==================== block 1
**config.mk**
```make
export PLATFORM = sky130hd
export DESIGN_NAME = door_access_scheduler
export DESIGN_NICKNAME = d
export VERILOG_FILES = /design/src/rtl/door_sched_pkg.sv /design/src/rtl/door_lock_tracker.sv /design/src/rtl/door_access_scheduler.sv
export SDC_FILE = /design/constraint.sdc
export NUM_CORES = 1
export LEC_CHECK = 0
export ABC_AREA = 1
export CORE_MARGIN = 1
export CORE_UTILIZATION = 60
export CTS_CLUSTER_SIZE = 16
export DETAILED_ROUTE_END_ITERATION = 12
export GPL_TIMING_DRIVEN = 1
export PLACE_DENSITY = 0.83
export SETUP_SLACK_MARGIN = 0.05
export SLEW_MARGIN = 20
export SYNTH_ARGS = -nofsm -noshare
export SYNTH_HDL_FRONTEND = slang
export SYNTH_SLANG_ARGS = --single-unit
```
**constraint.sdc**
```tcl
create_clock -name clk -period 5.2 [get_ports clk]
set_clock_uncertainty 0.15 [all_clocks]
set_input_delay 1.04 -clock clk [delete_from_list [all_inputs] [get_ports clk]]
set_output_delay 1.04 -clock clk [all_outputs]
set_load 0.01 [all_outputs]
```
**src/rtl/door_sched_pkg.sv**
```systemverilog
// Shared types, default timing constants and sizing helpers for the door access scheduler.
package door_sched_pkg;

  typedef enum logic [1:0] {IDLE, WAIT, OPEN, DENY} state_t;

  localparam int unsigned DEF_N_DOORS     = 4;
  localparam int unsigned DEF_TIMEOUT_CYC = 32;
  localparam int unsigned DEF_OPEN_CYC    = 16;
  localparam int unsigned DEF_DENY_CYC    = 8;
  localparam int unsigned DEF_MAX_FAIL    = 3;
  localparam int unsigned DEF_LOCKOUT_CYC = 64;

  // Bits needed to index v items; never less than 1.
  function automatic int unsigned clog2(input int unsigned v);
    int unsigned r;
    r = 0;
    while ((32'd1 << r) < v) r = r + 1;
    if (r == 0) r = 1;
    return r;
  endfunction

  function automatic int unsigned max3(input int unsigned a, input int unsigned b,
                                       input int unsigned c);
    int unsigned m;
    m = (a > b) ? a : b;
    return (m > c) ? m : c;
  endfunction

endpackage

```
**src/rtl/door_lock_tracker.sv**
```systemverilog
// Per-door invalid-card counter and lockout timer; locked while the timer is non-zero.
module door_lock_tracker
  import door_sched_pkg::*;
#(
  parameter int unsigned MAX_FAIL    = DEF_MAX_FAIL,
  parameter int unsigned LOCKOUT_CYC = DEF_LOCKOUT_CYC
) (
  input  logic clk,
  input  logic reset,
  input  logic deny_pulse,
  input  logic grant_pulse,
  output logic locked
);

  localparam int unsigned FW = clog2(MAX_FAIL);
  localparam int unsigned LW = clog2(LOCKOUT_CYC + 1);

  logic [FW-1:0] fail_cnt;
  logic [LW-1:0] lock_timer;

  always_ff @(posedge clk) begin
    if (reset) begin
      fail_cnt   <= '0;
      lock_timer <= '0;
    end else begin
      if (lock_timer != '0) lock_timer <= lock_timer - 1'b1;
      if (deny_pulse) begin
        if (fail_cnt == FW'(MAX_FAIL - 1)) begin
          fail_cnt   <= '0;
          lock_timer <= LW'(LOCKOUT_CYC);
        end else begin
          fail_cnt <= fail_cnt + 1'b1;
        end
      end else if (grant_pulse) begin
        fail_cnt <= '0;
      end
    end
  end

  assign locked = (lock_timer != '0);

endmodule

```
**src/rtl/door_access_scheduler.sv**
```systemverilog
// Round-robin sharing of one card reader between N_DOORS doors with open/deny/timeout sequencing.
// Lockout after repeated invalid cards is enabled by defining DOOR_SCHED_LOCKOUT_EN.
module door_access_scheduler
  import door_sched_pkg::*;
#(
  parameter int unsigned N_DOORS     = DEF_N_DOORS,
  parameter int unsigned TIMEOUT_CYC = DEF_TIMEOUT_CYC,
  parameter int unsigned OPEN_CYC    = DEF_OPEN_CYC,
  parameter int unsigned DENY_CYC    = DEF_DENY_CYC,
  parameter int unsigned MAX_FAIL    = DEF_MAX_FAIL,
  parameter int unsigned LOCKOUT_CYC = DEF_LOCKOUT_CYC,
  localparam int unsigned SEL_W      = clog2(N_DOORS)
) (
  input  logic               clk,
  input  logic               reset,
  input  logic [N_DOORS-1:0] sensor_entrance,
  input  logic               card_present,
  input  logic               card_valid,
  output logic               reader_en,
  output logic [SEL_W-1:0]   reader_sel,
  output logic [N_DOORS-1:0] door_open,
  output logic [N_DOORS-1:0] green_led,
  output logic [N_DOORS-1:0] red_led,
  output logic [N_DOORS-1:0] yellow_led,
  output logic               alarm,
  output logic               busy
);

  localparam int unsigned TW = clog2(max3(TIMEOUT_CYC, OPEN_CYC, DENY_CYC));
  localparam logic [N_DOORS-1:0] ONE = {{(N_DOORS-1){1'b0}}, 1'b1};

  state_t             state;
  logic [SEL_W-1:0]   rr_ptr, pick, cand, nxt_ptr;
  logic [TW-1:0]      timer;
  logic [N_DOORS-1:0] locked, elig, sel_mask, show_mask_n;
  logic               any_elig, card_ok, card_bad, done, wait_drop;
  logic               show_n, deny_n, lock_arm;

`ifdef DOOR_SCHED_LOCKOUT_EN
  assign lock_arm = 1'b1;
`else
  assign lock_arm = 1'b0;
`endif

  // With lock_arm low the trackers never see a pulse, so locked stays 0.
  for (genvar g = 0; g < N_DOORS; g++) begin : g_lock
    door_lock_tracker #(
      .MAX_FAIL   (MAX_FAIL),
      .LOCKOUT_CYC(LOCKOUT_CYC)
    ) u_trk (
      .clk        (clk),
      .reset      (reset),
      .deny_pulse (lock_arm & (state == WAIT) & card_bad & (reader_sel == SEL_W'(g))),
      .grant_pulse(lock_arm & (state == WAIT) & card_ok & (reader_sel == SEL_W'(g))),
      .locked     (locked[g])
    );
  end

  assign elig      = sensor_entrance & ~locked;
  assign card_ok   = card_present & card_valid;
  assign card_bad  = card_present & ~card_valid;
  assign done      = (timer == '0);
  assign wait_drop = ~sensor_entrance[reader_sel] | done;
  assign sel_mask  = ONE << reader_sel;
  assign nxt_ptr   = (reader_sel == SEL_W'(N_DOORS - 1)) ? '0 : reader_sel + 1'b1;

  always_comb begin
    any_elig = 1'b0;
    pick     = '0;
    cand     = '0;
    for (int unsigned k = 0; k < N_DOORS; k++) begin
      cand = SEL_W'((32'(rr_ptr) + k) % N_DOORS);
      if (!any_elig && elig[cand]) begin
        any_elig = 1'b1;
        pick     = cand;
      end
    end
  end

  // Which door the FSM shows after this edge, and whether it shows red; drives busy/red/lock overlay.
  always_comb begin
    show_n = 1'b0;
    deny_n = 1'b0;
    case (state)
      IDLE: show_n = any_elig;
      WAIT: begin
        show_n = card_present | ~wait_drop;
        deny_n = card_bad;
      end
      OPEN: show_n = ~done;
      DENY: begin
        show_n = ~done;
        deny_n = ~done;
      end
      default: ;
    endcase
  end

  assign show_mask_n = show_n ? ((state == IDLE) ? (ONE << pick) : sel_mask) : '0;

  always_ff @(posedge clk) begin
    if (reset) begin
      state      <= IDLE;
      rr_ptr     <= '0;
      reader_sel <= '0;
      timer      <= '0;
      reader_en  <= 1'b0;
      yellow_led <= '0;
      green_led  <= '0;
      door_open  <= '0;
    end else begin
      case (state)
        IDLE: if (any_elig) begin
          state      <= WAIT;
          reader_sel <= pick;
          timer      <= TW'(TIMEOUT_CYC - 1);
          reader_en  <= 1'b1;
          yellow_led <= ONE << pick;
        end
        WAIT: begin
          if (card_ok) begin
            state      <= OPEN;
            timer      <= TW'(OPEN_CYC - 1);
            green_led  <= sel_mask;
            door_open  <= sel_mask;
          end else if (card_bad) begin
            state      <= DENY;
            timer      <= TW'(DENY_CYC - 1);
          end else if (wait_drop) begin
            state      <= IDLE;
          end else begin
            timer      <= timer - 1'b1;
          end
          if (card_present || wait_drop) begin
            reader_en  <= 1'b0;
            yellow_led <= '0;
            rr_ptr     <= nxt_ptr;
          end
        end
        OPEN, DENY: begin
          if (done) begin
            state     <= IDLE;
            green_led <= '0;
            door_open <= '0;
            rr_ptr    <= nxt_ptr;
          end else begin
            timer     <= timer - 1'b1;
          end
        end
        default: state <= IDLE;
      endcase
    end
  end

  always_ff @(posedge clk) begin
    if (reset) begin
      red_led <= '0;
      alarm   <= 1'b0;
      busy    <= 1'b0;
    end else begin
      red_led <= (locked & ~show_mask_n) | (deny_n ? show_mask_n : '0);
      alarm   <= lock_arm & (|locked);
      busy    <= show_n;
    end
  end

endmodule

```
==================== block 2
--- config.mk ---
export PLATFORM = sky130hd
export DESIGN_NAME = seq_alu
export DESIGN_NICKNAME = d
export VERILOG_FILES = /design/src/rtl/alu_pkg.sv /design/src/rtl/seq_alu_shift_add_mul.sv /design/src/rtl/seq_alu.sv
export SDC_FILE = /design/constraint.sdc
export NUM_CORES = 1
export LEC_CHECK = 0
export ABC_AREA = 1
export CORE_MARGIN = 2
export CORE_UTILIZATION = 50
export CTS_BUF_LIST = sky130_fd_sc_hd__clkbuf_16
export CTS_CLUSTER_DIAMETER = 60
export DETAILED_ROUTE_END_ITERATION = 8
export PLACE_DENSITY = 0.72
export SLEW_MARGIN = 25
export SYNTH_ARGS = -nofsm -noshare
export SYNTH_HDL_FRONTEND = slang
export SYNTH_SLANG_ARGS = --single-unit
--- constraint.sdc ---
create_clock -name clk -period 1.63 [get_ports clk]
set_input_delay 0.163 -clock clk [delete_from_list [all_inputs] [get_ports clk]]
set_output_delay 0.163 -clock clk [all_outputs]
set_load 0.05 [all_outputs]
--- src/rtl/alu_pkg.sv ---
// Shared types for the sequential ALU: op encoding, FSM states and width limits.
package alu_pkg;

  localparam int MAX_WIDTH = 16;
  localparam int CNT_W     = $clog2(MAX_WIDTH) + 1;

  typedef enum logic [1:0] {
    OP_MUL = 2'b00,
    OP_SUB = 2'b01,
    OP_AND = 2'b10,
    OP_XOR = 2'b11
  } alu_op_e;

  typedef enum logic [1:0] {
    S_IDLE = 2'd0,
    S_MUL  = 2'd1,
    S_DONE = 2'd2
  } seq_alu_state_e;

endpackage

--- src/rtl/seq_alu_shift_add_mul.sv ---
// Iterative shift-add multiplier: one partial product per cycle, exactly WIDTH cycles.
module shift_add_mul
  import alu_pkg::*;
#(
  parameter int WIDTH = 4
) (
  input  logic                 clk,
  input  logic                 rst,
  input  logic                 start,
  input  logic [WIDTH-1:0]     A,
  input  logic [WIDTH-1:0]     B,
  output logic                 busy,
  output logic                 done,
  output logic [2*WIDTH-1:0]   P
);

  logic [2*WIDTH-1:0] r_mcand;
  logic [2*WIDTH-1:0] r_acc;
  logic [WIDTH-1:0]   r_mplier;
  logic [CNT_W-1:0]   r_cnt;
  logic               r_busy;
  logic [2*WIDTH-1:0] w_acc_next;

  assign w_acc_next = r_mplier[0] ? (r_acc + r_mcand) : r_acc;
  assign busy       = r_busy;
  assign done       = r_busy && (r_cnt == CNT_W'(WIDTH - 1));
  // P carries the accumulator including this cycle's partial product, so it is the full product when done=1.
  assign P          = w_acc_next;

  always_ff @(posedge clk) begin
    if (rst) begin
      r_busy <= 1'b0;
      r_cnt  <= '0;
    end else if (start) begin
      r_busy <= 1'b1;
      r_cnt  <= '0;
    end else if (r_busy) begin
      r_cnt <= r_cnt + 1'b1;
      if (done) r_busy <= 1'b0;
    end
  end

  always_ff @(posedge clk) begin
    if (start) begin
      r_mcand  <= {{WIDTH{1'b0}}, A};
      r_mplier <= B;
      r_acc    <= '0;
    end else if (r_busy) begin
      r_acc    <= w_acc_next;
      r_mcand  <= r_mcand << 1;
      r_mplier <= r_mplier >> 1;
    end
  end

endmodule

--- src/rtl/seq_alu.sv ---
// Multi-cycle ALU (MUL/SUB/AND/XOR) with valid/ready handshakes and Z/C/V/S flags.
// Optional macro SEQ_ALU_MUL_FLAGS_EN: MUL reports C=V=(product does not fit in WIDTH bits).
module seq_alu
  import alu_pkg::*;
#(
  parameter int WIDTH = 4
) (
  input  logic                 clk,
  input  logic                 rst,
  input  logic                 in_valid,
  output logic                 in_ready,
  input  logic [WIDTH-1:0]     A,
  input  logic [WIDTH-1:0]     B,
  input  logic [1:0]           sel,
  output logic                 out_valid,
  input  logic                 out_ready,
  output logic [2*WIDTH-1:0]   result,
  output logic                 Z,
  output logic                 C,
  output logic                 V,
  output logic                 S
);

  localparam int RW = 2 * WIDTH;

  seq_alu_state_e r_state, w_next;
  logic           w_start;
  logic           w_mul_busy;
  logic           w_mul_done;
  logic [RW-1:0]  w_prod;
  logic [RW-1:0]  r_result;
  logic           r_z, r_c, r_v, r_s;
  alu_op_e        w_op;

  assign w_op = alu_op_e'(sel);

  // Packed as {result, Z, C, V, S}.
  function automatic logic [RW+3:0] logic_op(input logic [WIDTH-1:0] a,
                                             input logic [WIDTH-1:0] b,
                                             input alu_op_e op);
    logic [WIDTH-1:0] d;
    logic [RW-1:0]    r;
    logic             c, v, s;
    d = '0;
    r = '0;
    c = 1'b0;
    v = 1'b0;
    s = 1'b0;
    case (op)
      OP_SUB: begin
        d = a - b;
        r = {{WIDTH{1'b0}}, d};
        c = (a < b);
        s = d[WIDTH-1];
        v = (a[WIDTH-1] & ~b[WIDTH-1] & ~d[WIDTH-1]) |
            (~a[WIDTH-1] & b[WIDTH-1] & d[WIDTH-1]);
      end
      OP_AND:  r = {{WIDTH{1'b0}}, a & b};
      OP_XOR:  r = {{WIDTH{1'b0}}, a ^ b};
      default: r = '0;
    endcase
    return {r, (r == '0), c, v, s};
  endfunction

  function automatic logic [RW+3:0] mul_op(input logic [RW-1:0] p);
    logic ovf;
    ovf = 1'b0;
`ifdef SEQ_ALU_MUL_FLAGS_EN
    ovf = (p[RW-1:WIDTH] != '0);
`endif
    return {p, (p == '0), ovf, ovf, 1'b0};
  endfunction

  shift_add_mul #(.WIDTH(WIDTH)) u_mul (
    .clk   (clk),
    .rst   (rst),
    .start (w_start),
    .A     (A),
    .B     (B),
    .busy  (w_mul_busy),
    .done  (w_mul_done),
    .P     (w_prod)
  );

  always_ff @(posedge clk) begin
    if (rst) r_state <= S_IDLE;
    else     r_state <= w_next;
  end

  always_comb begin
    w_next    = r_state;
    w_start   = 1'b0;
    in_ready  = 1'b0;
    out_valid = 1'b0;
    case (r_state)
      S_IDLE: begin
        in_ready = 1'b1;
        if (in_valid) begin
          if (w_op == OP_MUL) begin
            w_next  = S_MUL;
            w_start = 1'b1;
          end else begin
            w_next = S_DONE;
          end
        end
      end
      S_MUL: begin
        if (w_mul_done)       w_next = S_DONE;
        // Recovery only: the multiplier should never be idle while we wait on it.
        else if (!w_mul_busy) w_next = S_IDLE;
      end
      S_DONE: begin
        out_valid = 1'b1;
        if (out_ready) w_next = S_IDLE;
      end
      default: w_next = S_IDLE;
    endcase
  end

  always_ff @(posedge clk) begin
    if (rst) begin
      {r_result, r_z, r_c, r_v, r_s} <= '0;
    end else if (r_state == S_IDLE && in_valid && w_op != OP_MUL) begin
      {r_result, r_z, r_c, r_v, r_s} <= logic_op(A, B, w_op);
    end else if (r_state == S_MUL && w_mul_done) begin
      {r_result, r_z, r_c, r_v, r_s} <= mul_op(w_prod);
    end
  end

  assign result = r_result;
  assign Z      = r_z;
  assign C      = r_c;
  assign V      = r_v;
  assign S      = r_s;

endmodule

==================== block 3
==> config.mk <==
export PLATFORM = sky130hd
export DESIGN_NAME = rb_arbiter_flat
export DESIGN_NICKNAME = d
export VERILOG_FILES = /design/src/rtl/rb_pkg.sv /design/src/rtl/rb_arbiter_if.sv /design/src/rtl/rb_arbiter.sv /design/src/flat_wrapper.sv
export SDC_FILE = /design/constraint.sdc
export NUM_CORES = 1
export LEC_CHECK = 0
export CELL_PAD_IN_SITES_DETAIL_PLACEMENT = 0
export CELL_PAD_IN_SITES_GLOBAL_PLACEMENT = 2
export CORE_UTILIZATION = 24
export CTS_BUF_LIST = sky130_fd_sc_hd__clkbuf_8 sky130_fd_sc_hd__clkbuf_16
export CTS_CLUSTER_DIAMETER = 60
export CTS_CLUSTER_SIZE = 8
export DETAILED_ROUTE_END_ITERATION = 10
export PLACE_DENSITY_LB_ADDON = 0.1
export SLEW_MARGIN = 40
export SYNTH_ARGS = -nofsm -noshare
export SYNTH_HDL_FRONTEND = slang
export SYNTH_SLANG_ARGS = --single-unit
==> constraint.sdc <==
create_clock -name clk -period 3.9 [get_ports clk]
set_input_delay 0.39 -clock clk [delete_from_list [all_inputs] [get_ports clk]]
set_output_delay 0.39 -clock clk [all_outputs]
set_load 0.1 [all_outputs]
==> src/rtl/rb_pkg.sv <==
// rb_pkg: owner encoding, lock limit, bus widths and the owner hand-off rule shared by the arbiter
package rb_pkg;

    typedef enum logic [1:0] {
        NONE = 2'd0,
        M0   = 2'd1,
        M1   = 2'd2
    } owner_t;

    localparam logic [3:0] LOCK_MAX = 4'd15;
    localparam int         ADDR_W   = 5;
    localparam int         DATA_W   = 8;

    // Next owner while a master holds the bank: release when it stops asking,
    // keep it while unopposed or while a lock is within budget, otherwise hand over.
    function automatic owner_t hold_next(
        input logic       own_req,
        input logic       oth_req,
        input logic       own_lock,
        input logic [3:0] cnt,
        input owner_t     cur,
        input owner_t     alt
    );
        return !own_req ? (oth_req ? alt : NONE) :
               (!oth_req || (own_lock && cnt != LOCK_MAX)) ? cur : alt;
    endfunction

endpackage

==> src/rtl/rb_arbiter_if.sv <==
// rb_arbiter_if: two-master request/grant bus plus the single-port register-bank port
//   slave  : arbiter side (takes requests and RB_Q, drives grants, read returns, RB_RW/RB_A/RB_D)
//   master : environment side (masters and the bank)
interface rb_arbiter_if;
    import rb_pkg::*;

    logic              m0_req, m1_req;
    logic              m0_rw, m1_rw;
    logic [ADDR_W-1:0] m0_addr, m1_addr;
    logic [DATA_W-1:0] m0_wdata, m1_wdata;
    logic              m0_lock, m1_lock;
    logic              m0_gnt, m1_gnt;
    logic [DATA_W-1:0] m0_rdata, m1_rdata;
    logic              m0_rvalid, m1_rvalid;
    logic              RB_RW;
    logic [ADDR_W-1:0] RB_A;
    logic [DATA_W-1:0] RB_D;
    logic [DATA_W-1:0] RB_Q;

    modport slave (
        input  m0_req, m1_req, m0_rw, m1_rw, m0_addr, m1_addr,
               m0_wdata, m1_wdata, m0_lock, m1_lock, RB_Q,
        output m0_gnt, m1_gnt, m0_rdata, m1_rdata, m0_rvalid, m1_rvalid,
               RB_RW, RB_A, RB_D
    );

    modport master (
        output m0_req, m1_req, m0_rw, m1_rw, m0_addr, m1_addr,
               m0_wdata, m1_wdata, m0_lock, m1_lock, RB_Q,
        input  m0_gnt, m1_gnt, m0_rdata, m1_rdata, m0_rvalid, m1_rvalid,
               RB_RW, RB_A, RB_D
    );

endinterface

==> src/rtl/rb_arbiter.sv <==
// rb_arbiter: two-master arbiter for a single-port 32x8 register bank
//   clk : clock, posedge
//   rst : asynchronous active-high reset
//   bus : rb_arbiter_if.slave -- master requests/grants/read returns and the bank port
module rb_arbiter
    import rb_pkg::*;
(
    input logic         clk,
    input logic         rst,
    rb_arbiter_if.slave bus
);

    owner_t     owner, owner_nxt, last_served;
    logic [3:0] lock_cnt;
    logic       gnt0, gnt1;

    // A grant is the owner asking this cycle; the access completes at the next edge.
    assign gnt0 = (owner == M0) && bus.m0_req;
    assign gnt1 = (owner == M1) && bus.m1_req;

    assign bus.m0_gnt = gnt0;
    assign bus.m1_gnt = gnt1;
    assign bus.RB_RW  = gnt0 ? bus.m0_rw    : gnt1 ? bus.m1_rw    : 1'b1;
    assign bus.RB_A   = gnt0 ? bus.m0_addr  : gnt1 ? bus.m1_addr  : '0;
    assign bus.RB_D   = gnt0 ? bus.m0_wdata : gnt1 ? bus.m1_wdata : '0;

    always_comb begin
        owner_nxt = NONE;
        case (owner)
            // Simultaneous requests from idle go to whoever was not served last.
            NONE:    owner_nxt = (bus.m0_req && bus.m1_req) ? ((last_served == M0) ? M1 : M0) :
                                 bus.m0_req ? M0 : bus.m1_req ? M1 : NONE;
            M0:      owner_nxt = hold_next(bus.m0_req, bus.m1_req, bus.m0_lock, lock_cnt, M0, M1);
            M1:      owner_nxt = hold_next(bus.m1_req, bus.m0_req, bus.m1_lock, lock_cnt, M1, M0);
            default: owner_nxt = NONE;
        endcase
    end

    always_ff @(posedge clk or posedge rst) begin
        if (rst) begin
            owner       <= NONE;
            last_served <= M1;
            lock_cnt    <= 4'd0;
        end else begin
            owner       <= owner_nxt;
            lock_cnt    <= (owner_nxt != owner || owner_nxt == NONE) ? 4'd0 : lock_cnt + 4'(gnt0 | gnt1);
            last_served <= gnt0 ? M0 : gnt1 ? M1 : last_served;
        end
    end

    always_ff @(posedge clk or posedge rst) begin
        if (rst) begin
            bus.m0_rvalid <= 1'b0;
            bus.m1_rvalid <= 1'b0;
            bus.m0_rdata  <= '0;
            bus.m1_rdata  <= '0;
        end else begin
            bus.m0_rvalid <= gnt0 && bus.m0_rw;
            bus.m1_rvalid <= gnt1 && bus.m1_rw;
            if (gnt0 && bus.m0_rw) bus.m0_rdata <= bus.RB_Q;
            if (gnt1 && bus.m1_rw) bus.m1_rdata <= bus.RB_Q;
        end
    end

endmodule

==> src/flat_wrapper.sv <==
// flat-port wrapper written by rule: the top's interface ports become plain ports
module rb_arbiter_flat import rb_pkg::*;
  (clk, rst, bus_m0_req, bus_m1_req, bus_m0_rw, bus_m1_rw, bus_m0_addr, bus_m1_addr, bus_m0_wdata, bus_m1_wdata, bus_m0_lock, bus_m1_lock, bus_RB_Q, bus_m0_gnt, bus_m1_gnt, bus_m0_rdata, bus_m1_rdata, bus_m0_rvalid, bus_m1_rvalid, bus_RB_RW, bus_RB_A, bus_RB_D);
  rb_arbiter_if bus_i ();
  input logic clk;
  input logic rst;
  input wire logic [$bits(bus_i.m0_req)-1:0] bus_m0_req;
  input wire logic [$bits(bus_i.m1_req)-1:0] bus_m1_req;
  input wire logic [$bits(bus_i.m0_rw)-1:0] bus_m0_rw;
  input wire logic [$bits(bus_i.m1_rw)-1:0] bus_m1_rw;
  input wire logic [$bits(bus_i.m0_addr)-1:0] bus_m0_addr;
  input wire logic [$bits(bus_i.m1_addr)-1:0] bus_m1_addr;
  input wire logic [$bits(bus_i.m0_wdata)-1:0] bus_m0_wdata;
  input wire logic [$bits(bus_i.m1_wdata)-1:0] bus_m1_wdata;
  input wire logic [$bits(bus_i.m0_lock)-1:0] bus_m0_lock;
  input wire logic [$bits(bus_i.m1_lock)-1:0] bus_m1_lock;
  input wire logic [$bits(bus_i.RB_Q)-1:0] bus_RB_Q;
  output wire logic [$bits(bus_i.m0_gnt)-1:0] bus_m0_gnt;
  output wire logic [$bits(bus_i.m1_gnt)-1:0] bus_m1_gnt;
  output wire logic [$bits(bus_i.m0_rdata)-1:0] bus_m0_rdata;
  output wire logic [$bits(bus_i.m1_rdata)-1:0] bus_m1_rdata;
  output wire logic [$bits(bus_i.m0_rvalid)-1:0] bus_m0_rvalid;
  output wire logic [$bits(bus_i.m1_rvalid)-1:0] bus_m1_rvalid;
  output wire logic [$bits(bus_i.RB_RW)-1:0] bus_RB_RW;
  output wire logic [$bits(bus_i.RB_A)-1:0] bus_RB_A;
  output wire logic [$bits(bus_i.RB_D)-1:0] bus_RB_D;
  assign bus_i.m0_req = bus_m0_req;
  assign bus_i.m1_req = bus_m1_req;
  assign bus_i.m0_rw = bus_m0_rw;
  assign bus_i.m1_rw = bus_m1_rw;
  assign bus_i.m0_addr = bus_m0_addr;
  assign bus_i.m1_addr = bus_m1_addr;
  assign bus_i.m0_wdata = bus_m0_wdata;
  assign bus_i.m1_wdata = bus_m1_wdata;
  assign bus_i.m0_lock = bus_m0_lock;
  assign bus_i.m1_lock = bus_m1_lock;
  assign bus_i.RB_Q = bus_RB_Q;
  assign bus_m0_gnt = bus_i.m0_gnt;
  assign bus_m1_gnt = bus_i.m1_gnt;
  assign bus_m0_rdata = bus_i.m0_rdata;
  assign bus_m1_rdata = bus_i.m1_rdata;
  assign bus_m0_rvalid = bus_i.m0_rvalid;
  assign bus_m1_rvalid = bus_i.m1_rvalid;
  assign bus_RB_RW = bus_i.RB_RW;
  assign bus_RB_A = bus_i.RB_A;
  assign bus_RB_D = bus_i.RB_D;
  rb_arbiter u_core (.clk(clk), .rst(rst), .bus(bus_i));
endmodule
### Metal 2, block 3

Cells faint in the background.
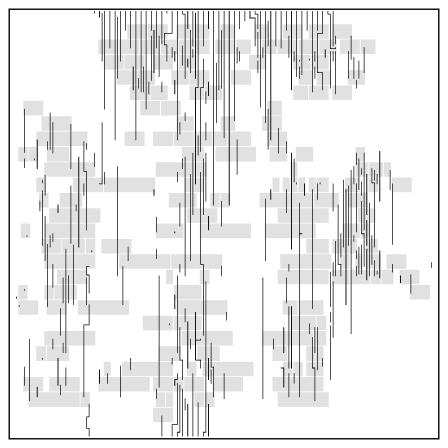
The longest straight run is 34.3 um. The wires run mostly vertical. 206 nets have wire on it. The layer carries 1820 um of wire.
Routed WL: 3360 um
M2 GR Usage: 0.201
DR vias: 1109

==> flow_summary.yaml, block 3 <==
# generated from flow reports
floorplan:
  tap_cells: 70
  core_area_um2: 5170
  chip_area_um2: 5760
  num_rows: 26
timing:
  tns_ps: 0
  slew_headroom: 0.645
  tightest_slew_ps: 532
  hold_slack_ps: 470
  fin_ws_ps: 1560
  finClkSkew_ps: 1.87
status:
  status: "completed"
final_layout:
  design_area_um2: 2060
  buffers: 75
  buffer_area_frac: 0.301
  utilization: 0.399
  top_regs: "u_core.bus.m0_rdata x8, u_core.bus.m1_rdata x8, u_core.lock_cnt x4"
logic_synthesis:
  top_cell_area_share: 0.478
  synthMuxAreaShare: 0.160
  syn-instance-count: 104
  common_cells: "dfrtp_1, a22o_1, mux2_1, mux2_4, nand2_1"
  synth-edff-count: 0
  synthDistinctLibCells: 34
  yosysMostFrequentCell: "dfrtp_1"
  ys_top_logic_family: "multiplexers"
  synthArstFlopShare: 1.00
  ys_warn_count: 0
placed_design:
  placed_area_um2: 2010
  port_buffers: 75
  dp_hpwl_um: 2650
critical_path:
  cp_num_cells: 5
  slowest_delay_ps: 600
  slowest_stage: "clkdlybuf4s50_1"
  worstSetupStartpoint: "bus_m0_req"
  start_kind: "input pin"
clock_tree:
  cts.path.max_buffers: 2
  clkTransAtPathRegs_ps: 90
job:
  max_cap_violations: 0
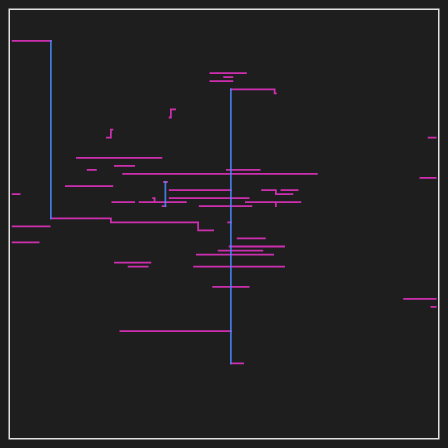
*Wiring by layer, block 1*
Two of the layers only.
Key: blue = met4 [wire length 80.2 um]; magenta = met3 [wire length 295 um]

==> flow_summary.yaml, block 1 <==
# generated from flow reports
job:
  warning_count: 34
final_layout:
  buffers: 27
  nClkBuffers: 5
critical_path:
  slowest_stage: "clkdlybuf4s50_1"
  r2r_start: "rr_ptr[0]$_SDFFE_PP0P_"
  rr_worst_depth: 11
  cp_common_cell: "nand2_1"
  worstSetupStartpoint: "sensor_entrance[0]"
  critPathBufInv: 1
logic_synthesis:
  syn-instance-count: 412
  compound_area_frac: 0.110
  synthArstFlopShare: 0
clock_tree:
  clkTransAtPathRegs_ps: 100
  cts_setup_buffers: 0
  ctsHoldBuffers: 0
status:
  status: "completed"
global_route:
  antenna_found_initial: 0
floorplan:
  chip_area_um2: 5210
placed_design:
  placed_area_um2: 3240
timing:
  rsz0062_at_grt: "false"
### Metal 2, block 2

Cells faint in the background.
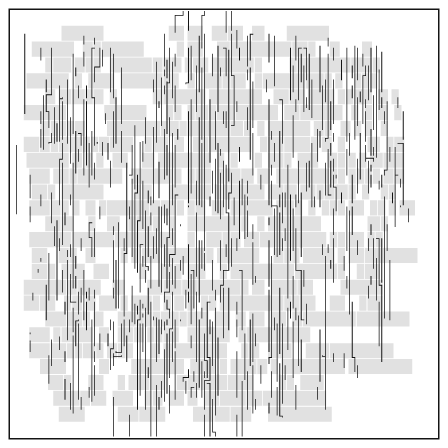
The longest straight run is 37.1 um. The wires run mostly vertical. 351 nets have wire on it. The layer holds 50% of the routed length.
Routed WL: 5660 um
M2 GR Usage: 0.393
DR vias: 2281

==> flow_summary.yaml, block 2 <==
# generated from flow reports
status:
  status: "finished, violations left"
  violations: "setup timing"
final_layout:
  fill_cells: 370
  nNetsFinal: 433
  nClkBuffers: 6
  design_area_um2: 3330
global_route:
  grt_usage: 0.226
  grtUsageMet3: 0.0384
critical_path:
  slowest_stage: "fa_1"
  timing.rr.end: "Z$_SDFFE_PP0P_"
  slowest_delay_ps: 470
logic_synthesis:
  yosysMostFrequentCell: "nand2_1"
  common_cells: "nand2_1, inv_1, dfxtp_1"
  synth_stat.cells: 328
  avgSynthCellArea_um2: 7.33
floorplan:
  fp-utilization: 0.513
route:
  drc: 0
clock_tree:
  htreeDepth: 2
  ctsHoldBuffers: 0
timing:
  finalSetupViolCount: 10
  fin_crit_ps: 1960
  fin_ws_ps: -332
  tightest_slew_ps: 317

==================== block 4
[config.mk]
export PLATFORM = sky130hd
export DESIGN_NAME = morse_key_decoder
export DESIGN_NICKNAME = d
export VERILOG_FILES = /design/src/rtl/morse_key_decoder.sv
export SDC_FILE = /design/constraint.sdc
export NUM_CORES = 1
export LEC_CHECK = 0
export CAP_MARGIN = 20
export CORE_ASPECT_RATIO = 0.5
export CORE_MARGIN = 4
export CORE_UTILIZATION = 60
export DETAILED_ROUTE_END_ITERATION = 8
export PLACE_DENSITY = 0.79
export SLEW_MARGIN = 20
export SYNTH_ARGS = -nofsm -noshare
export SYNTH_HDL_FRONTEND = slang
export SYNTH_SLANG_ARGS = --single-unit
[constraint.sdc]
create_clock -name clock -period 2.71 [get_ports clock]
set_input_delay 0.542 -clock clock [delete_from_list [all_inputs] [get_ports clock]]
set_output_delay 0.542 -clock clock [all_outputs]
set_load 0.03 [all_outputs]
[src/rtl/morse_key_decoder.sv]
// ---------------------------------------------------------------------------
// morse_key_decoder
//
// Times a single Morse key, classifies each press as a dot or a dash, finds
// letter and word gaps, and emits a 6-bit character index with a one-cycle
// strobe. Index map: 0-9 digits, 10-35 letters A-Z, 36 word space.
// Patterns that are unmapped or longer than five symbols raise "invalid".
//
// Ports
//   clock       in   1  system clock
//   reset       in   1  asynchronous reset, active low
//   key         in   1  debounced key, 1 = pressed, asynchronous to clock
//   morse       out  6  character index, valid while morseReady is high
//   morseReady  out  1  one-cycle strobe: morse holds a new character
//   invalid     out  1  one-cycle strobe: completed pattern was rejected
//   symCount    out  3  symbols captured in the current letter (6 = overflow)
// ---------------------------------------------------------------------------
module morse_key_decoder #(
    parameter int UNIT_CYCLES = 6000000
) (
    input  logic       clock,
    input  logic       reset,
    input  logic       key,
    output logic [5:0] morse,
    output logic       morseReady,
    output logic       invalid,
    output logic [2:0] symCount
);

    localparam int CW = $clog2(5 * UNIT_CYCLES + 1);
    localparam logic [CW-1:0] LETTER_CNT = CW'(2 * UNIT_CYCLES);
    localparam logic [CW-1:0] WORD_CNT   = CW'(5 * UNIT_CYCLES);
    localparam logic [5:0]    SPACE_IDX  = 6'd36;

    typedef enum logic [1:0] {
        IDLE,
        PRESS,
        GAP,
        WORDWAIT
    } state_t;

    logic          keyMeta_q;
    logic          keyS_q;
    logic          keyPrev_q;
    logic [1:0]    syncFill_q;
    logic          armed_q;
    logic          keyRise;
    logic          keyFall;
    logic          keyEdge;

    state_t        state_q, state_d;
    logic [CW-1:0] count_q, count_d;
    logic [4:0]    pattern_q, pattern_d;
    logic [2:0]    len_q, len_d;
    logic          spacePending_q, spacePending_d;
    logic [5:0]    morse_q, morse_d;
    logic          morseReady_q, morseReady_d;
    logic          invalid_q, invalid_d;
    logic [6:0]    charInfo;

    // ITU table. Symbols enter at bit 0, so the first symbol sits at bit
    // len-1. Returns {found, index}.
    function automatic logic [6:0] lookupChar(input logic [2:0] len,
                                              input logic [4:0] pat);
        logic [6:0] res;
        res = 7'd0;
        case ({len, pat})
            {3'd1, 5'b00000}: res = {1'b1, 6'd14};  // E
            {3'd1, 5'b00001}: res = {1'b1, 6'd29};  // T
            {3'd2, 5'b00001}: res = {1'b1, 6'd10};  // A
            {3'd2, 5'b00000}: res = {1'b1, 6'd18};  // I
            {3'd2, 5'b00011}: res = {1'b1, 6'd22};  // M
            {3'd2, 5'b00010}: res = {1'b1, 6'd23};  // N
            {3'd3, 5'b00100}: res = {1'b1, 6'd13};  // D
            {3'd3, 5'b00110}: res = {1'b1, 6'd16};  // G
            {3'd3, 5'b00101}: res = {1'b1, 6'd20};  // K
            {3'd3, 5'b00111}: res = {1'b1, 6'd24};  // O
            {3'd3, 5'b00010}: res = {1'b1, 6'd27};  // R
            {3'd3, 5'b00000}: res = {1'b1, 6'd28};  // S
            {3'd3, 5'b00001}: res = {1'b1, 6'd30};  // U
            {3'd3, 5'b00011}: res = {1'b1, 6'd32};  // W
            {3'd4, 5'b01000}: res = {1'b1, 6'd11};  // B
            {3'd4, 5'b01010}: res = {1'b1, 6'd12};  // C
            {3'd4, 5'b00010}: res = {1'b1, 6'd15};  // F
            {3'd4, 5'b00000}: res = {1'b1, 6'd17};  // H
            {3'd4, 5'b00111}: res = {1'b1, 6'd19};  // J
            {3'd4, 5'b00100}: res = {1'b1, 6'd21};  // L
            {3'd4, 5'b00110}: res = {1'b1, 6'd25};  // P
            {3'd4, 5'b01101}: res = {1'b1, 6'd26};  // Q
            {3'd4, 5'b00001}: res = {1'b1, 6'd31};  // V
            {3'd4, 5'b01001}: res = {1'b1, 6'd33};  // X
            {3'd4, 5'b01011}: res = {1'b1, 6'd34};  // Y
            {3'd4, 5'b01100}: res = {1'b1, 6'd35};  // Z
            {3'd5, 5'b11111}: res = {1'b1, 6'd0};
            {3'd5, 5'b01111}: res = {1'b1, 6'd1};
            {3'd5, 5'b00111}: res = {1'b1, 6'd2};
            {3'd5, 5'b00011}: res = {1'b1, 6'd3};
            {3'd5, 5'b00001}: res = {1'b1, 6'd4};
            {3'd5, 5'b00000}: res = {1'b1, 6'd5};
            {3'd5, 5'b10000}: res = {1'b1, 6'd6};
            {3'd5, 5'b11000}: res = {1'b1, 6'd7};
            {3'd5, 5'b11100}: res = {1'b1, 6'd8};
            {3'd5, 5'b11110}: res = {1'b1, 6'd9};
            default:          res = 7'd0;
        endcase
        return res;
    endfunction

    // Two-flop synchroniser plus edge-detect copy. syncFill_q marks when
    // keyS_q holds a genuine post-reset sample; armed_q only sets once the
    // key has been seen released, so a key held through reset is ignored
    // until it is let go and pressed again.
    always_ff @(posedge clock or negedge reset) begin
        if (!reset) begin
            keyMeta_q  <= 1'b0;
            keyS_q     <= 1'b0;
            keyPrev_q  <= 1'b0;
            syncFill_q <= 2'b00;
            armed_q    <= 1'b0;
        end else begin
            keyMeta_q  <= key;
            keyS_q     <= keyMeta_q;
            keyPrev_q  <= keyS_q;
            syncFill_q <= {syncFill_q[0], 1'b1};
            armed_q    <= armed_q | (syncFill_q[1] & ~keyS_q);
        end
    end

    assign keyRise  = keyS_q & ~keyPrev_q & armed_q;
    assign keyFall  = ~keyS_q & keyPrev_q;
    assign keyEdge  = keyS_q ^ keyPrev_q;
    assign charInfo = lookupChar(len_q, pattern_q);

    // State, timing and output registers.
    always_ff @(posedge clock or negedge reset) begin
        if (!reset) begin
            state_q        <= IDLE;
            count_q        <= '0;
            pattern_q      <= 5'd0;
            len_q          <= 3'd0;
            spacePending_q <= 1'b0;
            morse_q        <= 6'd0;
            morseReady_q   <= 1'b0;
            invalid_q      <= 1'b0;
        end else begin
            state_q        <= state_d;
            count_q        <= count_d;
            pattern_q      <= pattern_d;
            len_q          <= len_d;
            spacePending_q <= spacePending_d;
            morse_q        <= morse_d;
            morseReady_q   <= morseReady_d;
            invalid_q      <= invalid_d;
        end
    end

    // Next-state logic. The edge cycle itself loads 1 into the counter, so
    // when the opposite edge arrives count_q equals the number of clocks
    // key_s spent at its level. The counter is not restarted at letter end:
    // the word gap is measured from the release, like the letter gap.
    always_comb begin
        state_d        = state_q;
        pattern_d      = pattern_q;
        len_d          = len_q;
        spacePending_d = spacePending_q;
        morse_d        = morse_q;
        morseReady_d   = 1'b0;
        invalid_d      = 1'b0;

        if (keyEdge) begin
            count_d = CW'(1);
        end else if (count_q == WORD_CNT) begin
            count_d = count_q;
        end else begin
            count_d = count_q + CW'(1);
        end

        case (state_q)
            IDLE: begin
                if (keyRise) begin
                    state_d = PRESS;
                end
            end

            PRESS: begin
                if (keyFall) begin
                    state_d = GAP;
                    if (len_q < 3'd5) begin
                        pattern_d = {pattern_q[3:0], (count_q >= LETTER_CNT)};
                    end
                    if (len_q < 3'd6) begin
                        len_d = len_q + 3'd1;
                    end
                end
            end

            // A rise on the threshold cycle still closes the letter first;
            // the new letter's first symbol is captured later at its fall.
            GAP: begin
                if (count_q == LETTER_CNT) begin
                    state_d   = WORDWAIT;
                    pattern_d = 5'd0;
                    len_d     = 3'd0;
                    if (len_q <= 3'd5 && charInfo[6]) begin
                        morse_d        = charInfo[5:0];
                        morseReady_d   = 1'b1;
                        spacePending_d = 1'b1;
                    end else begin
                        invalid_d = 1'b1;
                    end
                end
                if (keyRise) begin
                    state_d = PRESS;
                end
            end

            WORDWAIT: begin
                if (keyRise) begin
                    state_d = PRESS;
                end else if (count_q == WORD_CNT) begin
                    state_d = IDLE;
                    if (spacePending_q) begin
                        morse_d        = SPACE_IDX;
                        morseReady_d   = 1'b1;
                        spacePending_d = 1'b0;
                    end
                end
            end

            default: begin
                state_d = IDLE;
            end
        endcase
    end

    assign morse      = morse_q;
    assign morseReady = morseReady_q;
    assign invalid    = invalid_q;
    assign symCount   = len_q;

endmodule

==================== block 5
**src/rtl/ham_deserializer.sv**
```systemverilog
// ---------------------------------------------------------------------------
// ham_deserializer
//
// Upstream stage of hamFix. Collects a serial Hamming(15,11) codeword,
// position 1 first, and builds the 4-bit syndrome on the fly. The presented
// word has the syndrome bits in the parity positions, which is the format
// hamFix expects: ham[1]=s0, ham[2]=s1, ham[4]=s2, ham[8]=s3. Every other
// position holds the received bit.
//
// A partial frame is discarded in two cases:
//   - the sender goes quiet for too long (timeout);
//   - a new start-of-frame arrives mid-frame (resync).
//
// Parameters
//   TIMEOUT     max idle cycles between accepted bits inside a frame (>=2)
//   SOF_RESYNC  1: sof inside a frame restarts it; 0: sof is a plain bit
//
// Ports
//   clock        single clock, all state updates on posedge
//   reset        synchronous, active-high
//   bit_valid    bit_in qualifies this cycle
//   bit_in       serial codeword bit
//   sof          start of frame (with bit_valid), marks position 1
//   ham[15:1]    assembled word with syndrome in positions 1,2,4,8
//   syndrome     {s3,s2,s1,s0} of the last completed frame
//   ham_valid    one-cycle pulse: ham/syndrome/err_flag updated
//   err_flag     syndrome != 0 for the last completed frame
//   frame_abort  one-cycle pulse: partial frame discarded
// ---------------------------------------------------------------------------
module ham_deserializer #(
  parameter int TIMEOUT    = 64,
  parameter bit SOF_RESYNC = 1'b1
) (
  input  logic        clock,
  input  logic        reset,
  input  logic        bit_valid,
  input  logic        bit_in,
  input  logic        sof,
  output logic [15:1] ham,
  output logic [3:0]  syndrome,
  output logic        ham_valid,
  output logic        err_flag,
  output logic        frame_abort
);

  localparam int TW = $clog2(TIMEOUT);
  localparam logic [TW-1:0] TLAST = TW'(TIMEOUT - 1);

  typedef enum logic {IDLE, SHIFT} state_t;

  state_t        state;
  logic [3:0]    pos;    // codeword position of the next expected bit
  logic [3:0]    acc;    // running syndrome: XOR of positions holding a 1
  logic [15:1]   shreg;  // received bits by codeword position
  logic [TW-1:0] tcnt;   // idle cycles since the last accepted bit

  logic [3:0]  acc_next;
  logic [15:1] word;

  // Syndrome after folding in the current bit. XOR-ing the position index
  // sets s_k exactly when bit k of the index is set, so no per-bit parity
  // trees are needed.
  always_comb begin
    acc_next = acc ^ (bit_in ? pos : 4'd0);
    word     = shreg;
    word[15] = bit_in;  // last bit bypasses shreg so the result is ready one cycle after it
    word[1]  = acc_next[0];
    word[2]  = acc_next[1];
    word[4]  = acc_next[2];
    word[8]  = acc_next[3];
  end

  // NOTE: every register here, shreg included, is reset so a reset mid-frame
  // leaves no stale bits visible; all state updates use non-blocking
  // assignments so each branch reads the pre-edge values.
  always_ff @(posedge clock) begin
    if (reset) begin
      state       <= IDLE;
      pos         <= 4'd0;
      acc         <= 4'd0;
      shreg       <= '0;
      tcnt        <= '0;
      ham         <= '0;
      syndrome    <= 4'd0;
      err_flag    <= 1'b0;
      ham_valid   <= 1'b0;
      frame_abort <= 1'b0;
    end else begin
      ham_valid   <= 1'b0;
      frame_abort <= 1'b0;
      case (state)
        IDLE: begin
          // Non-sof bits outside a frame are ignored.
          if (bit_valid && sof) begin
            shreg[1] <= bit_in;
            acc      <= {3'b000, bit_in};
            pos      <= 4'd2;
            tcnt     <= '0;
            state    <= SHIFT;
          end
        end
        SHIFT: begin
          if (bit_valid && sof && SOF_RESYNC) begin
            // Drop the partial frame; this bit is position 1 of a new one.
            frame_abort <= 1'b1;
            shreg[1]    <= bit_in;
            acc         <= {3'b000, bit_in};
            pos         <= 4'd2;
            tcnt        <= '0;
          end else if (bit_valid) begin
            shreg[pos] <= bit_in;
            tcnt       <= '0;
            if (pos == 4'd15) begin
              ham       <= word;
              syndrome  <= acc_next;
              err_flag  <= |acc_next;
              ham_valid <= 1'b1;
              acc       <= 4'd0;
              pos       <= 4'd0;
              state     <= IDLE;
            end else begin
              acc <= acc_next;
              pos <= pos + 4'd1;
            end
          end else if (tcnt == TLAST) begin
            // TIMEOUT idle cycles in a row: give up on this frame.
            frame_abort <= 1'b1;
            acc         <= 4'd0;
            pos         <= 4'd0;
            tcnt        <= '0;
            state       <= IDLE;
          end else begin
            tcnt <= tcnt + TW'(1);
          end
        end
        default: state <= IDLE;
      endcase
    end
  end

endmodule

```
**config.mk**
```make
export PLATFORM = sky130hd
export DESIGN_NAME = ham_deserializer
export DESIGN_NICKNAME = d
export VERILOG_FILES = /design/src/rtl/ham_deserializer.sv
export SDC_FILE = /design/constraint.sdc
export NUM_CORES = 1
export LEC_CHECK = 0
export ABC_AREA = 1
export CELL_PAD_IN_SITES_DETAIL_PLACEMENT = 0
export CELL_PAD_IN_SITES_GLOBAL_PLACEMENT = 1
export CORE_UTILIZATION = 35
export CTS_CLUSTER_SIZE = 25
export DETAILED_ROUTE_END_ITERATION = 8
export GPL_TIMING_DRIVEN = 0
export HOLD_SLACK_MARGIN = 0.08
export MAX_ROUTING_LAYER = met4
export PLACE_DENSITY = 0.87
export SLEW_MARGIN = 20
export SYNTH_ARGS = -nofsm -noshare
export SYNTH_HDL_FRONTEND = slang
export SYNTH_SLANG_ARGS = --single-unit
export TNS_END_PERCENT = 20
```
**constraint.sdc**
```tcl
create_clock -name clock -period 1.4 [get_ports clock]
set_clock_uncertainty 0.05 [all_clocks]
set_input_delay 0.42 -clock clock [delete_from_list [all_inputs] [get_ports clock]]
set_output_delay 0.42 -clock clock [all_outputs]
set_load 0.005 [all_outputs]
```
==================== block 6
File: src/rtl/decode_stage_pkg.sv
// Shared processor constants: opcode, ALU operation and decode FSM encodings,
// plus the decoded-control bundle passed from ID to EX.
package decode_stage_pkg;

  typedef enum logic [3:0] {
    OP_NOP   = 4'd0,
    OP_MOV   = 4'd1,
    OP_ADD   = 4'd2,
    OP_SUB   = 4'd3,
    OP_AND   = 4'd4,
    OP_OR    = 4'd5,
    OP_STACK = 4'd7,
    OP_LDM   = 4'd12
  } opcode_t;

  typedef enum logic [2:0] {
    ALU_PASS_B   = 3'd0,
    ALU_ADD      = 3'd1,
    ALU_SUB      = 3'd2,
    ALU_AND      = 3'd3,
    ALU_OR       = 3'd4,
    ALU_DEC_A    = 3'd5,
    ALU_PASS_IMM = 3'd6
  } alu_op_t;

  typedef enum logic [0:0] {
    S_OP  = 1'b0,
    S_IMM = 1'b1
  } state_t;

  // Stack pointer lives in r3.
  localparam logic [1:0] SP_REG = 2'd3;

  typedef struct packed {
    logic [1:0] ra;
    logic [1:0] rb;
    logic [1:0] adder;
    logic       wr_en;
    logic       sp_inc;
    logic       mem_wr;
    alu_op_t    alu_op;
    logic [7:0] imm;
    logic       valid;
  } ctrl_t;

  // A bubble drives every field to zero, including the don't-care ones.
  localparam ctrl_t CTRL_BUBBLE = '0;

endpackage

File: src/rtl/decode_stage_if.sv
// Fetch-to-decode byte handshake.
interface decode_stage_if;
  logic [7:0] instr;
  logic       instr_valid;
  logic       instr_ready;

  modport master (output instr, output instr_valid, input instr_ready);
  modport slave  (input instr, input instr_valid, output instr_ready);
endinterface

File: src/rtl/decode_logic.sv
// Combinational byte-to-control decode. In S_IMM the byte is an immediate
// for the pending LDM; otherwise it is an opcode byte.
module decode_logic
  import decode_stage_pkg::*;
(
  input  logic [7:0] instr,
  input  state_t     state,
  input  logic [1:0] ra_lat,
  output ctrl_t      ctrl,
  output logic       ldm_start
);

  logic [1:0] ra, rb;
  assign ra = instr[3:2];
  assign rb = instr[1:0];

  // Decode one byte into an ID/EX control bundle.
  always_comb begin
    ctrl      = CTRL_BUBBLE;
    ldm_start = 1'b0;
    if (state == S_IMM) begin
      ctrl.adder  = ra_lat;
      ctrl.wr_en  = 1'b1;
      ctrl.alu_op = ALU_PASS_IMM;
      ctrl.imm    = instr;
      ctrl.valid  = 1'b1;
    end else begin
      case (opcode_t'(instr[7:4]))
        OP_MOV, OP_ADD, OP_SUB, OP_AND, OP_OR: begin
          ctrl.ra    = ra;
          ctrl.rb    = rb;
          ctrl.adder = ra;
          ctrl.wr_en = 1'b1;
          ctrl.valid = 1'b1;
          case (opcode_t'(instr[7:4]))
            OP_ADD:  ctrl.alu_op = ALU_ADD;
            OP_SUB:  ctrl.alu_op = ALU_SUB;
            OP_AND:  ctrl.alu_op = ALU_AND;
            OP_OR:   ctrl.alu_op = ALU_OR;
            default: ctrl.alu_op = ALU_PASS_B;
          endcase
        end
        OP_STACK: begin
          ctrl.ra    = SP_REG;
          ctrl.wr_en = 1'b1;
          ctrl.valid = 1'b1;
          if (rb[0]) begin
            // POP: rd <- mem[sp], sp++
            ctrl.adder  = ra;
            ctrl.sp_inc = 1'b1;
            ctrl.alu_op = ALU_PASS_B;
          end else begin
            // PUSH: mem[sp-1] <- rs, sp--
            ctrl.rb     = ra;
            ctrl.adder  = SP_REG;
            ctrl.mem_wr = 1'b1;
            ctrl.alu_op = ALU_DEC_A;
          end
        end
        OP_LDM: begin
          // First half of LDM produces a bubble; the immediate follows.
          ldm_start = 1'b1;
        end
        default: begin
          // NOP and undefined opcodes: a real but effect-free instruction.
          ctrl.valid = 1'b1;
        end
      endcase
    end
  end

endmodule

File: src/rtl/decode_stage.sv
// Instruction decode stage: LDM two-byte FSM plus ID/EX output registers.
module decode_stage
  import decode_stage_pkg::*;
(
  input  logic           clk,
  input  logic           rst,
  decode_stage_if.slave  fi,
  input  logic           stall,
  input  logic           flush,
  output logic [1:0]     RA,
  output logic [1:0]     RB,
  output logic [1:0]     ADDER,
  output logic           wr_en,
  output logic           SP_INC,
  output logic           mem_wr,
  output logic [2:0]     alu_op,
  output logic [7:0]     imm,
  output logic           valid_out
);

  state_t     state;
  logic [1:0] ra_lat;
  ctrl_t      ctrl_d, ctrl_q;
  logic       ldm_start;

  decode_logic u_dec (
    .instr     (fi.instr),
    .state     (state),
    .ra_lat    (ra_lat),
    .ctrl      (ctrl_d),
    .ldm_start (ldm_start)
  );

  assign fi.instr_ready = ~stall;

  // FSM and ID/EX registers; flush beats stall, stall beats a new byte.
  always_ff @(posedge clk or negedge rst) begin
    if (!rst) begin
      state  <= S_OP;
      ra_lat <= 2'd0;
      ctrl_q <= CTRL_BUBBLE;
    end else if (flush) begin
      state  <= S_OP;
      ra_lat <= 2'd0;
      ctrl_q <= CTRL_BUBBLE;
    end else if (!stall) begin
      if (fi.instr_valid) begin
        ctrl_q <= ctrl_d;
        if (state == S_IMM) begin
          state <= S_OP;
        end else if (ldm_start) begin
          state  <= S_IMM;
          ra_lat <= fi.instr[3:2];
        end
      end else begin
        ctrl_q <= CTRL_BUBBLE;
      end
    end
  end

  assign RA        = ctrl_q.ra;
  assign RB        = ctrl_q.rb;
  assign ADDER     = ctrl_q.adder;
  assign wr_en     = ctrl_q.wr_en;
  assign SP_INC    = ctrl_q.sp_inc;
  assign mem_wr    = ctrl_q.mem_wr;
  assign alu_op    = ctrl_q.alu_op;
  assign imm       = ctrl_q.imm;
  assign valid_out = ctrl_q.valid;

endmodule

File: src/flat_wrapper.sv
// flat-port wrapper written by rule: the top's interface ports become plain ports
module decode_stage_flat import decode_stage_pkg::*;
  (clk, rst, stall, flush, RA, RB, ADDER, wr_en, SP_INC, mem_wr, alu_op, imm, valid_out, fi_instr, fi_instr_valid, fi_instr_ready);
  decode_stage_if fi_i ();
  input  logic clk;
  input  logic rst;
  input  logic stall;
  input  logic flush;
  output logic [1:0] RA;
  output logic [1:0] RB;
  output logic [1:0] ADDER;
  output logic wr_en;
  output logic SP_INC;
  output logic mem_wr;
  output logic [2:0] alu_op;
  output logic [7:0] imm;
  output logic valid_out;
  input wire logic [$bits(fi_i.instr)-1:0] fi_instr;
  input wire logic [$bits(fi_i.instr_valid)-1:0] fi_instr_valid;
  output wire logic [$bits(fi_i.instr_ready)-1:0] fi_instr_ready;
  assign fi_i.instr = fi_instr;
  assign fi_i.instr_valid = fi_instr_valid;
  assign fi_instr_ready = fi_i.instr_ready;
  decode_stage u_core (.clk(clk), .rst(rst), .fi(fi_i), .stall(stall), .flush(flush), .RA(RA), .RB(RB), .ADDER(ADDER), .wr_en(wr_en), .SP_INC(SP_INC), .mem_wr(mem_wr), .alu_op(alu_op), .imm(imm), .valid_out(valid_out));
endmodule
File: config.mk
export PLATFORM = sky130hd
export DESIGN_NAME = decode_stage_flat
export DESIGN_NICKNAME = d
export VERILOG_FILES = /design/src/rtl/decode_stage_pkg.sv /design/src/rtl/decode_stage_if.sv /design/src/rtl/decode_logic.sv /design/src/rtl/decode_stage.sv /design/src/flat_wrapper.sv
export SDC_FILE = /design/constraint.sdc
export NUM_CORES = 1
export LEC_CHECK = 0
export ABC_AREA = 0
export CAP_MARGIN = 30
export CORE_MARGIN = 10
export CORE_UTILIZATION = 30
export CTS_CLUSTER_DIAMETER = 30
export DETAILED_ROUTE_END_ITERATION = 7
export GPL_ROUTABILITY_DRIVEN = 0
export PLACE_DENSITY = 0.6
export SYNTH_ARGS = -nofsm -noshare
export SYNTH_HDL_FRONTEND = slang
export SYNTH_SLANG_ARGS = --single-unit
File: constraint.sdc
create_clock -name clk -period 1.7 [get_ports clk]
set_clock_uncertainty 0.1 [all_clocks]
set_input_delay 0.51 -clock clk [delete_from_list [all_inputs] [get_ports clk]]
set_output_delay 0.51 -clock clk [all_outputs]
set_load 0.01 [all_outputs]
### Wiring by layer, block 4

Two of the layers only.
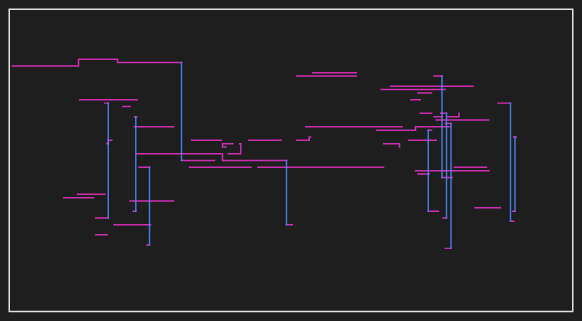
Key: magenta = met3 [wire length 355 um]; blue = met4 [wire length 212 um]
GRT Overall Usage: 0.233
routed len/inst: 16.7 um
Routed WL: 7420 um

### Metal 4, block 4

Bar = 20 um. Cells faint in the background.
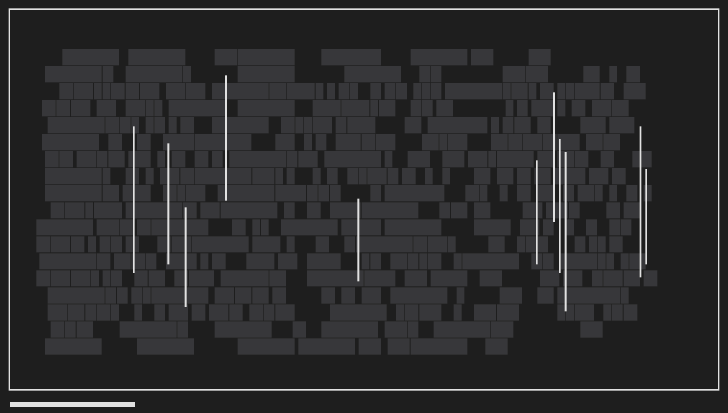
The layer carries 212 um of wire. 10 nets have wire on it.
DR vias: 2769

==> flow_summary.yaml, block 4 <==
# generated from flow reports
status:
  status: "completed"
placed_design:
  dp_hpwl_um: 5380
  placed_area_um2: 3480
  placed_cells: 436
final_layout:
  regMostFlops: "count_q"
  utilization: 0.698
critical_path:
  cp_data_arrival_time_ps: 2660
power:
  pg_seq_w: 0.000983
  combPwrFrac: 0.324
  irDropWorstVdd_uv: 361
floorplan:
  core_area_um2: 5130
job:
  max_cap_violations: 0
clock_tree:
  cts-root-buf: "clkbuf_8"
  ctsHoldBuffers: 0
timing:
  max_freq_mhz: 410
  hold_slack_ps: 323
logic_synthesis:
  avgSynthCellArea_um2: 9.16
### The metal 1 layer, block 6

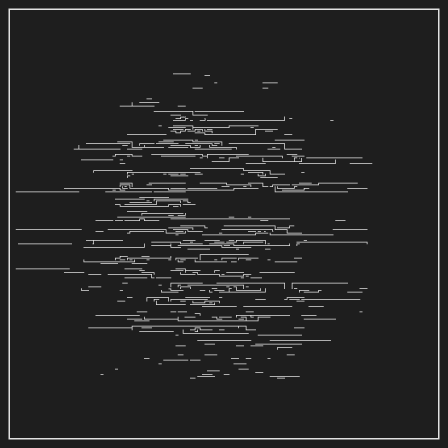
The longest straight run is 22.5 um. The layer holds 45% of the routed length. 158 nets have wire on it. The wires run mostly horizontal.
DR vias: 1037
met1 Use GR: 0.125

==> flow_summary.yaml, block 6 <==
# generated from flow reports
critical_path:
  cp_num_cells: 5
  cp_top_family: "simple AND/OR/NAND/NOR gates"
  critPathBufInv: 1
clock_tree:
  cts_setup_buffers: 0
  clock-sinks: 24
  ctsHoldBuffers: 0
logic_synthesis:
  compound_area_frac: 0.207
  synthDistinctLibCells: 31
  netlist_area_um2: 1130
  yosys_area_um2: 1130
final_layout:
  sh_comb_area: 0.301
  lay_top_count: "dlygate4sd2_1"
  drive_gt1_frac: 0.234
  clock_area_frac: 0.0408
  largest_class: "flip-flops and latches"
  buffer_area_frac: 0.273
  nClkBuffers: 3
  design_area_um2: 1750
  syn2layout_area_growth_pct: 54.9
route:
  top_layer: "met4"
  drtIter0Drc: 104
timing:
  hold_viol: 0
power:
  combPwrFrac: 0.132
  clkPwrFrac: 0.405
  pwr_density_cell_nw_per_um2: 718
  pg_seq_w: 0.000582
floorplan:
  chip_area_um2: 6620
  die_w_um: 81.3
  fp-utilization: 0.308
job:
  max_cap_violations: 0
status:
  status: "completed"
global_route:
  grt_pass1_wl_um: 5420
  use_met2: 0.171
### Wiring by layer, block 5

Two of the layers only.
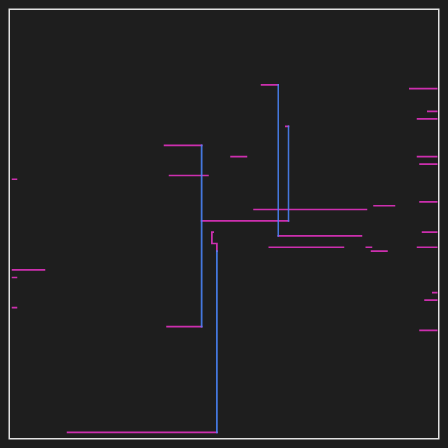
Key: magenta = met3 [wire length 168 um]; blue = met4 [wire length 110 um]
GRT Overall Usage: 0.174
DR vias: 1833
routed len/inst: 11.4 um
Routed WL: 4510 um

### The metal 1 layer, block 5

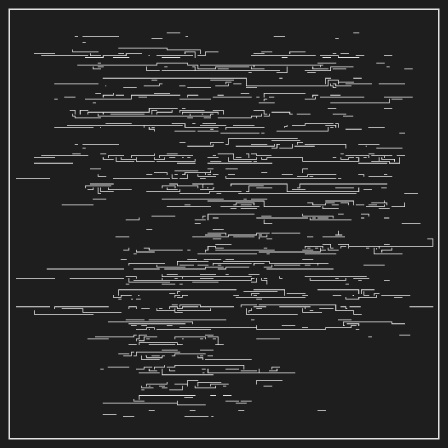
The layer carries 2200 um of wire. The longest straight run is 25.8 um. The wires run mostly horizontal. The layer holds 49% of the routed length.

==> flow_summary.yaml, block 5 <==
# generated from flow reports
final_layout:
  utilization: 0.503
  drive_gt1_frac: 0.247
  buffer_area_frac: 0.182
  seq_share: 0.337
  nNetsFinal: 333
clock_tree:
  cts.path.max_buffers: 2
  postCtsResizedCells: 64
floorplan:
  chip_area_um2: 5940
min_path:
  holdPathEnd: "ham[15]$_SDFFE_PP0P_"
  hp-class: "input pin to flop"
status:
  status: "completed"
logic_synthesis:
  netlist_area_um2: 1970
  synthAdderAreaFrac: 0.0317
  simple_gate_share: 0.371
  avgSynthCellArea_um2: 7.22
  synthXorXnorAreaFrac: 0.0222
critical_path:
  worstSetupStartpoint: "ham[8]$_SDFFE_PP0P_"
  r2r_start: "pos[0]$_SDFFE_PP0P_"
timing:
  max_freq_mhz: 736

==> notes/layouts.md <==
Pictures saved along the way, in no particular order.

Metal 2.
Cells faint in the background.
Plate I
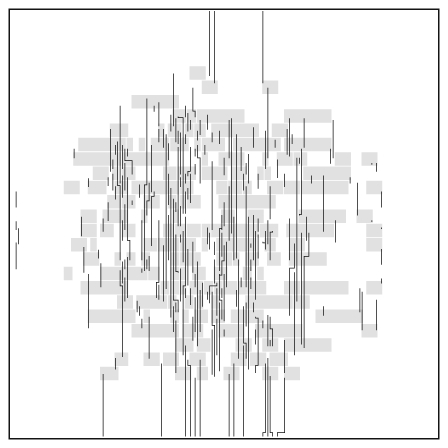
Plate II
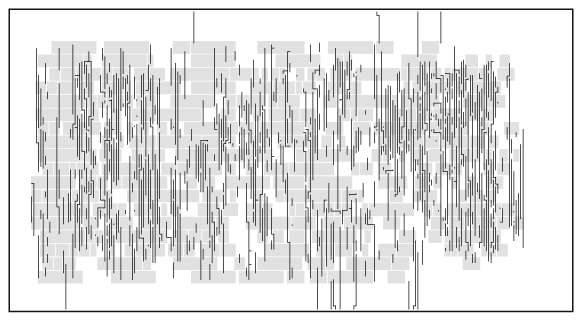
Plate III
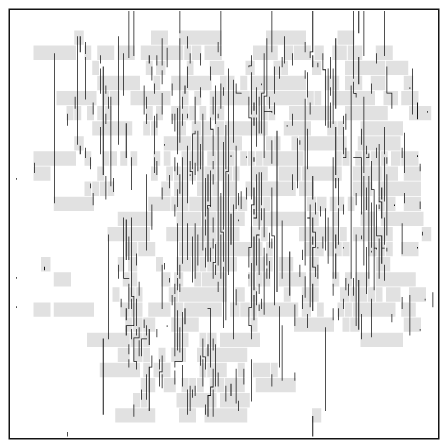
For block 6, see Plate I.
For block 5, see Plate III.
For block 4, see Plate II.


==================== block 7
### Wiring by layer, block 7

Two of the layers only.
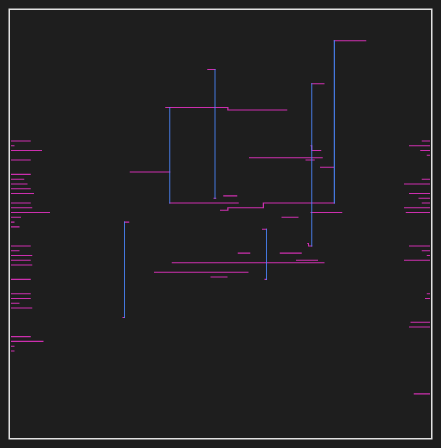

`config.mk`:
```
export PLATFORM = sky130hd
export DESIGN_NAME = addsub32_seq
export DESIGN_NICKNAME = d
export VERILOG_FILES = /design/src/rtl/addsub32_seq.sv
export SDC_FILE = /design/constraint.sdc
export NUM_CORES = 1
export LEC_CHECK = 0
export ABC_AREA = 0
export CAP_MARGIN = 20
export CORE_AREA = 2 2 118 120
export CTS_CLUSTER_DIAMETER = 60
export CTS_CLUSTER_SIZE = 40
export DETAILED_ROUTE_END_ITERATION = 8
export DIE_AREA = 0 0 120 122
export GPL_TIMING_DRIVEN = 0
export PLACE_DENSITY = 0.66
export RECOVER_POWER = 25
export SLEW_MARGIN = 30
export SYNTH_ARGS = -nofsm -noshare
export SYNTH_HDL_FRONTEND = slang
export SYNTH_SLANG_ARGS = --single-unit
```
`constraint.sdc`:
```
create_clock -name clk -period 5.5 [get_ports clk]
set_input_delay 0.825 -clock clk [delete_from_list [all_inputs] [get_ports clk]]
set_output_delay 0.825 -clock clk [all_outputs]
set_load 0.02 [all_outputs]
```
`src/rtl/addsub32_seq.sv`:
```
// addsub32_seq -- 32-bit add/subtract unit built around one 16-bit
// parallel-prefix (Kogge-Stone) adder that is time-shared over the low and
// high halves. One operand beat is accepted, the low half is summed in LO,
// the high half (plus flags) in HI, and the result is held in DONE until the
// consumer takes it.
//
// Configuration macro: ADDSUB32_SEQ_FLAGS_EN
//   defined   -> flags = {carry, overflow, zero, negative}
//   undefined -> flags tied to 4'b0000 (port kept, sum/timing unchanged)
//
// Ports:
//   clk        in   rising-edge clock
//   rst_n      in   asynchronous active-low reset
//   in_valid   in   operand beat offered
//   in_ready   out  operand beat accepted this cycle (with in_valid)
//   op         in   0 = add, 1 = subtract
//   cin        in   carry-in for add (ignored for subtract)
//   a, b       in   operands
//   out_valid  out  result beat held
//   out_ready  in   consumer takes result
//   sum        out  result
//   flags      out  {carry, overflow, zero, negative}

// 16-bit Kogge-Stone adder with carry-in and carry-out.
module addsub32_seq_pfx16 (
    input  logic [15:0] i_x,
    input  logic [15:0] i_y,
    input  logic        i_cin,
    output logic [15:0] o_sum,
    output logic        o_cout
);

    logic [15:0] w_g0, w_p0;
    logic [15:0] w_g1, w_p1;
    logic [15:0] w_g2, w_p2;
    logic [15:0] w_g3, w_p3;
    logic [15:0] w_g4, w_p4;
    logic [16:0] w_c;

    assign w_g0 = i_x & i_y;
    assign w_p0 = i_x ^ i_y;

    // Each level combines spans at distance 1, 2, 4, 8. Shifting in 0 for
    // generate and 1 for propagate leaves the low bits of a level unchanged.
    assign w_g1 = w_g0 | (w_p0 & {w_g0[14:0], 1'b0});
    assign w_p1 = w_p0 & {w_p0[14:0], 1'b1};
    assign w_g2 = w_g1 | (w_p1 & {w_g1[13:0], 2'b00});
    assign w_p2 = w_p1 & {w_p1[13:0], 2'b11};
    assign w_g3 = w_g2 | (w_p2 & {w_g2[11:0], 4'h0});
    assign w_p3 = w_p2 & {w_p2[11:0], 4'hF};
    assign w_g4 = w_g3 | (w_p3 & {w_g3[7:0], 8'h00});
    assign w_p4 = w_p3 & {w_p3[7:0], 8'hFF};

    // w_c[i] is the carry into bit i; carry-in folds in through the group
    // propagate of bits [i-1:0].
    assign w_c    = {w_g4 | (w_p4 & {16{i_cin}}), i_cin};
    assign o_sum  = w_p0 ^ w_c[15:0];
    assign o_cout = w_c[16];

endmodule

module addsub32_seq #(
    parameter int unsigned WIDTH = 32
) (
    input  logic             clk,
    input  logic             rst_n,
    input  logic             in_valid,
    output logic             in_ready,
    input  logic             op,
    input  logic             cin,
    input  logic [WIDTH-1:0] a,
    input  logic [WIDTH-1:0] b,
    output logic             out_valid,
    input  logic             out_ready,
    output logic [WIDTH-1:0] sum,
    output logic [3:0]       flags
);

    localparam int unsigned HALF = WIDTH / 2;

    typedef enum logic [1:0] {
        S_IDLE,
        S_LO,
        S_HI,
        S_DONE
    } state_t;

    state_t            r_state;
    state_t            w_next;

    logic [WIDTH-1:0]  r_a;
    logic [WIDTH-1:0]  r_b;      // b', already inverted for subtract
    logic              r_op;
    logic              r_cin;
    logic              r_c16;
    logic [WIDTH-1:0]  r_sum;

    logic              w_accept;
    logic [HALF-1:0]   w_x;
    logic [HALF-1:0]   w_y;
    logic              w_ci;
    logic [HALF-1:0]   w_s;
    logic              w_co;

    assign in_ready  = (r_state == S_IDLE) || ((r_state == S_DONE) && out_ready);
    assign w_accept  = in_valid && in_ready;
    assign out_valid = (r_state == S_DONE);
    assign sum       = r_sum;

    always_ff @(posedge clk or negedge rst_n) begin
        if (!rst_n) begin
            r_state <= S_IDLE;
        end else begin
            r_state <= w_next;
        end
    end

    always_comb begin
        w_next = r_state;
        case (r_state)
            S_IDLE: if (w_accept) w_next = S_LO;
            S_LO:   w_next = S_HI;
            S_HI:   w_next = S_DONE;
            S_DONE: begin
                if (out_ready) begin
                    w_next = w_accept ? S_LO : S_IDLE;
                end
            end
            default: w_next = S_IDLE;
        endcase
    end

    // Adder operand select: low half in LO (carry-in = 1 for subtract, else
    // cin), high half in HI with the registered carry out of the low half.
    always_comb begin
        w_x  = r_a[HALF-1:0];
        w_y  = r_b[HALF-1:0];
        w_ci = r_op | r_cin;
        if (r_state == S_HI) begin
            w_x  = r_a[WIDTH-1:HALF];
            w_y  = r_b[WIDTH-1:HALF];
            w_ci = r_c16;
        end
    end

    addsub32_seq_pfx16 u_pfx (
        .i_x    (w_x),
        .i_y    (w_y),
        .i_cin  (w_ci),
        .o_sum  (w_s),
        .o_cout (w_co)
    );

    // Accept (IDLE/DONE) never coincides with LO/HI, so the result halves are
    // only rewritten after out_valid has dropped.
    always_ff @(posedge clk or negedge rst_n) begin
        if (!rst_n) begin
            r_a   <= '0;
            r_b   <= '0;
            r_op  <= 1'b0;
            r_cin <= 1'b0;
            r_c16 <= 1'b0;
            r_sum <= '0;
        end else begin
            if (w_accept) begin
                r_a   <= a;
                r_b   <= op ? ~b : b;
                r_op  <= op;
                r_cin <= cin;
            end
            if (r_state == S_LO) begin
                r_sum[HALF-1:0] <= w_s;
                r_c16           <= w_co;
            end
            if (r_state == S_HI) begin
                r_sum[WIDTH-1:HALF] <= w_s;
            end
        end
    end

`ifdef ADDSUB32_SEQ_FLAGS_EN
    logic [3:0]       r_flags;
    logic [WIDTH-1:0] w_res;
    logic             w_ovf;

    // Flags are formed in HI from the fresh upper half and the stored lower half.
    always_comb begin
        w_res = {w_s, r_sum[HALF-1:0]};
        w_ovf = (r_a[WIDTH-1] == r_b[WIDTH-1]) && (w_res[WIDTH-1] != r_a[WIDTH-1]);
    end

    always_ff @(posedge clk or negedge rst_n) begin
        if (!rst_n) begin
            r_flags <= '0;
        end else if (r_state == S_HI) begin
            r_flags <= {w_co, w_ovf, (w_res == '0), w_res[WIDTH-1]};
        end
    end

    assign flags = r_flags;
`else
    assign flags = '0;
`endif

endmodule

```
==================== block 8
[src/rtl/uart_tx_arbiter.sv]
// uart_tx_arbiter: shares one uart_tx byte channel between NUM_REQ requesters.
// Each requester has a one-byte holding register. Packets are never interleaved,
// new packets start in round-robin order, and a lock timeout releases the channel
// from a requester that stops feeding its packet.

// One requester's holding register: {last, data} plus a full flag.
module uart_tx_hold (
  input  logic       clk,
  input  logic       rst,
  input  logic       new_data,
  input  logic [7:0] data,
  input  logic       last,
  input  logic       clr,
  output logic       full,
  output logic [7:0] hold_data,
  output logic       hold_last
);

  // Capture only into an empty hold. clr is only raised while full, so a
  // same-cycle new_data is dropped because full is still 1.
  always_ff @(posedge clk) begin
    if (rst) begin
      full      <= 1'b0;
      hold_data <= '0;
      hold_last <= 1'b0;
    end else if (clr) begin
      full      <= 1'b0;
    end else if (new_data && !full) begin
      full      <= 1'b1;
      hold_data <= data;
      hold_last <= last;
    end
  end

endmodule

module uart_tx_arbiter #(
  parameter int NUM_REQ      = 3,
  parameter int LOCK_TIMEOUT = 1024
) (
  input  logic                 clk,
  input  logic                 rst,
  input  logic [8*NUM_REQ-1:0] req_data,
  input  logic [NUM_REQ-1:0]   req_new_data,
  input  logic [NUM_REQ-1:0]   req_last,
  output logic [NUM_REQ-1:0]   req_busy,
  output logic [7:0]           tx_data,
  output logic                 tx_new_data,
  input  logic                 tx_busy,
  output logic [NUM_REQ-1:0]   grant,
  output logic                 locked
);

  localparam int IW = $clog2(NUM_REQ);
  localparam int CW = (LOCK_TIMEOUT > 0) ? $clog2(LOCK_TIMEOUT + 1) : 1;
  localparam logic [CW-1:0] TO = CW'(LOCK_TIMEOUT);

  typedef enum logic [1:0] {IDLE, LOCKED, GUARD} state_t;

  state_t                    state, state_n;
  logic [IW-1:0]             rr, rr_n;
  logic [IW-1:0]             owner, owner_n;
  logic [CW-1:0]             cnt, cnt_n;
  logic                      last_q, last_n;
  logic [NUM_REQ-1:0]        grant_n;
  logic                      locked_n;
  logic [7:0]                tx_data_n;
  logic                      tx_new_n;

  logic [NUM_REQ-1:0]        hold_full, hold_last, hold_clr;
  logic [NUM_REQ-1:0][7:0]   hold_data;

  logic                      found;
  logic [IW-1:0]             pick_idx;
  logic [IW-1:0]             iss_idx;
  logic                      can_iss;

  for (genvar g = 0; g < NUM_REQ; g++) begin : g_hold
    uart_tx_hold u_hold (
      .clk       (clk),
      .rst       (rst),
      .new_data  (req_new_data[g]),
      .data      (req_data[8*g +: 8]),
      .last      (req_last[g]),
      .clr       (hold_clr[g]),
      .full      (hold_full[g]),
      .hold_data (hold_data[g]),
      .hold_last (hold_last[g])
    );
  end

  assign req_busy = hold_full;

  // Round-robin pick: first full hold strictly after the rr pointer, wrapping.
  always_comb begin
    int j;
    found    = 1'b0;
    pick_idx = '0;
    j        = 0;
    for (int k = 1; k <= NUM_REQ; k++) begin
      j = (int'(rr) + k) % NUM_REQ;
      if (!found && hold_full[IW'(j)]) begin
        found    = 1'b1;
        pick_idx = IW'(j);
      end
    end
  end

  // Issue source: any requester when idle, only the owner while locked.
  always_comb begin
    iss_idx = (state == LOCKED) ? owner : pick_idx;
    can_iss = !tx_busy &&
              (((state == IDLE) && found) || ((state == LOCKED) && hold_full[owner]));
  end

  // Next-state and registered-output logic.
  always_comb begin
    state_n   = state;
    rr_n      = rr;
    owner_n   = owner;
    cnt_n     = cnt;
    last_n    = last_q;
    grant_n   = grant;
    locked_n  = locked;
    tx_data_n = tx_data;
    tx_new_n  = 1'b0;
    hold_clr  = '0;
    if (can_iss) begin
      hold_clr[iss_idx] = 1'b1;
      tx_data_n         = hold_data[iss_idx];
      tx_new_n          = 1'b1;
      last_n            = hold_last[iss_idx];
      owner_n           = iss_idx;
      cnt_n             = '0;
      state_n           = GUARD;
      if (hold_last[iss_idx]) begin
        // Packet ends here: release and move the pointer past this requester.
        rr_n     = iss_idx;
        grant_n  = '0;
        locked_n = 1'b0;
      end else begin
        grant_n  = NUM_REQ'(1) << iss_idx;
        locked_n = 1'b1;
      end
    end else begin
      case (state)
        // One dead cycle so uart_tx has time to raise busy.
        GUARD: state_n = last_q ? IDLE : LOCKED;
        LOCKED: begin
          // Count only while the owner leaves its hold empty; a full hold
          // stalled by tx_busy is not the owner's fault.
          if (!hold_full[owner]) begin
            if (cnt != '1) cnt_n = cnt + 1'b1;
            if ((LOCK_TIMEOUT != 0) && (cnt_n == TO)) begin
              state_n  = IDLE;
              grant_n  = '0;
              locked_n = 1'b0;
              rr_n     = owner;
              cnt_n    = '0;
            end
          end
        end
        default: ;
      endcase
    end
  end

  // State and output registers.
  always_ff @(posedge clk) begin
    if (rst) begin
      state       <= IDLE;
      rr          <= IW'(NUM_REQ - 1);
      owner       <= '0;
      cnt         <= '0;
      last_q      <= 1'b0;
      grant       <= '0;
      locked      <= 1'b0;
      tx_data     <= '0;
      tx_new_data <= 1'b0;
    end else begin
      state       <= state_n;
      rr          <= rr_n;
      owner       <= owner_n;
      cnt         <= cnt_n;
      last_q      <= last_n;
      grant       <= grant_n;
      locked      <= locked_n;
      tx_data     <= tx_data_n;
      tx_new_data <= tx_new_n;
    end
  end

endmodule
[config.mk]
export PLATFORM = sky130hd
export DESIGN_NAME = uart_tx_arbiter
export DESIGN_NICKNAME = d
export VERILOG_FILES = /design/src/rtl/uart_tx_arbiter.sv
export SDC_FILE = /design/constraint.sdc
export NUM_CORES = 1
export LEC_CHECK = 0
export ABC_AREA = 1
export CAP_MARGIN = 20
export CELL_PAD_IN_SITES_DETAIL_PLACEMENT = 1
export CELL_PAD_IN_SITES_GLOBAL_PLACEMENT = 2
export CORE_ASPECT_RATIO = 0.8
export CORE_UTILIZATION = 29
export CTS_BUF_LIST = sky130_fd_sc_hd__clkbuf_8
export CTS_CLUSTER_SIZE = 28
export DETAILED_ROUTE_END_ITERATION = 8
export PLACE_DENSITY = 0.78
export SKIP_LAST_GASP = 1
export SYNTH_ARGS = -nofsm -noshare
export SYNTH_HDL_FRONTEND = slang
export SYNTH_SLANG_ARGS = --single-unit
[constraint.sdc]
create_clock -name clk -period 2.3 [get_ports clk]
set_input_delay 0.46 -clock clk [delete_from_list [all_inputs] [get_ports clk]]
set_output_delay 0.46 -clock clk [all_outputs]
set_load 0.05 [all_outputs]
==================== block 9
`config.mk`:
```
export PLATFORM = sky130hd
export DESIGN_NAME = inst_fetch_flat
export DESIGN_NICKNAME = d
export VERILOG_FILES = /design/src/rtl/inst_fetch_pkg.sv /design/src/rtl/inst_fetch_if.sv /design/src/rtl/inst_fetch_pc_gen.sv /design/src/rtl/inst_fetch.sv /design/src/flat_wrapper.sv
export SDC_FILE = /design/constraint.sdc
export NUM_CORES = 1
export LEC_CHECK = 0
export CAP_MARGIN = 25
export CORE_MARGIN = 3
export CORE_UTILIZATION = 42
export CTS_CLUSTER_DIAMETER = 40
export DETAILED_ROUTE_END_ITERATION = 10
export PLACE_DENSITY = 0.77
export REMOVE_ABC_BUFFERS = 1
export SETUP_SLACK_MARGIN = 0.2
export SYNTH_ARGS = -nofsm -noshare
export SYNTH_HDL_FRONTEND = slang
export SYNTH_HIERARCHICAL = 1
export SYNTH_SLANG_ARGS = --single-unit
```
`constraint.sdc`:
```
create_clock -name clk -period 1.9 [get_ports clk]
set_input_delay 0.285 -clock clk [delete_from_list [all_inputs] [get_ports clk]]
set_output_delay 0.285 -clock clk [all_outputs]
set_load 0.01 [all_outputs]
```
`src/rtl/inst_fetch_pkg.sv`:
```
// Shared definitions for the instruction fetch stage and the decoder:
// fetch FSM encoding, opcode constants and PC alignment helper.
package inst_fetch_pkg;

  typedef enum logic [1:0] {
    REQ  = 2'd0,
    WAIT = 2'd1,
    HOLD = 2'd2
  } fetch_state_e;

  localparam logic [5:0]  OP_RTYPE   = 6'h00;
  localparam logic [5:0]  OP_J       = 6'h02;
  localparam logic [5:0]  OP_JAL     = 6'h03;
  localparam logic [31:0] WORD_BYTES = 32'd4;

  function automatic logic [31:0] align_word(input logic [31:0] addr);
    return {addr[31:2], 2'b00};
  endfunction

endpackage

```
`src/rtl/inst_fetch_if.sv`:
```
// Bundle of the fetch stage's memory, redirect and decode-side signals.
// Handshakes: imem_req is a one-cycle strobe with at most one read
// outstanding, answered by a one-cycle imem_rvalid; an instruction moves to
// decode on a cycle where inst_valid and id_ready are both high, and the
// held word/address stay stable while inst_valid=1 and id_ready=0.
interface inst_fetch_if;
  logic        imem_req;
  logic [31:0] imem_addr;
  logic        imem_rvalid;
  logic [31:0] imem_rdata;
  logic        redirect_valid;
  logic [31:0] redirect_pc;
  logic        inst_valid;
  logic        id_ready;
  logic [31:0] instruction;
  logic [31:0] p_count;

  modport master (
    output imem_req, imem_addr, inst_valid, instruction, p_count,
    input  imem_rvalid, imem_rdata, redirect_valid, redirect_pc, id_ready
  );

  modport slave (
    input  imem_req, imem_addr, inst_valid, instruction, p_count,
    output imem_rvalid, imem_rdata, redirect_valid, redirect_pc, id_ready
  );
endinterface

```
`src/rtl/inst_fetch_pc_gen.sv`:
```
// Combinational next-PC select: redirect target, predecoded jump target or
// pc+4. Jump predecode is built only with FETCH_PREDECODE_JUMP_EN defined.
module fetch_pc_gen
  import inst_fetch_pkg::*;
(
  input  logic [31:0] pc_i,
  input  logic        redirect_valid_i,
  input  logic [31:0] redirect_pc_i,
  input  logic [31:0] rdata_i,
  output logic [31:0] pc_next_o
);

  logic [31:0] pc_plus4;
  logic [31:0] seq_pc;

  // Plain 32-bit add: 0xFFFF_FFFC wraps to 0 by design.
  assign pc_plus4 = pc_i + WORD_BYTES;

`ifdef FETCH_PREDECODE_JUMP_EN
  logic is_jump;
  assign is_jump = (rdata_i[31:26] == OP_J) || (rdata_i[31:26] == OP_JAL);
  assign seq_pc  = is_jump ? {pc_plus4[31:28], rdata_i[25:0], 2'b00} : pc_plus4;
`else
  logic unused_rdata;
  assign unused_rdata = ^rdata_i;
  assign seq_pc       = pc_plus4;
`endif

  assign pc_next_o = redirect_valid_i ? align_word(redirect_pc_i) : seq_pc;

endmodule

```
`src/rtl/inst_fetch.sv`:
```
// Instruction fetch stage: owns the PC, issues one memory read at a time and
// holds the returned word for decode. Optional macro: FETCH_PREDECODE_JUMP_EN.
module inst_fetch
  import inst_fetch_pkg::*;
#(
  parameter logic [31:0] RESET_PC  = 32'h0000_0000,
  parameter logic [31:0] NOP_INSTR = 32'h0000_0000
) (
  input  logic               clk,
  input  logic               reset,
  inst_fetch_if.master       bus,
  output fetch_state_e       state_o
);

  fetch_state_e state_q, state_d;
  logic [31:0]  pc_q, pc_d;
  logic         discard_q, discard_d;
  logic         inst_valid_q, inst_valid_d;
  logic [31:0]  instr_q, instr_d;
  logic [31:0]  p_count_q, p_count_d;
  logic [31:0]  pc_next;

  fetch_pc_gen u_pc_gen (
    .pc_i             (pc_q),
    .redirect_valid_i (bus.redirect_valid),
    .redirect_pc_i    (bus.redirect_pc),
    .rdata_i          (bus.imem_rdata),
    .pc_next_o        (pc_next)
  );

  always_comb begin
    state_d      = state_q;
    pc_d         = pc_q;
    discard_d    = discard_q;
    inst_valid_d = inst_valid_q;
    instr_d      = instr_q;
    p_count_d    = p_count_q;
    case (state_q)
      REQ: begin
        // The request leaves this cycle regardless, so a redirect here must
        // mark its eventual return as wrong-path.
        state_d = WAIT;
        if (bus.redirect_valid) begin
          pc_d      = pc_next;
          discard_d = 1'b1;
        end
      end
      WAIT: begin
        if (bus.redirect_valid) begin
          pc_d = pc_next;
          if (bus.imem_rvalid) begin
            discard_d = 1'b0;
            state_d   = REQ;
          end else begin
            discard_d = 1'b1;
          end
        end else if (bus.imem_rvalid) begin
          if (discard_q) begin
            discard_d = 1'b0;
            state_d   = REQ;
          end else begin
            instr_d      = bus.imem_rdata;
            p_count_d    = pc_q;
            inst_valid_d = 1'b1;
            pc_d         = pc_next;
            state_d      = HOLD;
          end
        end
      end
      HOLD: begin
        if (bus.redirect_valid || bus.id_ready) begin
          inst_valid_d = 1'b0;
          instr_d      = NOP_INSTR;
          state_d      = REQ;
          if (bus.redirect_valid) pc_d = pc_next;
        end
      end
      default: state_d = REQ;
    endcase
  end

  always_ff @(posedge clk) begin
    if (reset) begin
      state_q      <= REQ;
      pc_q         <= RESET_PC;
      discard_q    <= 1'b0;
      inst_valid_q <= 1'b0;
      instr_q      <= NOP_INSTR;
      p_count_q    <= 32'h0;
    end else begin
      state_q      <= state_d;
      pc_q         <= pc_d;
      discard_q    <= discard_d;
      inst_valid_q <= inst_valid_d;
      instr_q      <= instr_d;
      p_count_q    <= p_count_d;
    end
  end

  // Request strobe is the REQ state itself, suppressed while reset is held.
  assign bus.imem_req    = (state_q == REQ) && !reset;
  assign bus.imem_addr   = bus.imem_req ? pc_q : 32'h0;
  assign bus.inst_valid  = inst_valid_q;
  assign bus.instruction = instr_q;
  assign bus.p_count     = p_count_q;
  assign state_o         = state_q;

endmodule

```
`src/flat_wrapper.sv`:
```
// flat-port wrapper written by rule: the top's interface ports become plain ports
module inst_fetch_flat import inst_fetch_pkg::*;
#(
  parameter logic [31:0] RESET_PC  = 32'h0000_0000,
  parameter logic [31:0] NOP_INSTR = 32'h0000_0000
)
  (clk, reset, state_o, bus_imem_req, bus_imem_addr, bus_inst_valid, bus_instruction, bus_p_count, bus_imem_rvalid, bus_imem_rdata, bus_redirect_valid, bus_redirect_pc, bus_id_ready);
  inst_fetch_if bus_i ();
  input  logic clk;
  input  logic reset;
  output fetch_state_e state_o;
  output wire logic [$bits(bus_i.imem_req)-1:0] bus_imem_req;
  output wire logic [$bits(bus_i.imem_addr)-1:0] bus_imem_addr;
  output wire logic [$bits(bus_i.inst_valid)-1:0] bus_inst_valid;
  output wire logic [$bits(bus_i.instruction)-1:0] bus_instruction;
  output wire logic [$bits(bus_i.p_count)-1:0] bus_p_count;
  input wire logic [$bits(bus_i.imem_rvalid)-1:0] bus_imem_rvalid;
  input wire logic [$bits(bus_i.imem_rdata)-1:0] bus_imem_rdata;
  input wire logic [$bits(bus_i.redirect_valid)-1:0] bus_redirect_valid;
  input wire logic [$bits(bus_i.redirect_pc)-1:0] bus_redirect_pc;
  input wire logic [$bits(bus_i.id_ready)-1:0] bus_id_ready;
  assign bus_imem_req = bus_i.imem_req;
  assign bus_imem_addr = bus_i.imem_addr;
  assign bus_inst_valid = bus_i.inst_valid;
  assign bus_instruction = bus_i.instruction;
  assign bus_p_count = bus_i.p_count;
  assign bus_i.imem_rvalid = bus_imem_rvalid;
  assign bus_i.imem_rdata = bus_imem_rdata;
  assign bus_i.redirect_valid = bus_redirect_valid;
  assign bus_i.redirect_pc = bus_redirect_pc;
  assign bus_i.id_ready = bus_id_ready;
  inst_fetch #(.RESET_PC(RESET_PC), .NOP_INSTR(NOP_INSTR)) u_core (.clk(clk), .reset(reset), .bus(bus_i), .state_o(state_o));
endmodule
```
==================== block 10
$ cat src/rtl/fir_decimator.sv
// fir_decimator: keeps one of every DECIM FIR output samples, rounds and
// saturates each kept sample to OUT_W bits, and queues the results in a
// small FIFO with a registered first-word-fall-through head for a
// ready/valid consumer. The FIR cannot stall, so a full FIFO drops the
// sample and raises the sticky ovf flag.
//
// Optional feature: define FIR_DEC_SATCNT_EN to add the 16-bit sat_count
// output, a saturating count of saturated samples written to the FIFO.
module fir_decimator #(
    parameter int IN_W  = 20,
    parameter int OUT_W = 8,
    parameter int SHIFT = 12,
    parameter int DECIM = 4,
    parameter int DEPTH = 4
) (
    input  logic             clk,
    input  logic             rst_n,
    input  logic             fir_en,
    input  logic [IN_W-1:0]  in_wave,
    input  logic             dec_clr,
    output logic             out_valid,
    input  logic             out_ready,
    output logic [OUT_W-1:0] out_data,
    output logic             sat_flag,
    output logic             ovf
`ifdef FIR_DEC_SATCNT_EN
    ,
    output logic [15:0]      sat_count
`endif
);

    localparam int PH_W = (DECIM > 1) ? $clog2(DECIM) : 1;
    localparam int AW   = (DEPTH > 1) ? $clog2(DEPTH) : 1;
    localparam int CW   = AW + 1;

    // Rounding constant and clamp limits, all at IN_W+1 bits so the
    // rounding add can never wrap.
    localparam logic signed [IN_W:0] HALF  = (IN_W + 1)'(1) << (SHIFT - 1);
    localparam logic signed [IN_W:0] MAX_V = {{(IN_W - OUT_W + 2){1'b0}}, {(OUT_W - 1){1'b1}}};
    localparam logic signed [IN_W:0] MIN_V = {{(IN_W - OUT_W + 2){1'b1}}, {(OUT_W - 1){1'b0}}};
    localparam logic [PH_W-1:0]      PH_LAST = PH_W'(DECIM - 1);
    localparam logic [CW-1:0]        FULL_LVL = CW'(DEPTH);

    // ------------------------------------------------------------------
    // State
    // ------------------------------------------------------------------
    logic [PH_W-1:0]  phase_q, phase_d;
    logic             s1_valid_q, s1_valid_d;
    logic [OUT_W-1:0] s1_data_q, s1_data_d;
    logic             s1_sat_q, s1_sat_d;

    logic [AW-1:0]    wr_ptr_q, wr_ptr_d;
    logic [AW-1:0]    rd_ptr_q, rd_ptr_d;
    logic [CW-1:0]    mem_cnt_q, mem_cnt_d;

    logic             out_valid_q, out_valid_d;
    logic [OUT_W-1:0] out_data_q, out_data_d;
    logic             sat_q, sat_d;
    logic             ovf_q, ovf_d;

    logic [OUT_W-1:0] mem_data [DEPTH];
    logic             mem_sat  [DEPTH];

    // ------------------------------------------------------------------
    // Decimation and rounding datapath
    // ------------------------------------------------------------------
    logic                keep;
    logic signed [IN_W:0] in_ext;
    logic signed [IN_W:0] rnd_sum;
    logic signed [IN_W:0] rnd_shift;
    logic [OUT_W-1:0]    rnd_data;
    logic                rnd_sat;

    // Round half up, then clamp to the signed OUT_W range.
    always_comb begin
        keep      = fir_en && (phase_q == '0);
        in_ext    = {in_wave[IN_W-1], in_wave};
        rnd_sum   = in_ext + HALF;
        rnd_shift = rnd_sum >>> SHIFT;
        rnd_data  = rnd_shift[OUT_W-1:0];
        rnd_sat   = 1'b0;
        if (rnd_shift > MAX_V) begin
            rnd_data = MAX_V[OUT_W-1:0];
            rnd_sat  = 1'b1;
        end else if (rnd_shift < MIN_V) begin
            rnd_data = MIN_V[OUT_W-1:0];
            rnd_sat  = 1'b1;
        end
    end

    // Phase counter and stage-1 register next state; clear wins over input.
    always_comb begin
        phase_d    = phase_q;
        s1_valid_d = 1'b0;
        s1_data_d  = rnd_data;
        s1_sat_d   = rnd_sat;
        if (dec_clr) begin
            phase_d = '0;
        end else if (fir_en) begin
            phase_d    = (phase_q == PH_LAST) ? '0 : phase_q + 1'b1;
            s1_valid_d = keep;
        end
    end

    // ------------------------------------------------------------------
    // FIFO control. Occupancy counts the memory entries plus the head
    // register, so DEPTH samples fit in total.
    // ------------------------------------------------------------------
    logic [CW-1:0] level;
    logic          pop;
    logic          full;
    logic          push;
    logic          load;

    // Push/pop/head-load decisions and pointer, level and flag updates.
    always_comb begin
        level       = mem_cnt_q + CW'(out_valid_q);
        pop         = out_valid_q && out_ready && !dec_clr;
        full        = (level == FULL_LVL);
        push        = s1_valid_q && (!full || pop) && !dec_clr;
        load        = (!out_valid_q || pop) && (mem_cnt_q != '0) && !dec_clr;

        wr_ptr_d    = wr_ptr_q + AW'(push);
        rd_ptr_d    = rd_ptr_q + AW'(load);
        mem_cnt_d   = mem_cnt_q + CW'(push) - CW'(load);
        out_valid_d = load ? 1'b1 : (pop ? 1'b0 : out_valid_q);
        out_data_d  = load ? mem_data[rd_ptr_q] : out_data_q;
        sat_d       = load ? mem_sat[rd_ptr_q]  : sat_q;
        ovf_d       = ovf_q || (s1_valid_q && full && !pop);

        if (dec_clr) begin
            wr_ptr_d    = '0;
            rd_ptr_d    = '0;
            mem_cnt_d   = '0;
            out_valid_d = 1'b0;
            ovf_d       = 1'b0;
        end
    end

    // FIFO storage: one write-enabled register per entry, no reset needed.
    generate
        for (genvar gi = 0; gi < DEPTH; gi++) begin : g_mem
            always_ff @(posedge clk) begin
                if (push && (wr_ptr_q == AW'(gi))) begin
                    mem_data[gi] <= s1_data_q;
                    mem_sat[gi]  <= s1_sat_q;
                end
            end
        end
    endgenerate

    // All control and datapath registers, asynchronously cleared.
    always_ff @(posedge clk or negedge rst_n) begin
        if (!rst_n) begin
            phase_q     <= '0;
            s1_valid_q  <= 1'b0;
            s1_data_q   <= '0;
            s1_sat_q    <= 1'b0;
            wr_ptr_q    <= '0;
            rd_ptr_q    <= '0;
            mem_cnt_q   <= '0;
            out_valid_q <= 1'b0;
            out_data_q  <= '0;
            sat_q       <= 1'b0;
            ovf_q       <= 1'b0;
        end else begin
            phase_q     <= phase_d;
            s1_valid_q  <= s1_valid_d;
            s1_data_q   <= s1_data_d;
            s1_sat_q    <= s1_sat_d;
            wr_ptr_q    <= wr_ptr_d;
            rd_ptr_q    <= rd_ptr_d;
            mem_cnt_q   <= mem_cnt_d;
            out_valid_q <= out_valid_d;
            out_data_q  <= out_data_d;
            sat_q       <= sat_d;
            ovf_q       <= ovf_d;
        end
    end

    assign out_valid = out_valid_q;
    assign out_data  = out_data_q;
    assign sat_flag  = sat_q;
    assign ovf       = ovf_q;

`ifdef FIR_DEC_SATCNT_EN
    logic [15:0] sat_cnt_q, sat_cnt_d;

    // Count saturated samples entering the FIFO, sticking at all-ones.
    always_comb begin
        sat_cnt_d = sat_cnt_q;
        if (dec_clr) begin
            sat_cnt_d = '0;
        end else if (push && s1_sat_q && (sat_cnt_q != 16'hFFFF)) begin
            sat_cnt_d = sat_cnt_q + 16'd1;
        end
    end

    // Saturation counter register.
    always_ff @(posedge clk or negedge rst_n) begin
        if (!rst_n) begin
            sat_cnt_q <= '0;
        end else begin
            sat_cnt_q <= sat_cnt_d;
        end
    end

    assign sat_count = sat_cnt_q;
`endif

endmodule

$ cat config.mk
export PLATFORM = sky130hd
export DESIGN_NAME = fir_decimator
export DESIGN_NICKNAME = d
export VERILOG_FILES = /design/src/rtl/fir_decimator.sv
export SDC_FILE = /design/constraint.sdc
export NUM_CORES = 1
export LEC_CHECK = 0
export CAP_MARGIN = 40
export CORE_UTILIZATION = 30
export DETAILED_ROUTE_END_ITERATION = 12
export PLACE_DENSITY = 0.48
export SYNTH_ARGS = -nofsm -noshare
export SYNTH_HDL_FRONTEND = slang
export SYNTH_SLANG_ARGS = --single-unit
$ cat constraint.sdc
create_clock -name clk -period 4.9 [get_ports clk]
set_clock_uncertainty 0.1 [all_clocks]
set_input_delay 1.225 -clock clk [delete_from_list [all_inputs] [get_ports clk]]
set_output_delay 1.225 -clock clk [all_outputs]
set_load 0.02 [all_outputs]
### Metal 4, block 8

Bar = 20 um. Cells faint in the background.
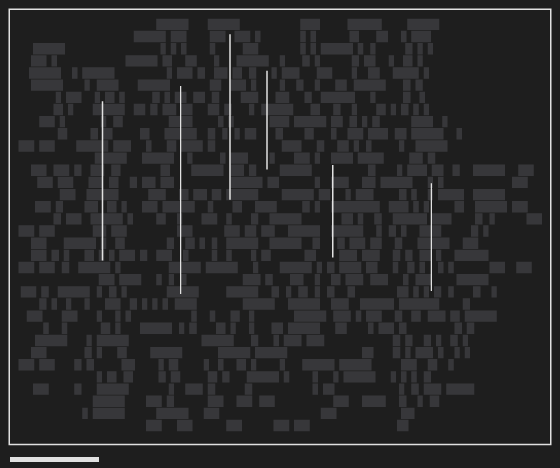
The longest straight run is 46.2 um. The wires run mostly vertical. The layer carries 184 um of wire. The layer holds 1.9% of the routed length.

==> flow_summary.yaml, block 8 <==
# generated from flow reports
status:
  status: "completed"
min_path:
  min-delay-start: "tx_data[3]$_SDFFE_PP0P_"
  hp-class: "flop to flop"
power:
  top_power_group: "combinational cells"
timing:
  tightest_slew_ps: 567
  slew_headroom: 0.620
global_route:
  use_met2: 0.289
  grtUsageMet1: 0.222
critical_path:
  cp_num_cells: 14
  crit_path_end: "g_hold[2].u_hold.hold_data[1]$_SDFFE_PP0P_"
  cp_top_family: "simple AND/OR/NAND/NOR gates"
  critPathBufInv: 3
  slowest_stage: "dfxtp_2"
  start_kind: "flop"
route:
  drt-met1-wl_um: 4700
  vias: 3135
  wire_per_inst_um: 15.0
job:
  warning_count: 30
placed_design:
  port_buffers: 48
  gp_congestion: 0.812
  dp_slack_ps: -89.7
logic_synthesis:
  synthAdderAreaFrac: 0.0229
  synth_stat.cells: 432
  top_cell_area_share: 0.373
clock_tree:
  cts_setup_buffers: 1
final_layout:
  logic_area_um2: 2060
  final_cells: 660
  utilization: 0.420
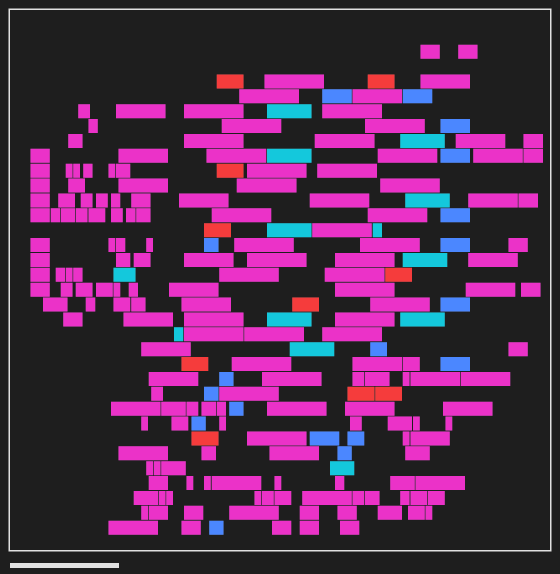
*Drive-strength map, block 10*
Bar = 20 um.
Key: red = drive 6 and up [cells 10, share 4.7%, most used clkbuf_8]; cyan = drive 2 [cells 13, share 6.0%, most used mux4_2]; blue = drive 3 to 4 [cells 18, share 8.4%, most used mux2_4]; magenta = drive 1 or less [cells 174, share 81%, most used edfxtp_1]

### The metal 1 layer, block 10

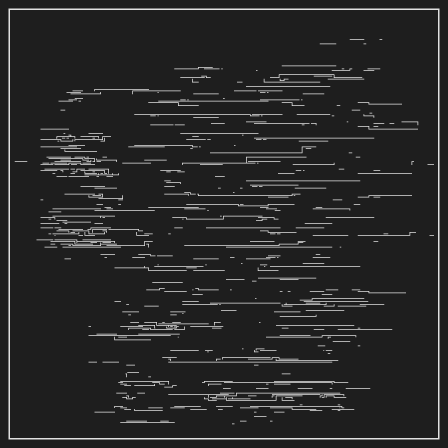
The layer holds 49% of the routed length. The layer carries 2260 um of wire. 213 nets have wire on it. The longest straight run is 37.7 um. The wires run mostly horizontal.

==> flow_summary.yaml, block 10 <==
# generated from flow reports
status:
  status: "completed"
logic_synthesis:
  floorplan.nets: 212
  avgSynthCellArea_um2: 15.9
  synthArstFlopShare: 0.455
  simple_gate_share: 0.0691
  synthMuxAreaShare: 0.131
  top_cell_area_share: 0.385
  numSynthFlops: 66
  synthAdderAreaFrac: 0.0472
  compound_area_frac: 0.0566
  synth.area.top_cells: "edfxtp_1, dfrtp_1, mux4_2, mux2_4, ha_1"
final_layout:
  inverters: 8
  nNetsFinal: 245
  clock_area_frac: 0.0535
  buffers: 29
  fill_cells: 826
  logic_gates: 96
  ff_count: 66
  syn2layout_area_growth_pct: 19.9
  buffer_area_frac: 0.0825
power:
  pg_comb_w: 0.000409
  switchingPower_w: 0.000436
placed_design:
  gp_congestion: 0.799
route:
  drt_wl_total_um: 4590
  drt-met1-wl_um: 2260
  top_layer: "met4"
  drc: 0
  wire_per_inst_um: 14.2
timing:
  fin_crit_ps: 3430
  tns_ps: 0
  max_freq_mhz: 292
  rsz0062_at_grt: "false"
  fin_ws_ps: 1470
  tightest_slew_ps: 586
  hold_slack_ps: 397
  finalSetupViolCount: 0
clock_tree:
  postCtsResizedCells: 0
  clkTransAtPathRegs_ps: 70
critical_path:
  slowest_delay_ps: 690
  crit_path_end_kind: "flop"
  timing.rr.end: "mem_cnt_q[2]$_DFF_PN0_"
global_route:
  grt_pass1_vias: 1568
  use_met2: 0.163
floorplan:
  fp-utilization: 0.316
job:
  warning_count: 38
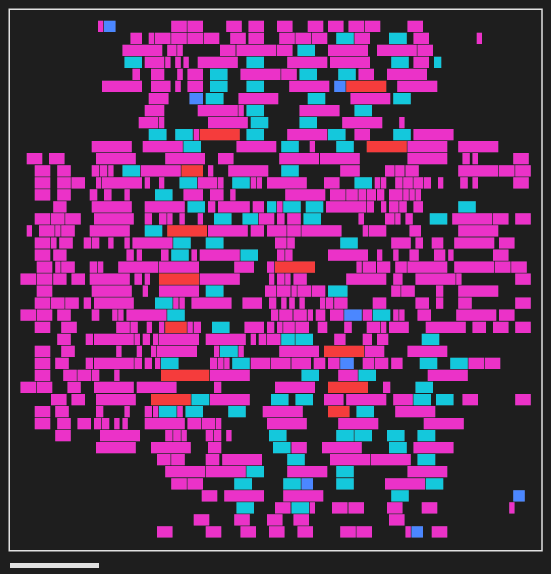
*Drive-strength map, block 7*
Bar = 20 um.
Key: cyan = drive 2 [cells 92, share 16%, most used mux2_2]; blue = drive 3 to 4 [cells 8, share 1.4%, most used buf_4]; red = drive 6 and up [cells 13, share 2.2%, most used clkbuf_16]; magenta = drive 1 or less [cells 475, share 81%]

About 'Wiring by layer' of block 7:
Key: magenta = met3 [wire length 470 um]; blue = met4 [wire length 198 um]
Routed WL: 12500 um
GRT Overall Usage: 0.179
routed len/inst: 16.3 um
DR vias: 3862

==> flow_summary.yaml, block 7 <==
# generated from flow reports
route:
  first_pass_iters: 4
  top_layer: "met4"
  drc: 0
  ant_nets: 0
  wl_met2_um: 6230
final_layout:
  nNetsFinal: 675
  utilization: 0.508
  seq_share: 0.368
  largest_class: "multi-input combinational cells"
  buffers: 131
  ff_count: 101
  n_antenna_cell: 0
logic_synthesis:
  compound_area_frac: 0.115
  syn-instance-count: 466
  synth-edff-count: 0
  avgSynthCellArea_um2: 11.3
  ff_type: "dfrtp_1"
  synthDistinctLibCells: 51
  ys_top_logic_family: "multiplexers"
  yosys_area_um2: 5290
clock_tree:
  clock-sinks: 101
  cts.path.max_buffers: 2
placed_design:
  port_buffers: 102
  placed_area_um2: 6570
  gp_congestion: 0.857
timing:
  final_max_slew_viol_count: 104
  finClkSkew_ps: 7.88
  hold_slack_ps: 472
job:
  max_cap_violations: 2
status:
  status: "finished, violations left"
  violations: "capacitance limit, slew limit"
floorplan:
  tap_cells: 180
  fp.dieH_um: 122
power:
  combPwrFrac: 0.603
  top_power_group: "combinational cells"
critical_path:
  start_kind: "flop"
  crit_chain: "inv_1 > ha_1 > clkbuf_1 > clkbuf_1 > mux2_2 > ha_1 > a21oi_1 > o31a_1 > a21oi_1 > or3_4 > a211o_1 > a22o_1"
  crit_type: "flop to flop"
  slowest_delay_ps: 560
  critPathBufInv: 3
  timing.rr.end: "sum[11]$_DFFE_PN0N_"
global_route:
  gr-total-overflow: 0
  grt_pass1_vias: 3951
min_path:
  min-delay-start: "r_b[15]$_DFFE_PN0P_"
  hp-class: "flop to flop"
### Metal 2, block 9

Cells faint in the background.
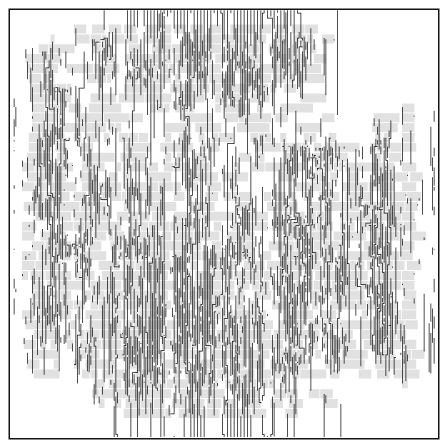
The wires run mostly vertical. The longest straight run is 44.2 um. The layer carries 8880 um of wire. The layer holds 50% of the routed length. 791 nets have wire on it.
DR vias: 5739
Routed WL: 17900 um
M2 GR Usage: 0.402

==> flow_summary.yaml, block 9 <==
# generated from flow reports
logic_synthesis:
  ys_seq_frac: 0.379
  syn-instance-count: 655
  synthAdderAreaFrac: 0.00237
timing:
  finalSetupViolCount: 8
  fin_ws_ps: -130
floorplan:
  chip_area_um2: 14000
global_route:
  grt_usage: 0.240
  gr-total-overflow: 0
job:
  warning_count: 31
critical_path:
  timing.rr.end: "u_core/pc_q[30]$_SDFFE_PP0P_"
status:
  status: "finished, violations left"
  violations: "setup timing"
final_layout:
  nClkBuffers: 12
power:
  switchingPower_w: 0.00139
  pg_comb_w: 0.00104

==> screenshots <==
Clock nets.
image #1
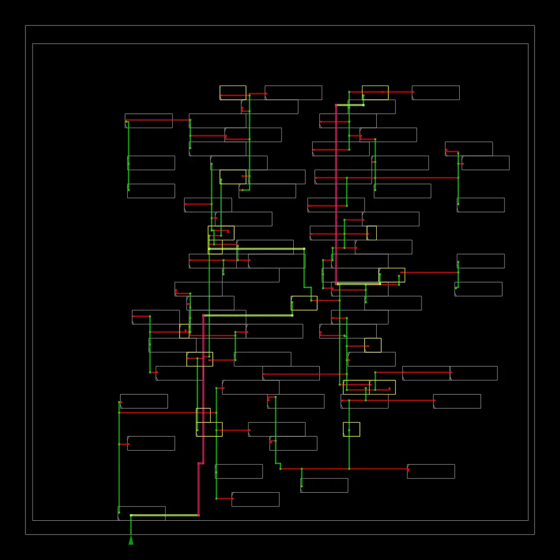
image #2
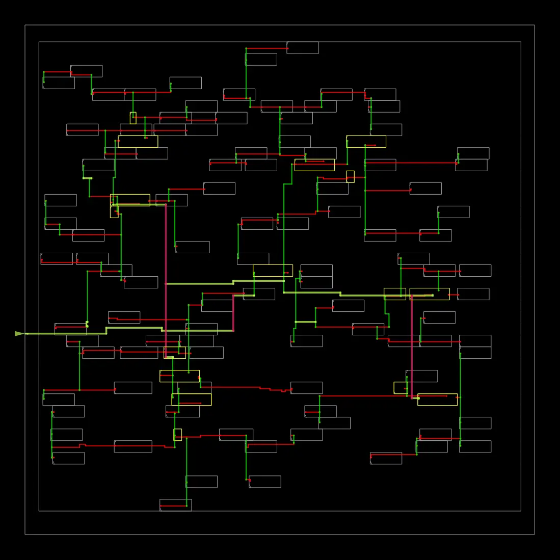
image #3
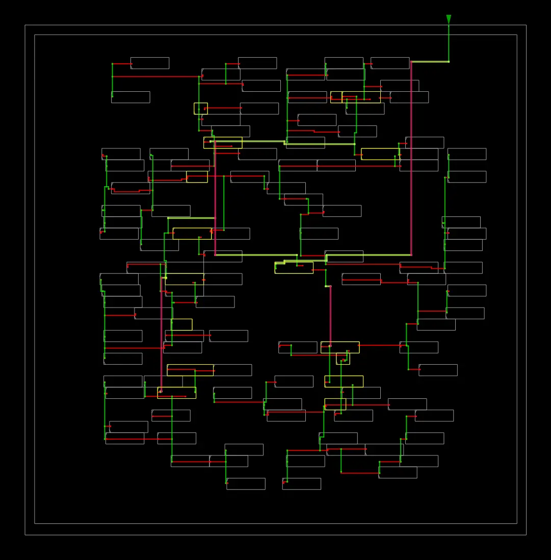
image #4
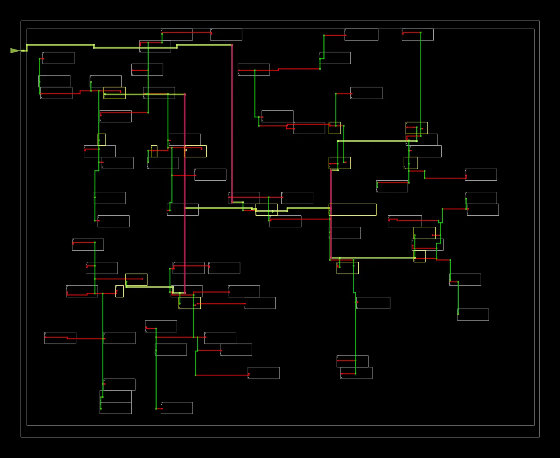
block 9 -> image #2
block 10 -> image #1
block 8 -> image #4
block 7 -> image #3


==================== block 11
### Clock nets, block 11

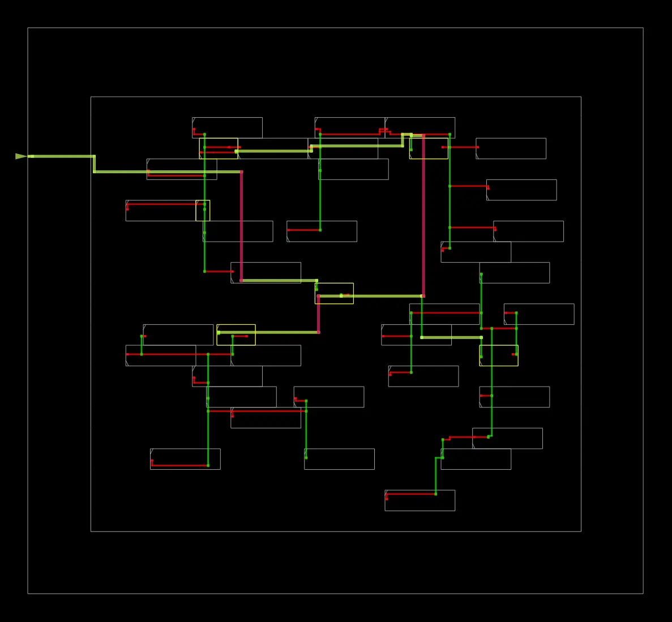
### Wiring by layer, block 11

Two of the layers only.
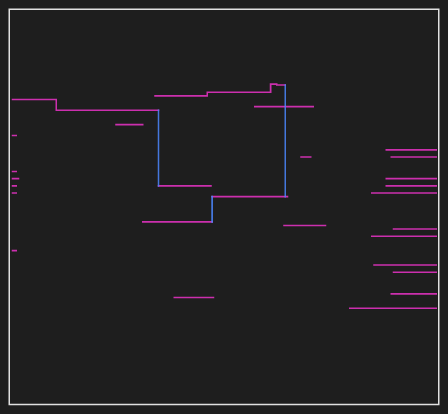
--- config.mk ---
export PLATFORM = sky130hd
export DESIGN_NAME = relogio_contador_hms
export DESIGN_NICKNAME = d
export VERILOG_FILES = /design/src/rtl/relogio_contador_hms_pkg.sv /design/src/rtl/relogio_contador_hms_bcd_mod_counter.sv /design/src/rtl/relogio_contador_hms.sv
export SDC_FILE = /design/constraint.sdc
export NUM_CORES = 1
export LEC_CHECK = 0
export CORE_ASPECT_RATIO = 0.9
export CORE_MARGIN = 8
export CORE_UTILIZATION = 47
export CTS_CLUSTER_SIZE = 10
export DETAILED_ROUTE_END_ITERATION = 6
export PLACE_DENSITY = 0.84
export SLEW_MARGIN = 25
export SYNTH_ARGS = -nofsm -noshare
export SYNTH_HDL_FRONTEND = slang
export SYNTH_HIERARCHICAL = 1
export SYNTH_SLANG_ARGS = --single-unit
export TNS_END_PERCENT = 20
--- constraint.sdc ---
create_clock -name clk -period 3.3 [get_ports clk]
set_clock_uncertainty 0.1 [all_clocks]
set_input_delay 0.495 -clock clk [delete_from_list [all_inputs] [get_ports clk]]
set_output_delay 0.495 -clock clk [all_outputs]
set_load 0.01 [all_outputs]
--- src/rtl/relogio_contador_hms_pkg.sv ---
// Shared definitions for the hours:minutes:seconds timekeeping core.
// Holds the mode encodings, the BCD constants and a binary-to-BCD helper
// used to turn the HOUR_MAX parameter into its two-digit BCD value.
package relogio_pkg;

  typedef enum logic [1:0] {
    MODE_RUN      = 2'b00,
    MODE_SET_HOUR = 2'b01,
    MODE_SET_MIN  = 2'b10
  } mode_e;

  localparam logic [7:0] BCD_59   = 8'h59;
  localparam logic [7:0] BCD_ZERO = 8'h00;

  // Two-digit BCD of a small binary value (0..99).
  function automatic logic [7:0] to_bcd8(input int unsigned v);
    logic [3:0] tens;
    logic [3:0] units;
    tens  = 4'((v / 10) % 10);
    units = 4'(v % 10);
    return {tens, units};
  endfunction

endpackage

--- src/rtl/relogio_contador_hms_bcd_mod_counter.sv ---
// Two-digit BCD modulo counter, 00..MAX_BCD then back to 00.
// Ports:
//   clk, reset  - clock, asynchronous active-low reset
//   clr         - synchronous clear to 00 (wins over inc)
//   inc         - count enable for this cycle
//   value       - registered BCD count [7:4] tens, [3:0] units
//   carry       - combinational: inc while value == MAX_BCD
module bcd_mod_counter
  import relogio_pkg::*;
#(
  parameter logic [7:0] MAX_BCD = BCD_59
) (
  input  logic       clk,
  input  logic       reset,
  input  logic       clr,
  input  logic       inc,
  output logic [7:0] value,
  output logic       carry
);

  logic [7:0] next_value;

  assign carry = inc && (value == MAX_BCD);

  // BCD +1 with wrap on the full 8-bit value.
  always_comb begin
    next_value = value;
    if (carry) begin
      next_value = BCD_ZERO;
    end else if (value[3:0] == 4'd9) begin
      next_value = {value[7:4] + 4'd1, 4'd0};
    end else begin
      next_value = {value[7:4], value[3:0] + 4'd1};
    end
  end

  always_ff @(posedge clk or negedge reset) begin
    if (!reset) begin
      value <= BCD_ZERO;
    end else if (clr) begin
      value <= BCD_ZERO;
    end else if (inc) begin
      value <= next_value;
    end
  end

endmodule

--- src/rtl/relogio_contador_hms.sv ---
// Timekeeping core: BCD hh:mm:ss driven by the 1 s tick, plus a two-button
// set-time state machine (mode cycles RUN -> SET_HOUR -> SET_MIN -> RUN,
// inc bumps the field being set).
// Ports:
//   clk, reset          - 27 MHz clock, asynchronous active-low reset
//   tick_1s             - one-cycle enable pulse per second
//   btn_mode, btn_inc   - raw asynchronous active-high buttons
//   hh_bcd/mm_bcd/ss_bcd- registered BCD time
//   mode                - 00 RUN, 01 SET_HOUR, 10 SET_MIN
//   min_pulse           - one-cycle pulse on the 59->00 seconds wrap in RUN
module relogio_contador_hms
  import relogio_pkg::*;
#(
  parameter int unsigned HOUR_MAX    = 23,
  parameter int unsigned SYNC_STAGES = 2
) (
  input  logic       clk,
  input  logic       reset,
  input  logic       tick_1s,
  input  logic       btn_mode,
  input  logic       btn_inc,
  output logic [7:0] hh_bcd,
  output logic [7:0] mm_bcd,
  output logic [7:0] ss_bcd,
  output logic [1:0] mode,
  output logic       min_pulse
);

  localparam logic [7:0] HOUR_MAX_BCD = to_bcd8(HOUR_MAX);

  logic [SYNC_STAGES-1:0] mode_sync;
  logic [SYNC_STAGES-1:0] inc_sync;
  logic                   mode_prev;
  logic                   inc_prev;
  logic                   mode_ev;
  logic                   inc_ev;
  mode_e                  state;

  logic run;
  logic ss_inc, ss_clr, ss_carry;
  logic mm_inc, mm_carry;
  logic hh_inc, unused_hh_carry;

  // Button synchronizers followed by rising-edge detectors.
  always_ff @(posedge clk or negedge reset) begin
    if (!reset) begin
      mode_sync <= '0;
      inc_sync  <= '0;
      mode_prev <= 1'b0;
      inc_prev  <= 1'b0;
    end else begin
      mode_sync <= {mode_sync[SYNC_STAGES-2:0], btn_mode};
      inc_sync  <= {inc_sync[SYNC_STAGES-2:0], btn_inc};
      mode_prev <= mode_sync[SYNC_STAGES-1];
      inc_prev  <= inc_sync[SYNC_STAGES-1];
    end
  end

  assign mode_ev = mode_sync[SYNC_STAGES-1] & ~mode_prev;
  assign inc_ev  = inc_sync[SYNC_STAGES-1] & ~inc_prev;

  // Mode FSM; the stray encoding 11 falls back to RUN.
  always_ff @(posedge clk or negedge reset) begin
    if (!reset) begin
      state <= MODE_RUN;
    end else begin
      case (state)
        MODE_RUN:      if (mode_ev) state <= MODE_SET_HOUR;
        MODE_SET_HOUR: if (mode_ev) state <= MODE_SET_MIN;
        MODE_SET_MIN:  if (mode_ev) state <= MODE_RUN;
        default:       state <= MODE_RUN;
      endcase
    end
  end

  assign mode = state;
  assign run  = (state == MODE_RUN);

  // Counter enables: a mode event swallows a same-cycle inc event; carries
  // only ripple while running.
  assign ss_inc = run & tick_1s;
  assign ss_clr = (state == MODE_SET_MIN) & mode_ev;
  assign mm_inc = ss_carry | ((state == MODE_SET_MIN) & inc_ev & ~mode_ev);
  assign hh_inc = (run & mm_carry) | ((state == MODE_SET_HOUR) & inc_ev & ~mode_ev);

  bcd_mod_counter #(.MAX_BCD(BCD_59)) u_ss (
    .clk  (clk),
    .reset(reset),
    .clr  (ss_clr),
    .inc  (ss_inc),
    .value(ss_bcd),
    .carry(ss_carry)
  );

  bcd_mod_counter #(.MAX_BCD(BCD_59)) u_mm (
    .clk  (clk),
    .reset(reset),
    .clr  (1'b0),
    .inc  (mm_inc),
    .value(mm_bcd),
    .carry(mm_carry)
  );

  bcd_mod_counter #(.MAX_BCD(HOUR_MAX_BCD)) u_hh (
    .clk  (clk),
    .reset(reset),
    .clr  (1'b0),
    .inc  (hh_inc),
    .value(hh_bcd),
    .carry(unused_hh_carry)
  );

  // ss_carry is already gated to RUN through ss_inc.
  always_ff @(posedge clk or negedge reset) begin
    if (!reset) begin
      min_pulse <= 1'b0;
    end else begin
      min_pulse <= ss_carry;
    end
  end

endmodule

==> flow_summary.yaml <==
# generated from flow reports
status:
  status: "completed"
route:
  ant_nets: 0
  drtIter0Drc: 87
  top_layer: "met4"
  drt_wl_total_um: 3890
  drt-met1-wl_um: 1780
critical_path:
  cp_common_cell: "nor2_1"
  cp_num_cells: 12
  cp_top_family: "simple AND/OR/NAND/NOR gates"
  crit_path_end: "u_hh/value[7]$_DFFE_PN0P_"
final_layout:
  largest_class: "multi-input combinational cells"
  nNetsFinal: 236
  top_regs: "u_hh/value x8, u_mm/value x8, u_ss/value x8"
  fill_cells: 321
  logic_area_um2: 926
  design_area_um2: 2280
  buffer_area_frac: 0.159
placed_design:
  gp_congestion: 0.820
  dp_hpwl_um: 2810
  placed_cells: 258
floorplan:
  fp-utilization: 0.483
  die_w_um: 80.8
  io_pins: 32
clock_tree:
  ctsHoldBuffers: 0
  htreeDepth: 2
  cts_made_buffers: 5
  cts.path.max_buffers: 2
  clk_latency_ps: 290
timing:
  post-route-period-util: 0.907
  tns_ps: 0
  finalSetupViolCount: 0
global_route:
  use_met2: 0.215
  grt_usage: 0.138
  grt_max_degree: 34
  grtUsageMet3: 0.0556
logic_synthesis:
  syn-instance-count: 171
  ys_warn_count: 6
job:
  max_cap_violations: 0
power:
  combPwrFrac: 0.300
  top_power_group: "registers"
  pwr_density_cell_nw_per_um2: 503
  pg_seq_w: 0.000524
## Picture notes: 'Clock nets' of block 11
flop count: 33
clkbuf count: 5
clock sinks: 33

## Picture notes: 'Wiring by layer' of block 11
Key: magenta = met3 [wire length 245 um]; blue = met4 [wire length 40.1 um]
routed len/inst: 14.7 um
DR vias: 1472



==> layout pictures side by side <==
Metal 2.
Cells faint in the background.
(a)
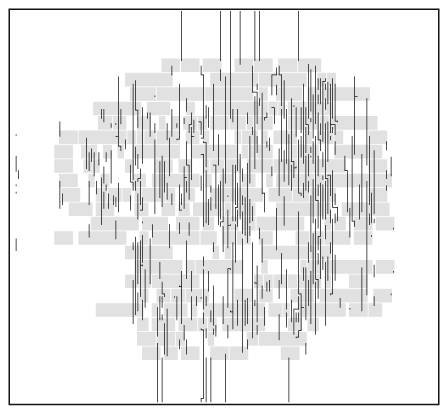
(b)
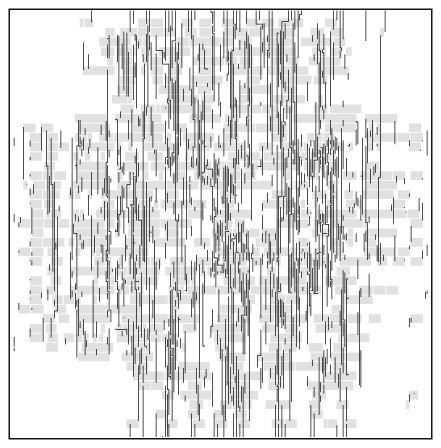
(c)
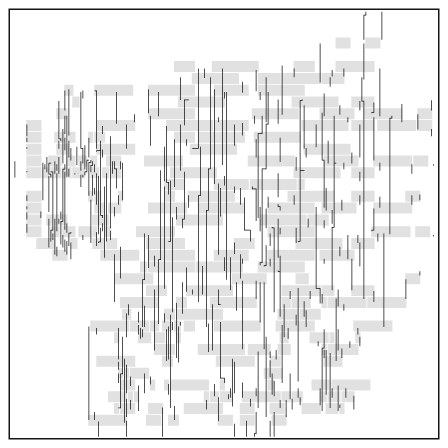
(d)
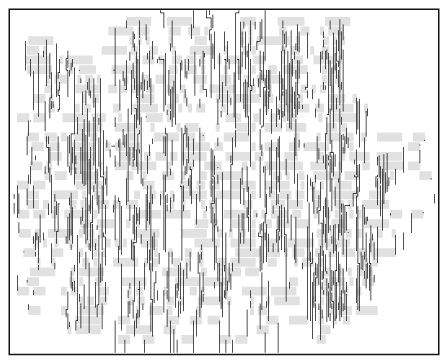
(e)
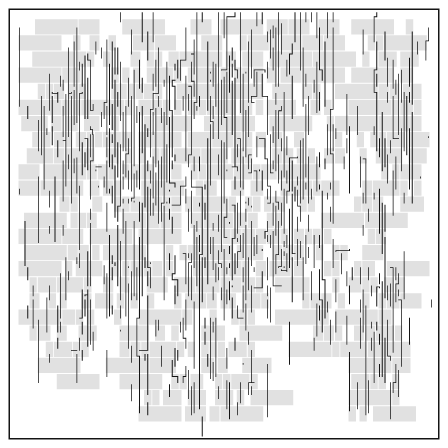
Block 1 is (e).
Block 8 is (d).
Block 7 is (b).
Block 11 is (a).
Block 10 is (c).


## Gallery

The metal 1 layer.
picture 1
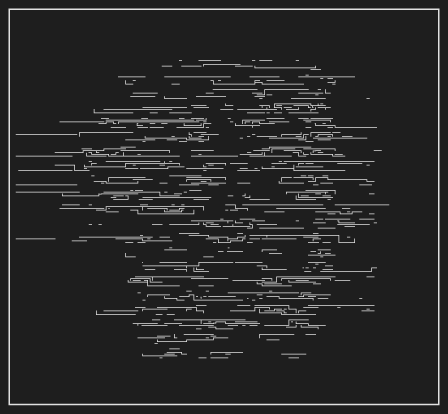
picture 2
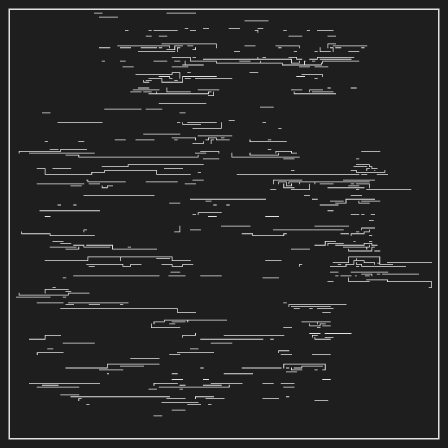
picture 3
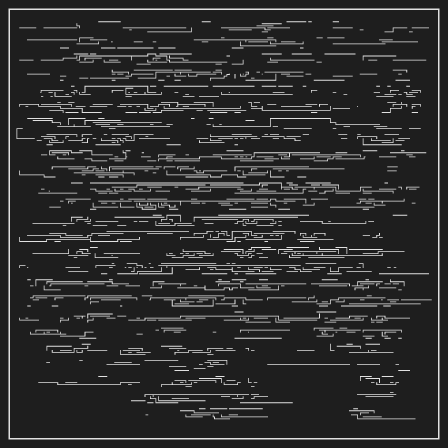
picture 4
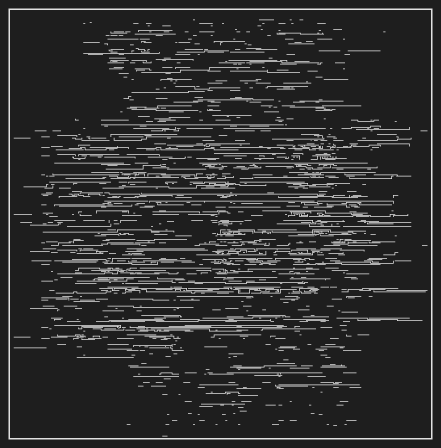
picture 5
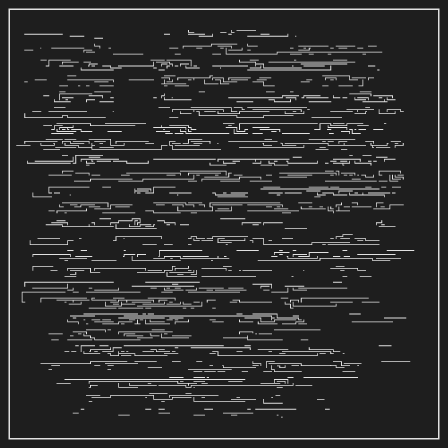
block 11: picture 1
block 1: picture 3
block 3: picture 2
block 7: picture 4
block 2: picture 5

Key to picture 2:
198 nets have wire on it. The layer holds 41% of the routed length. The wires run mostly horizontal. The layer carries 1370 um of wire. The longest straight run is 21.6 um.

Power is estimated from default activity; no workload was simulated.
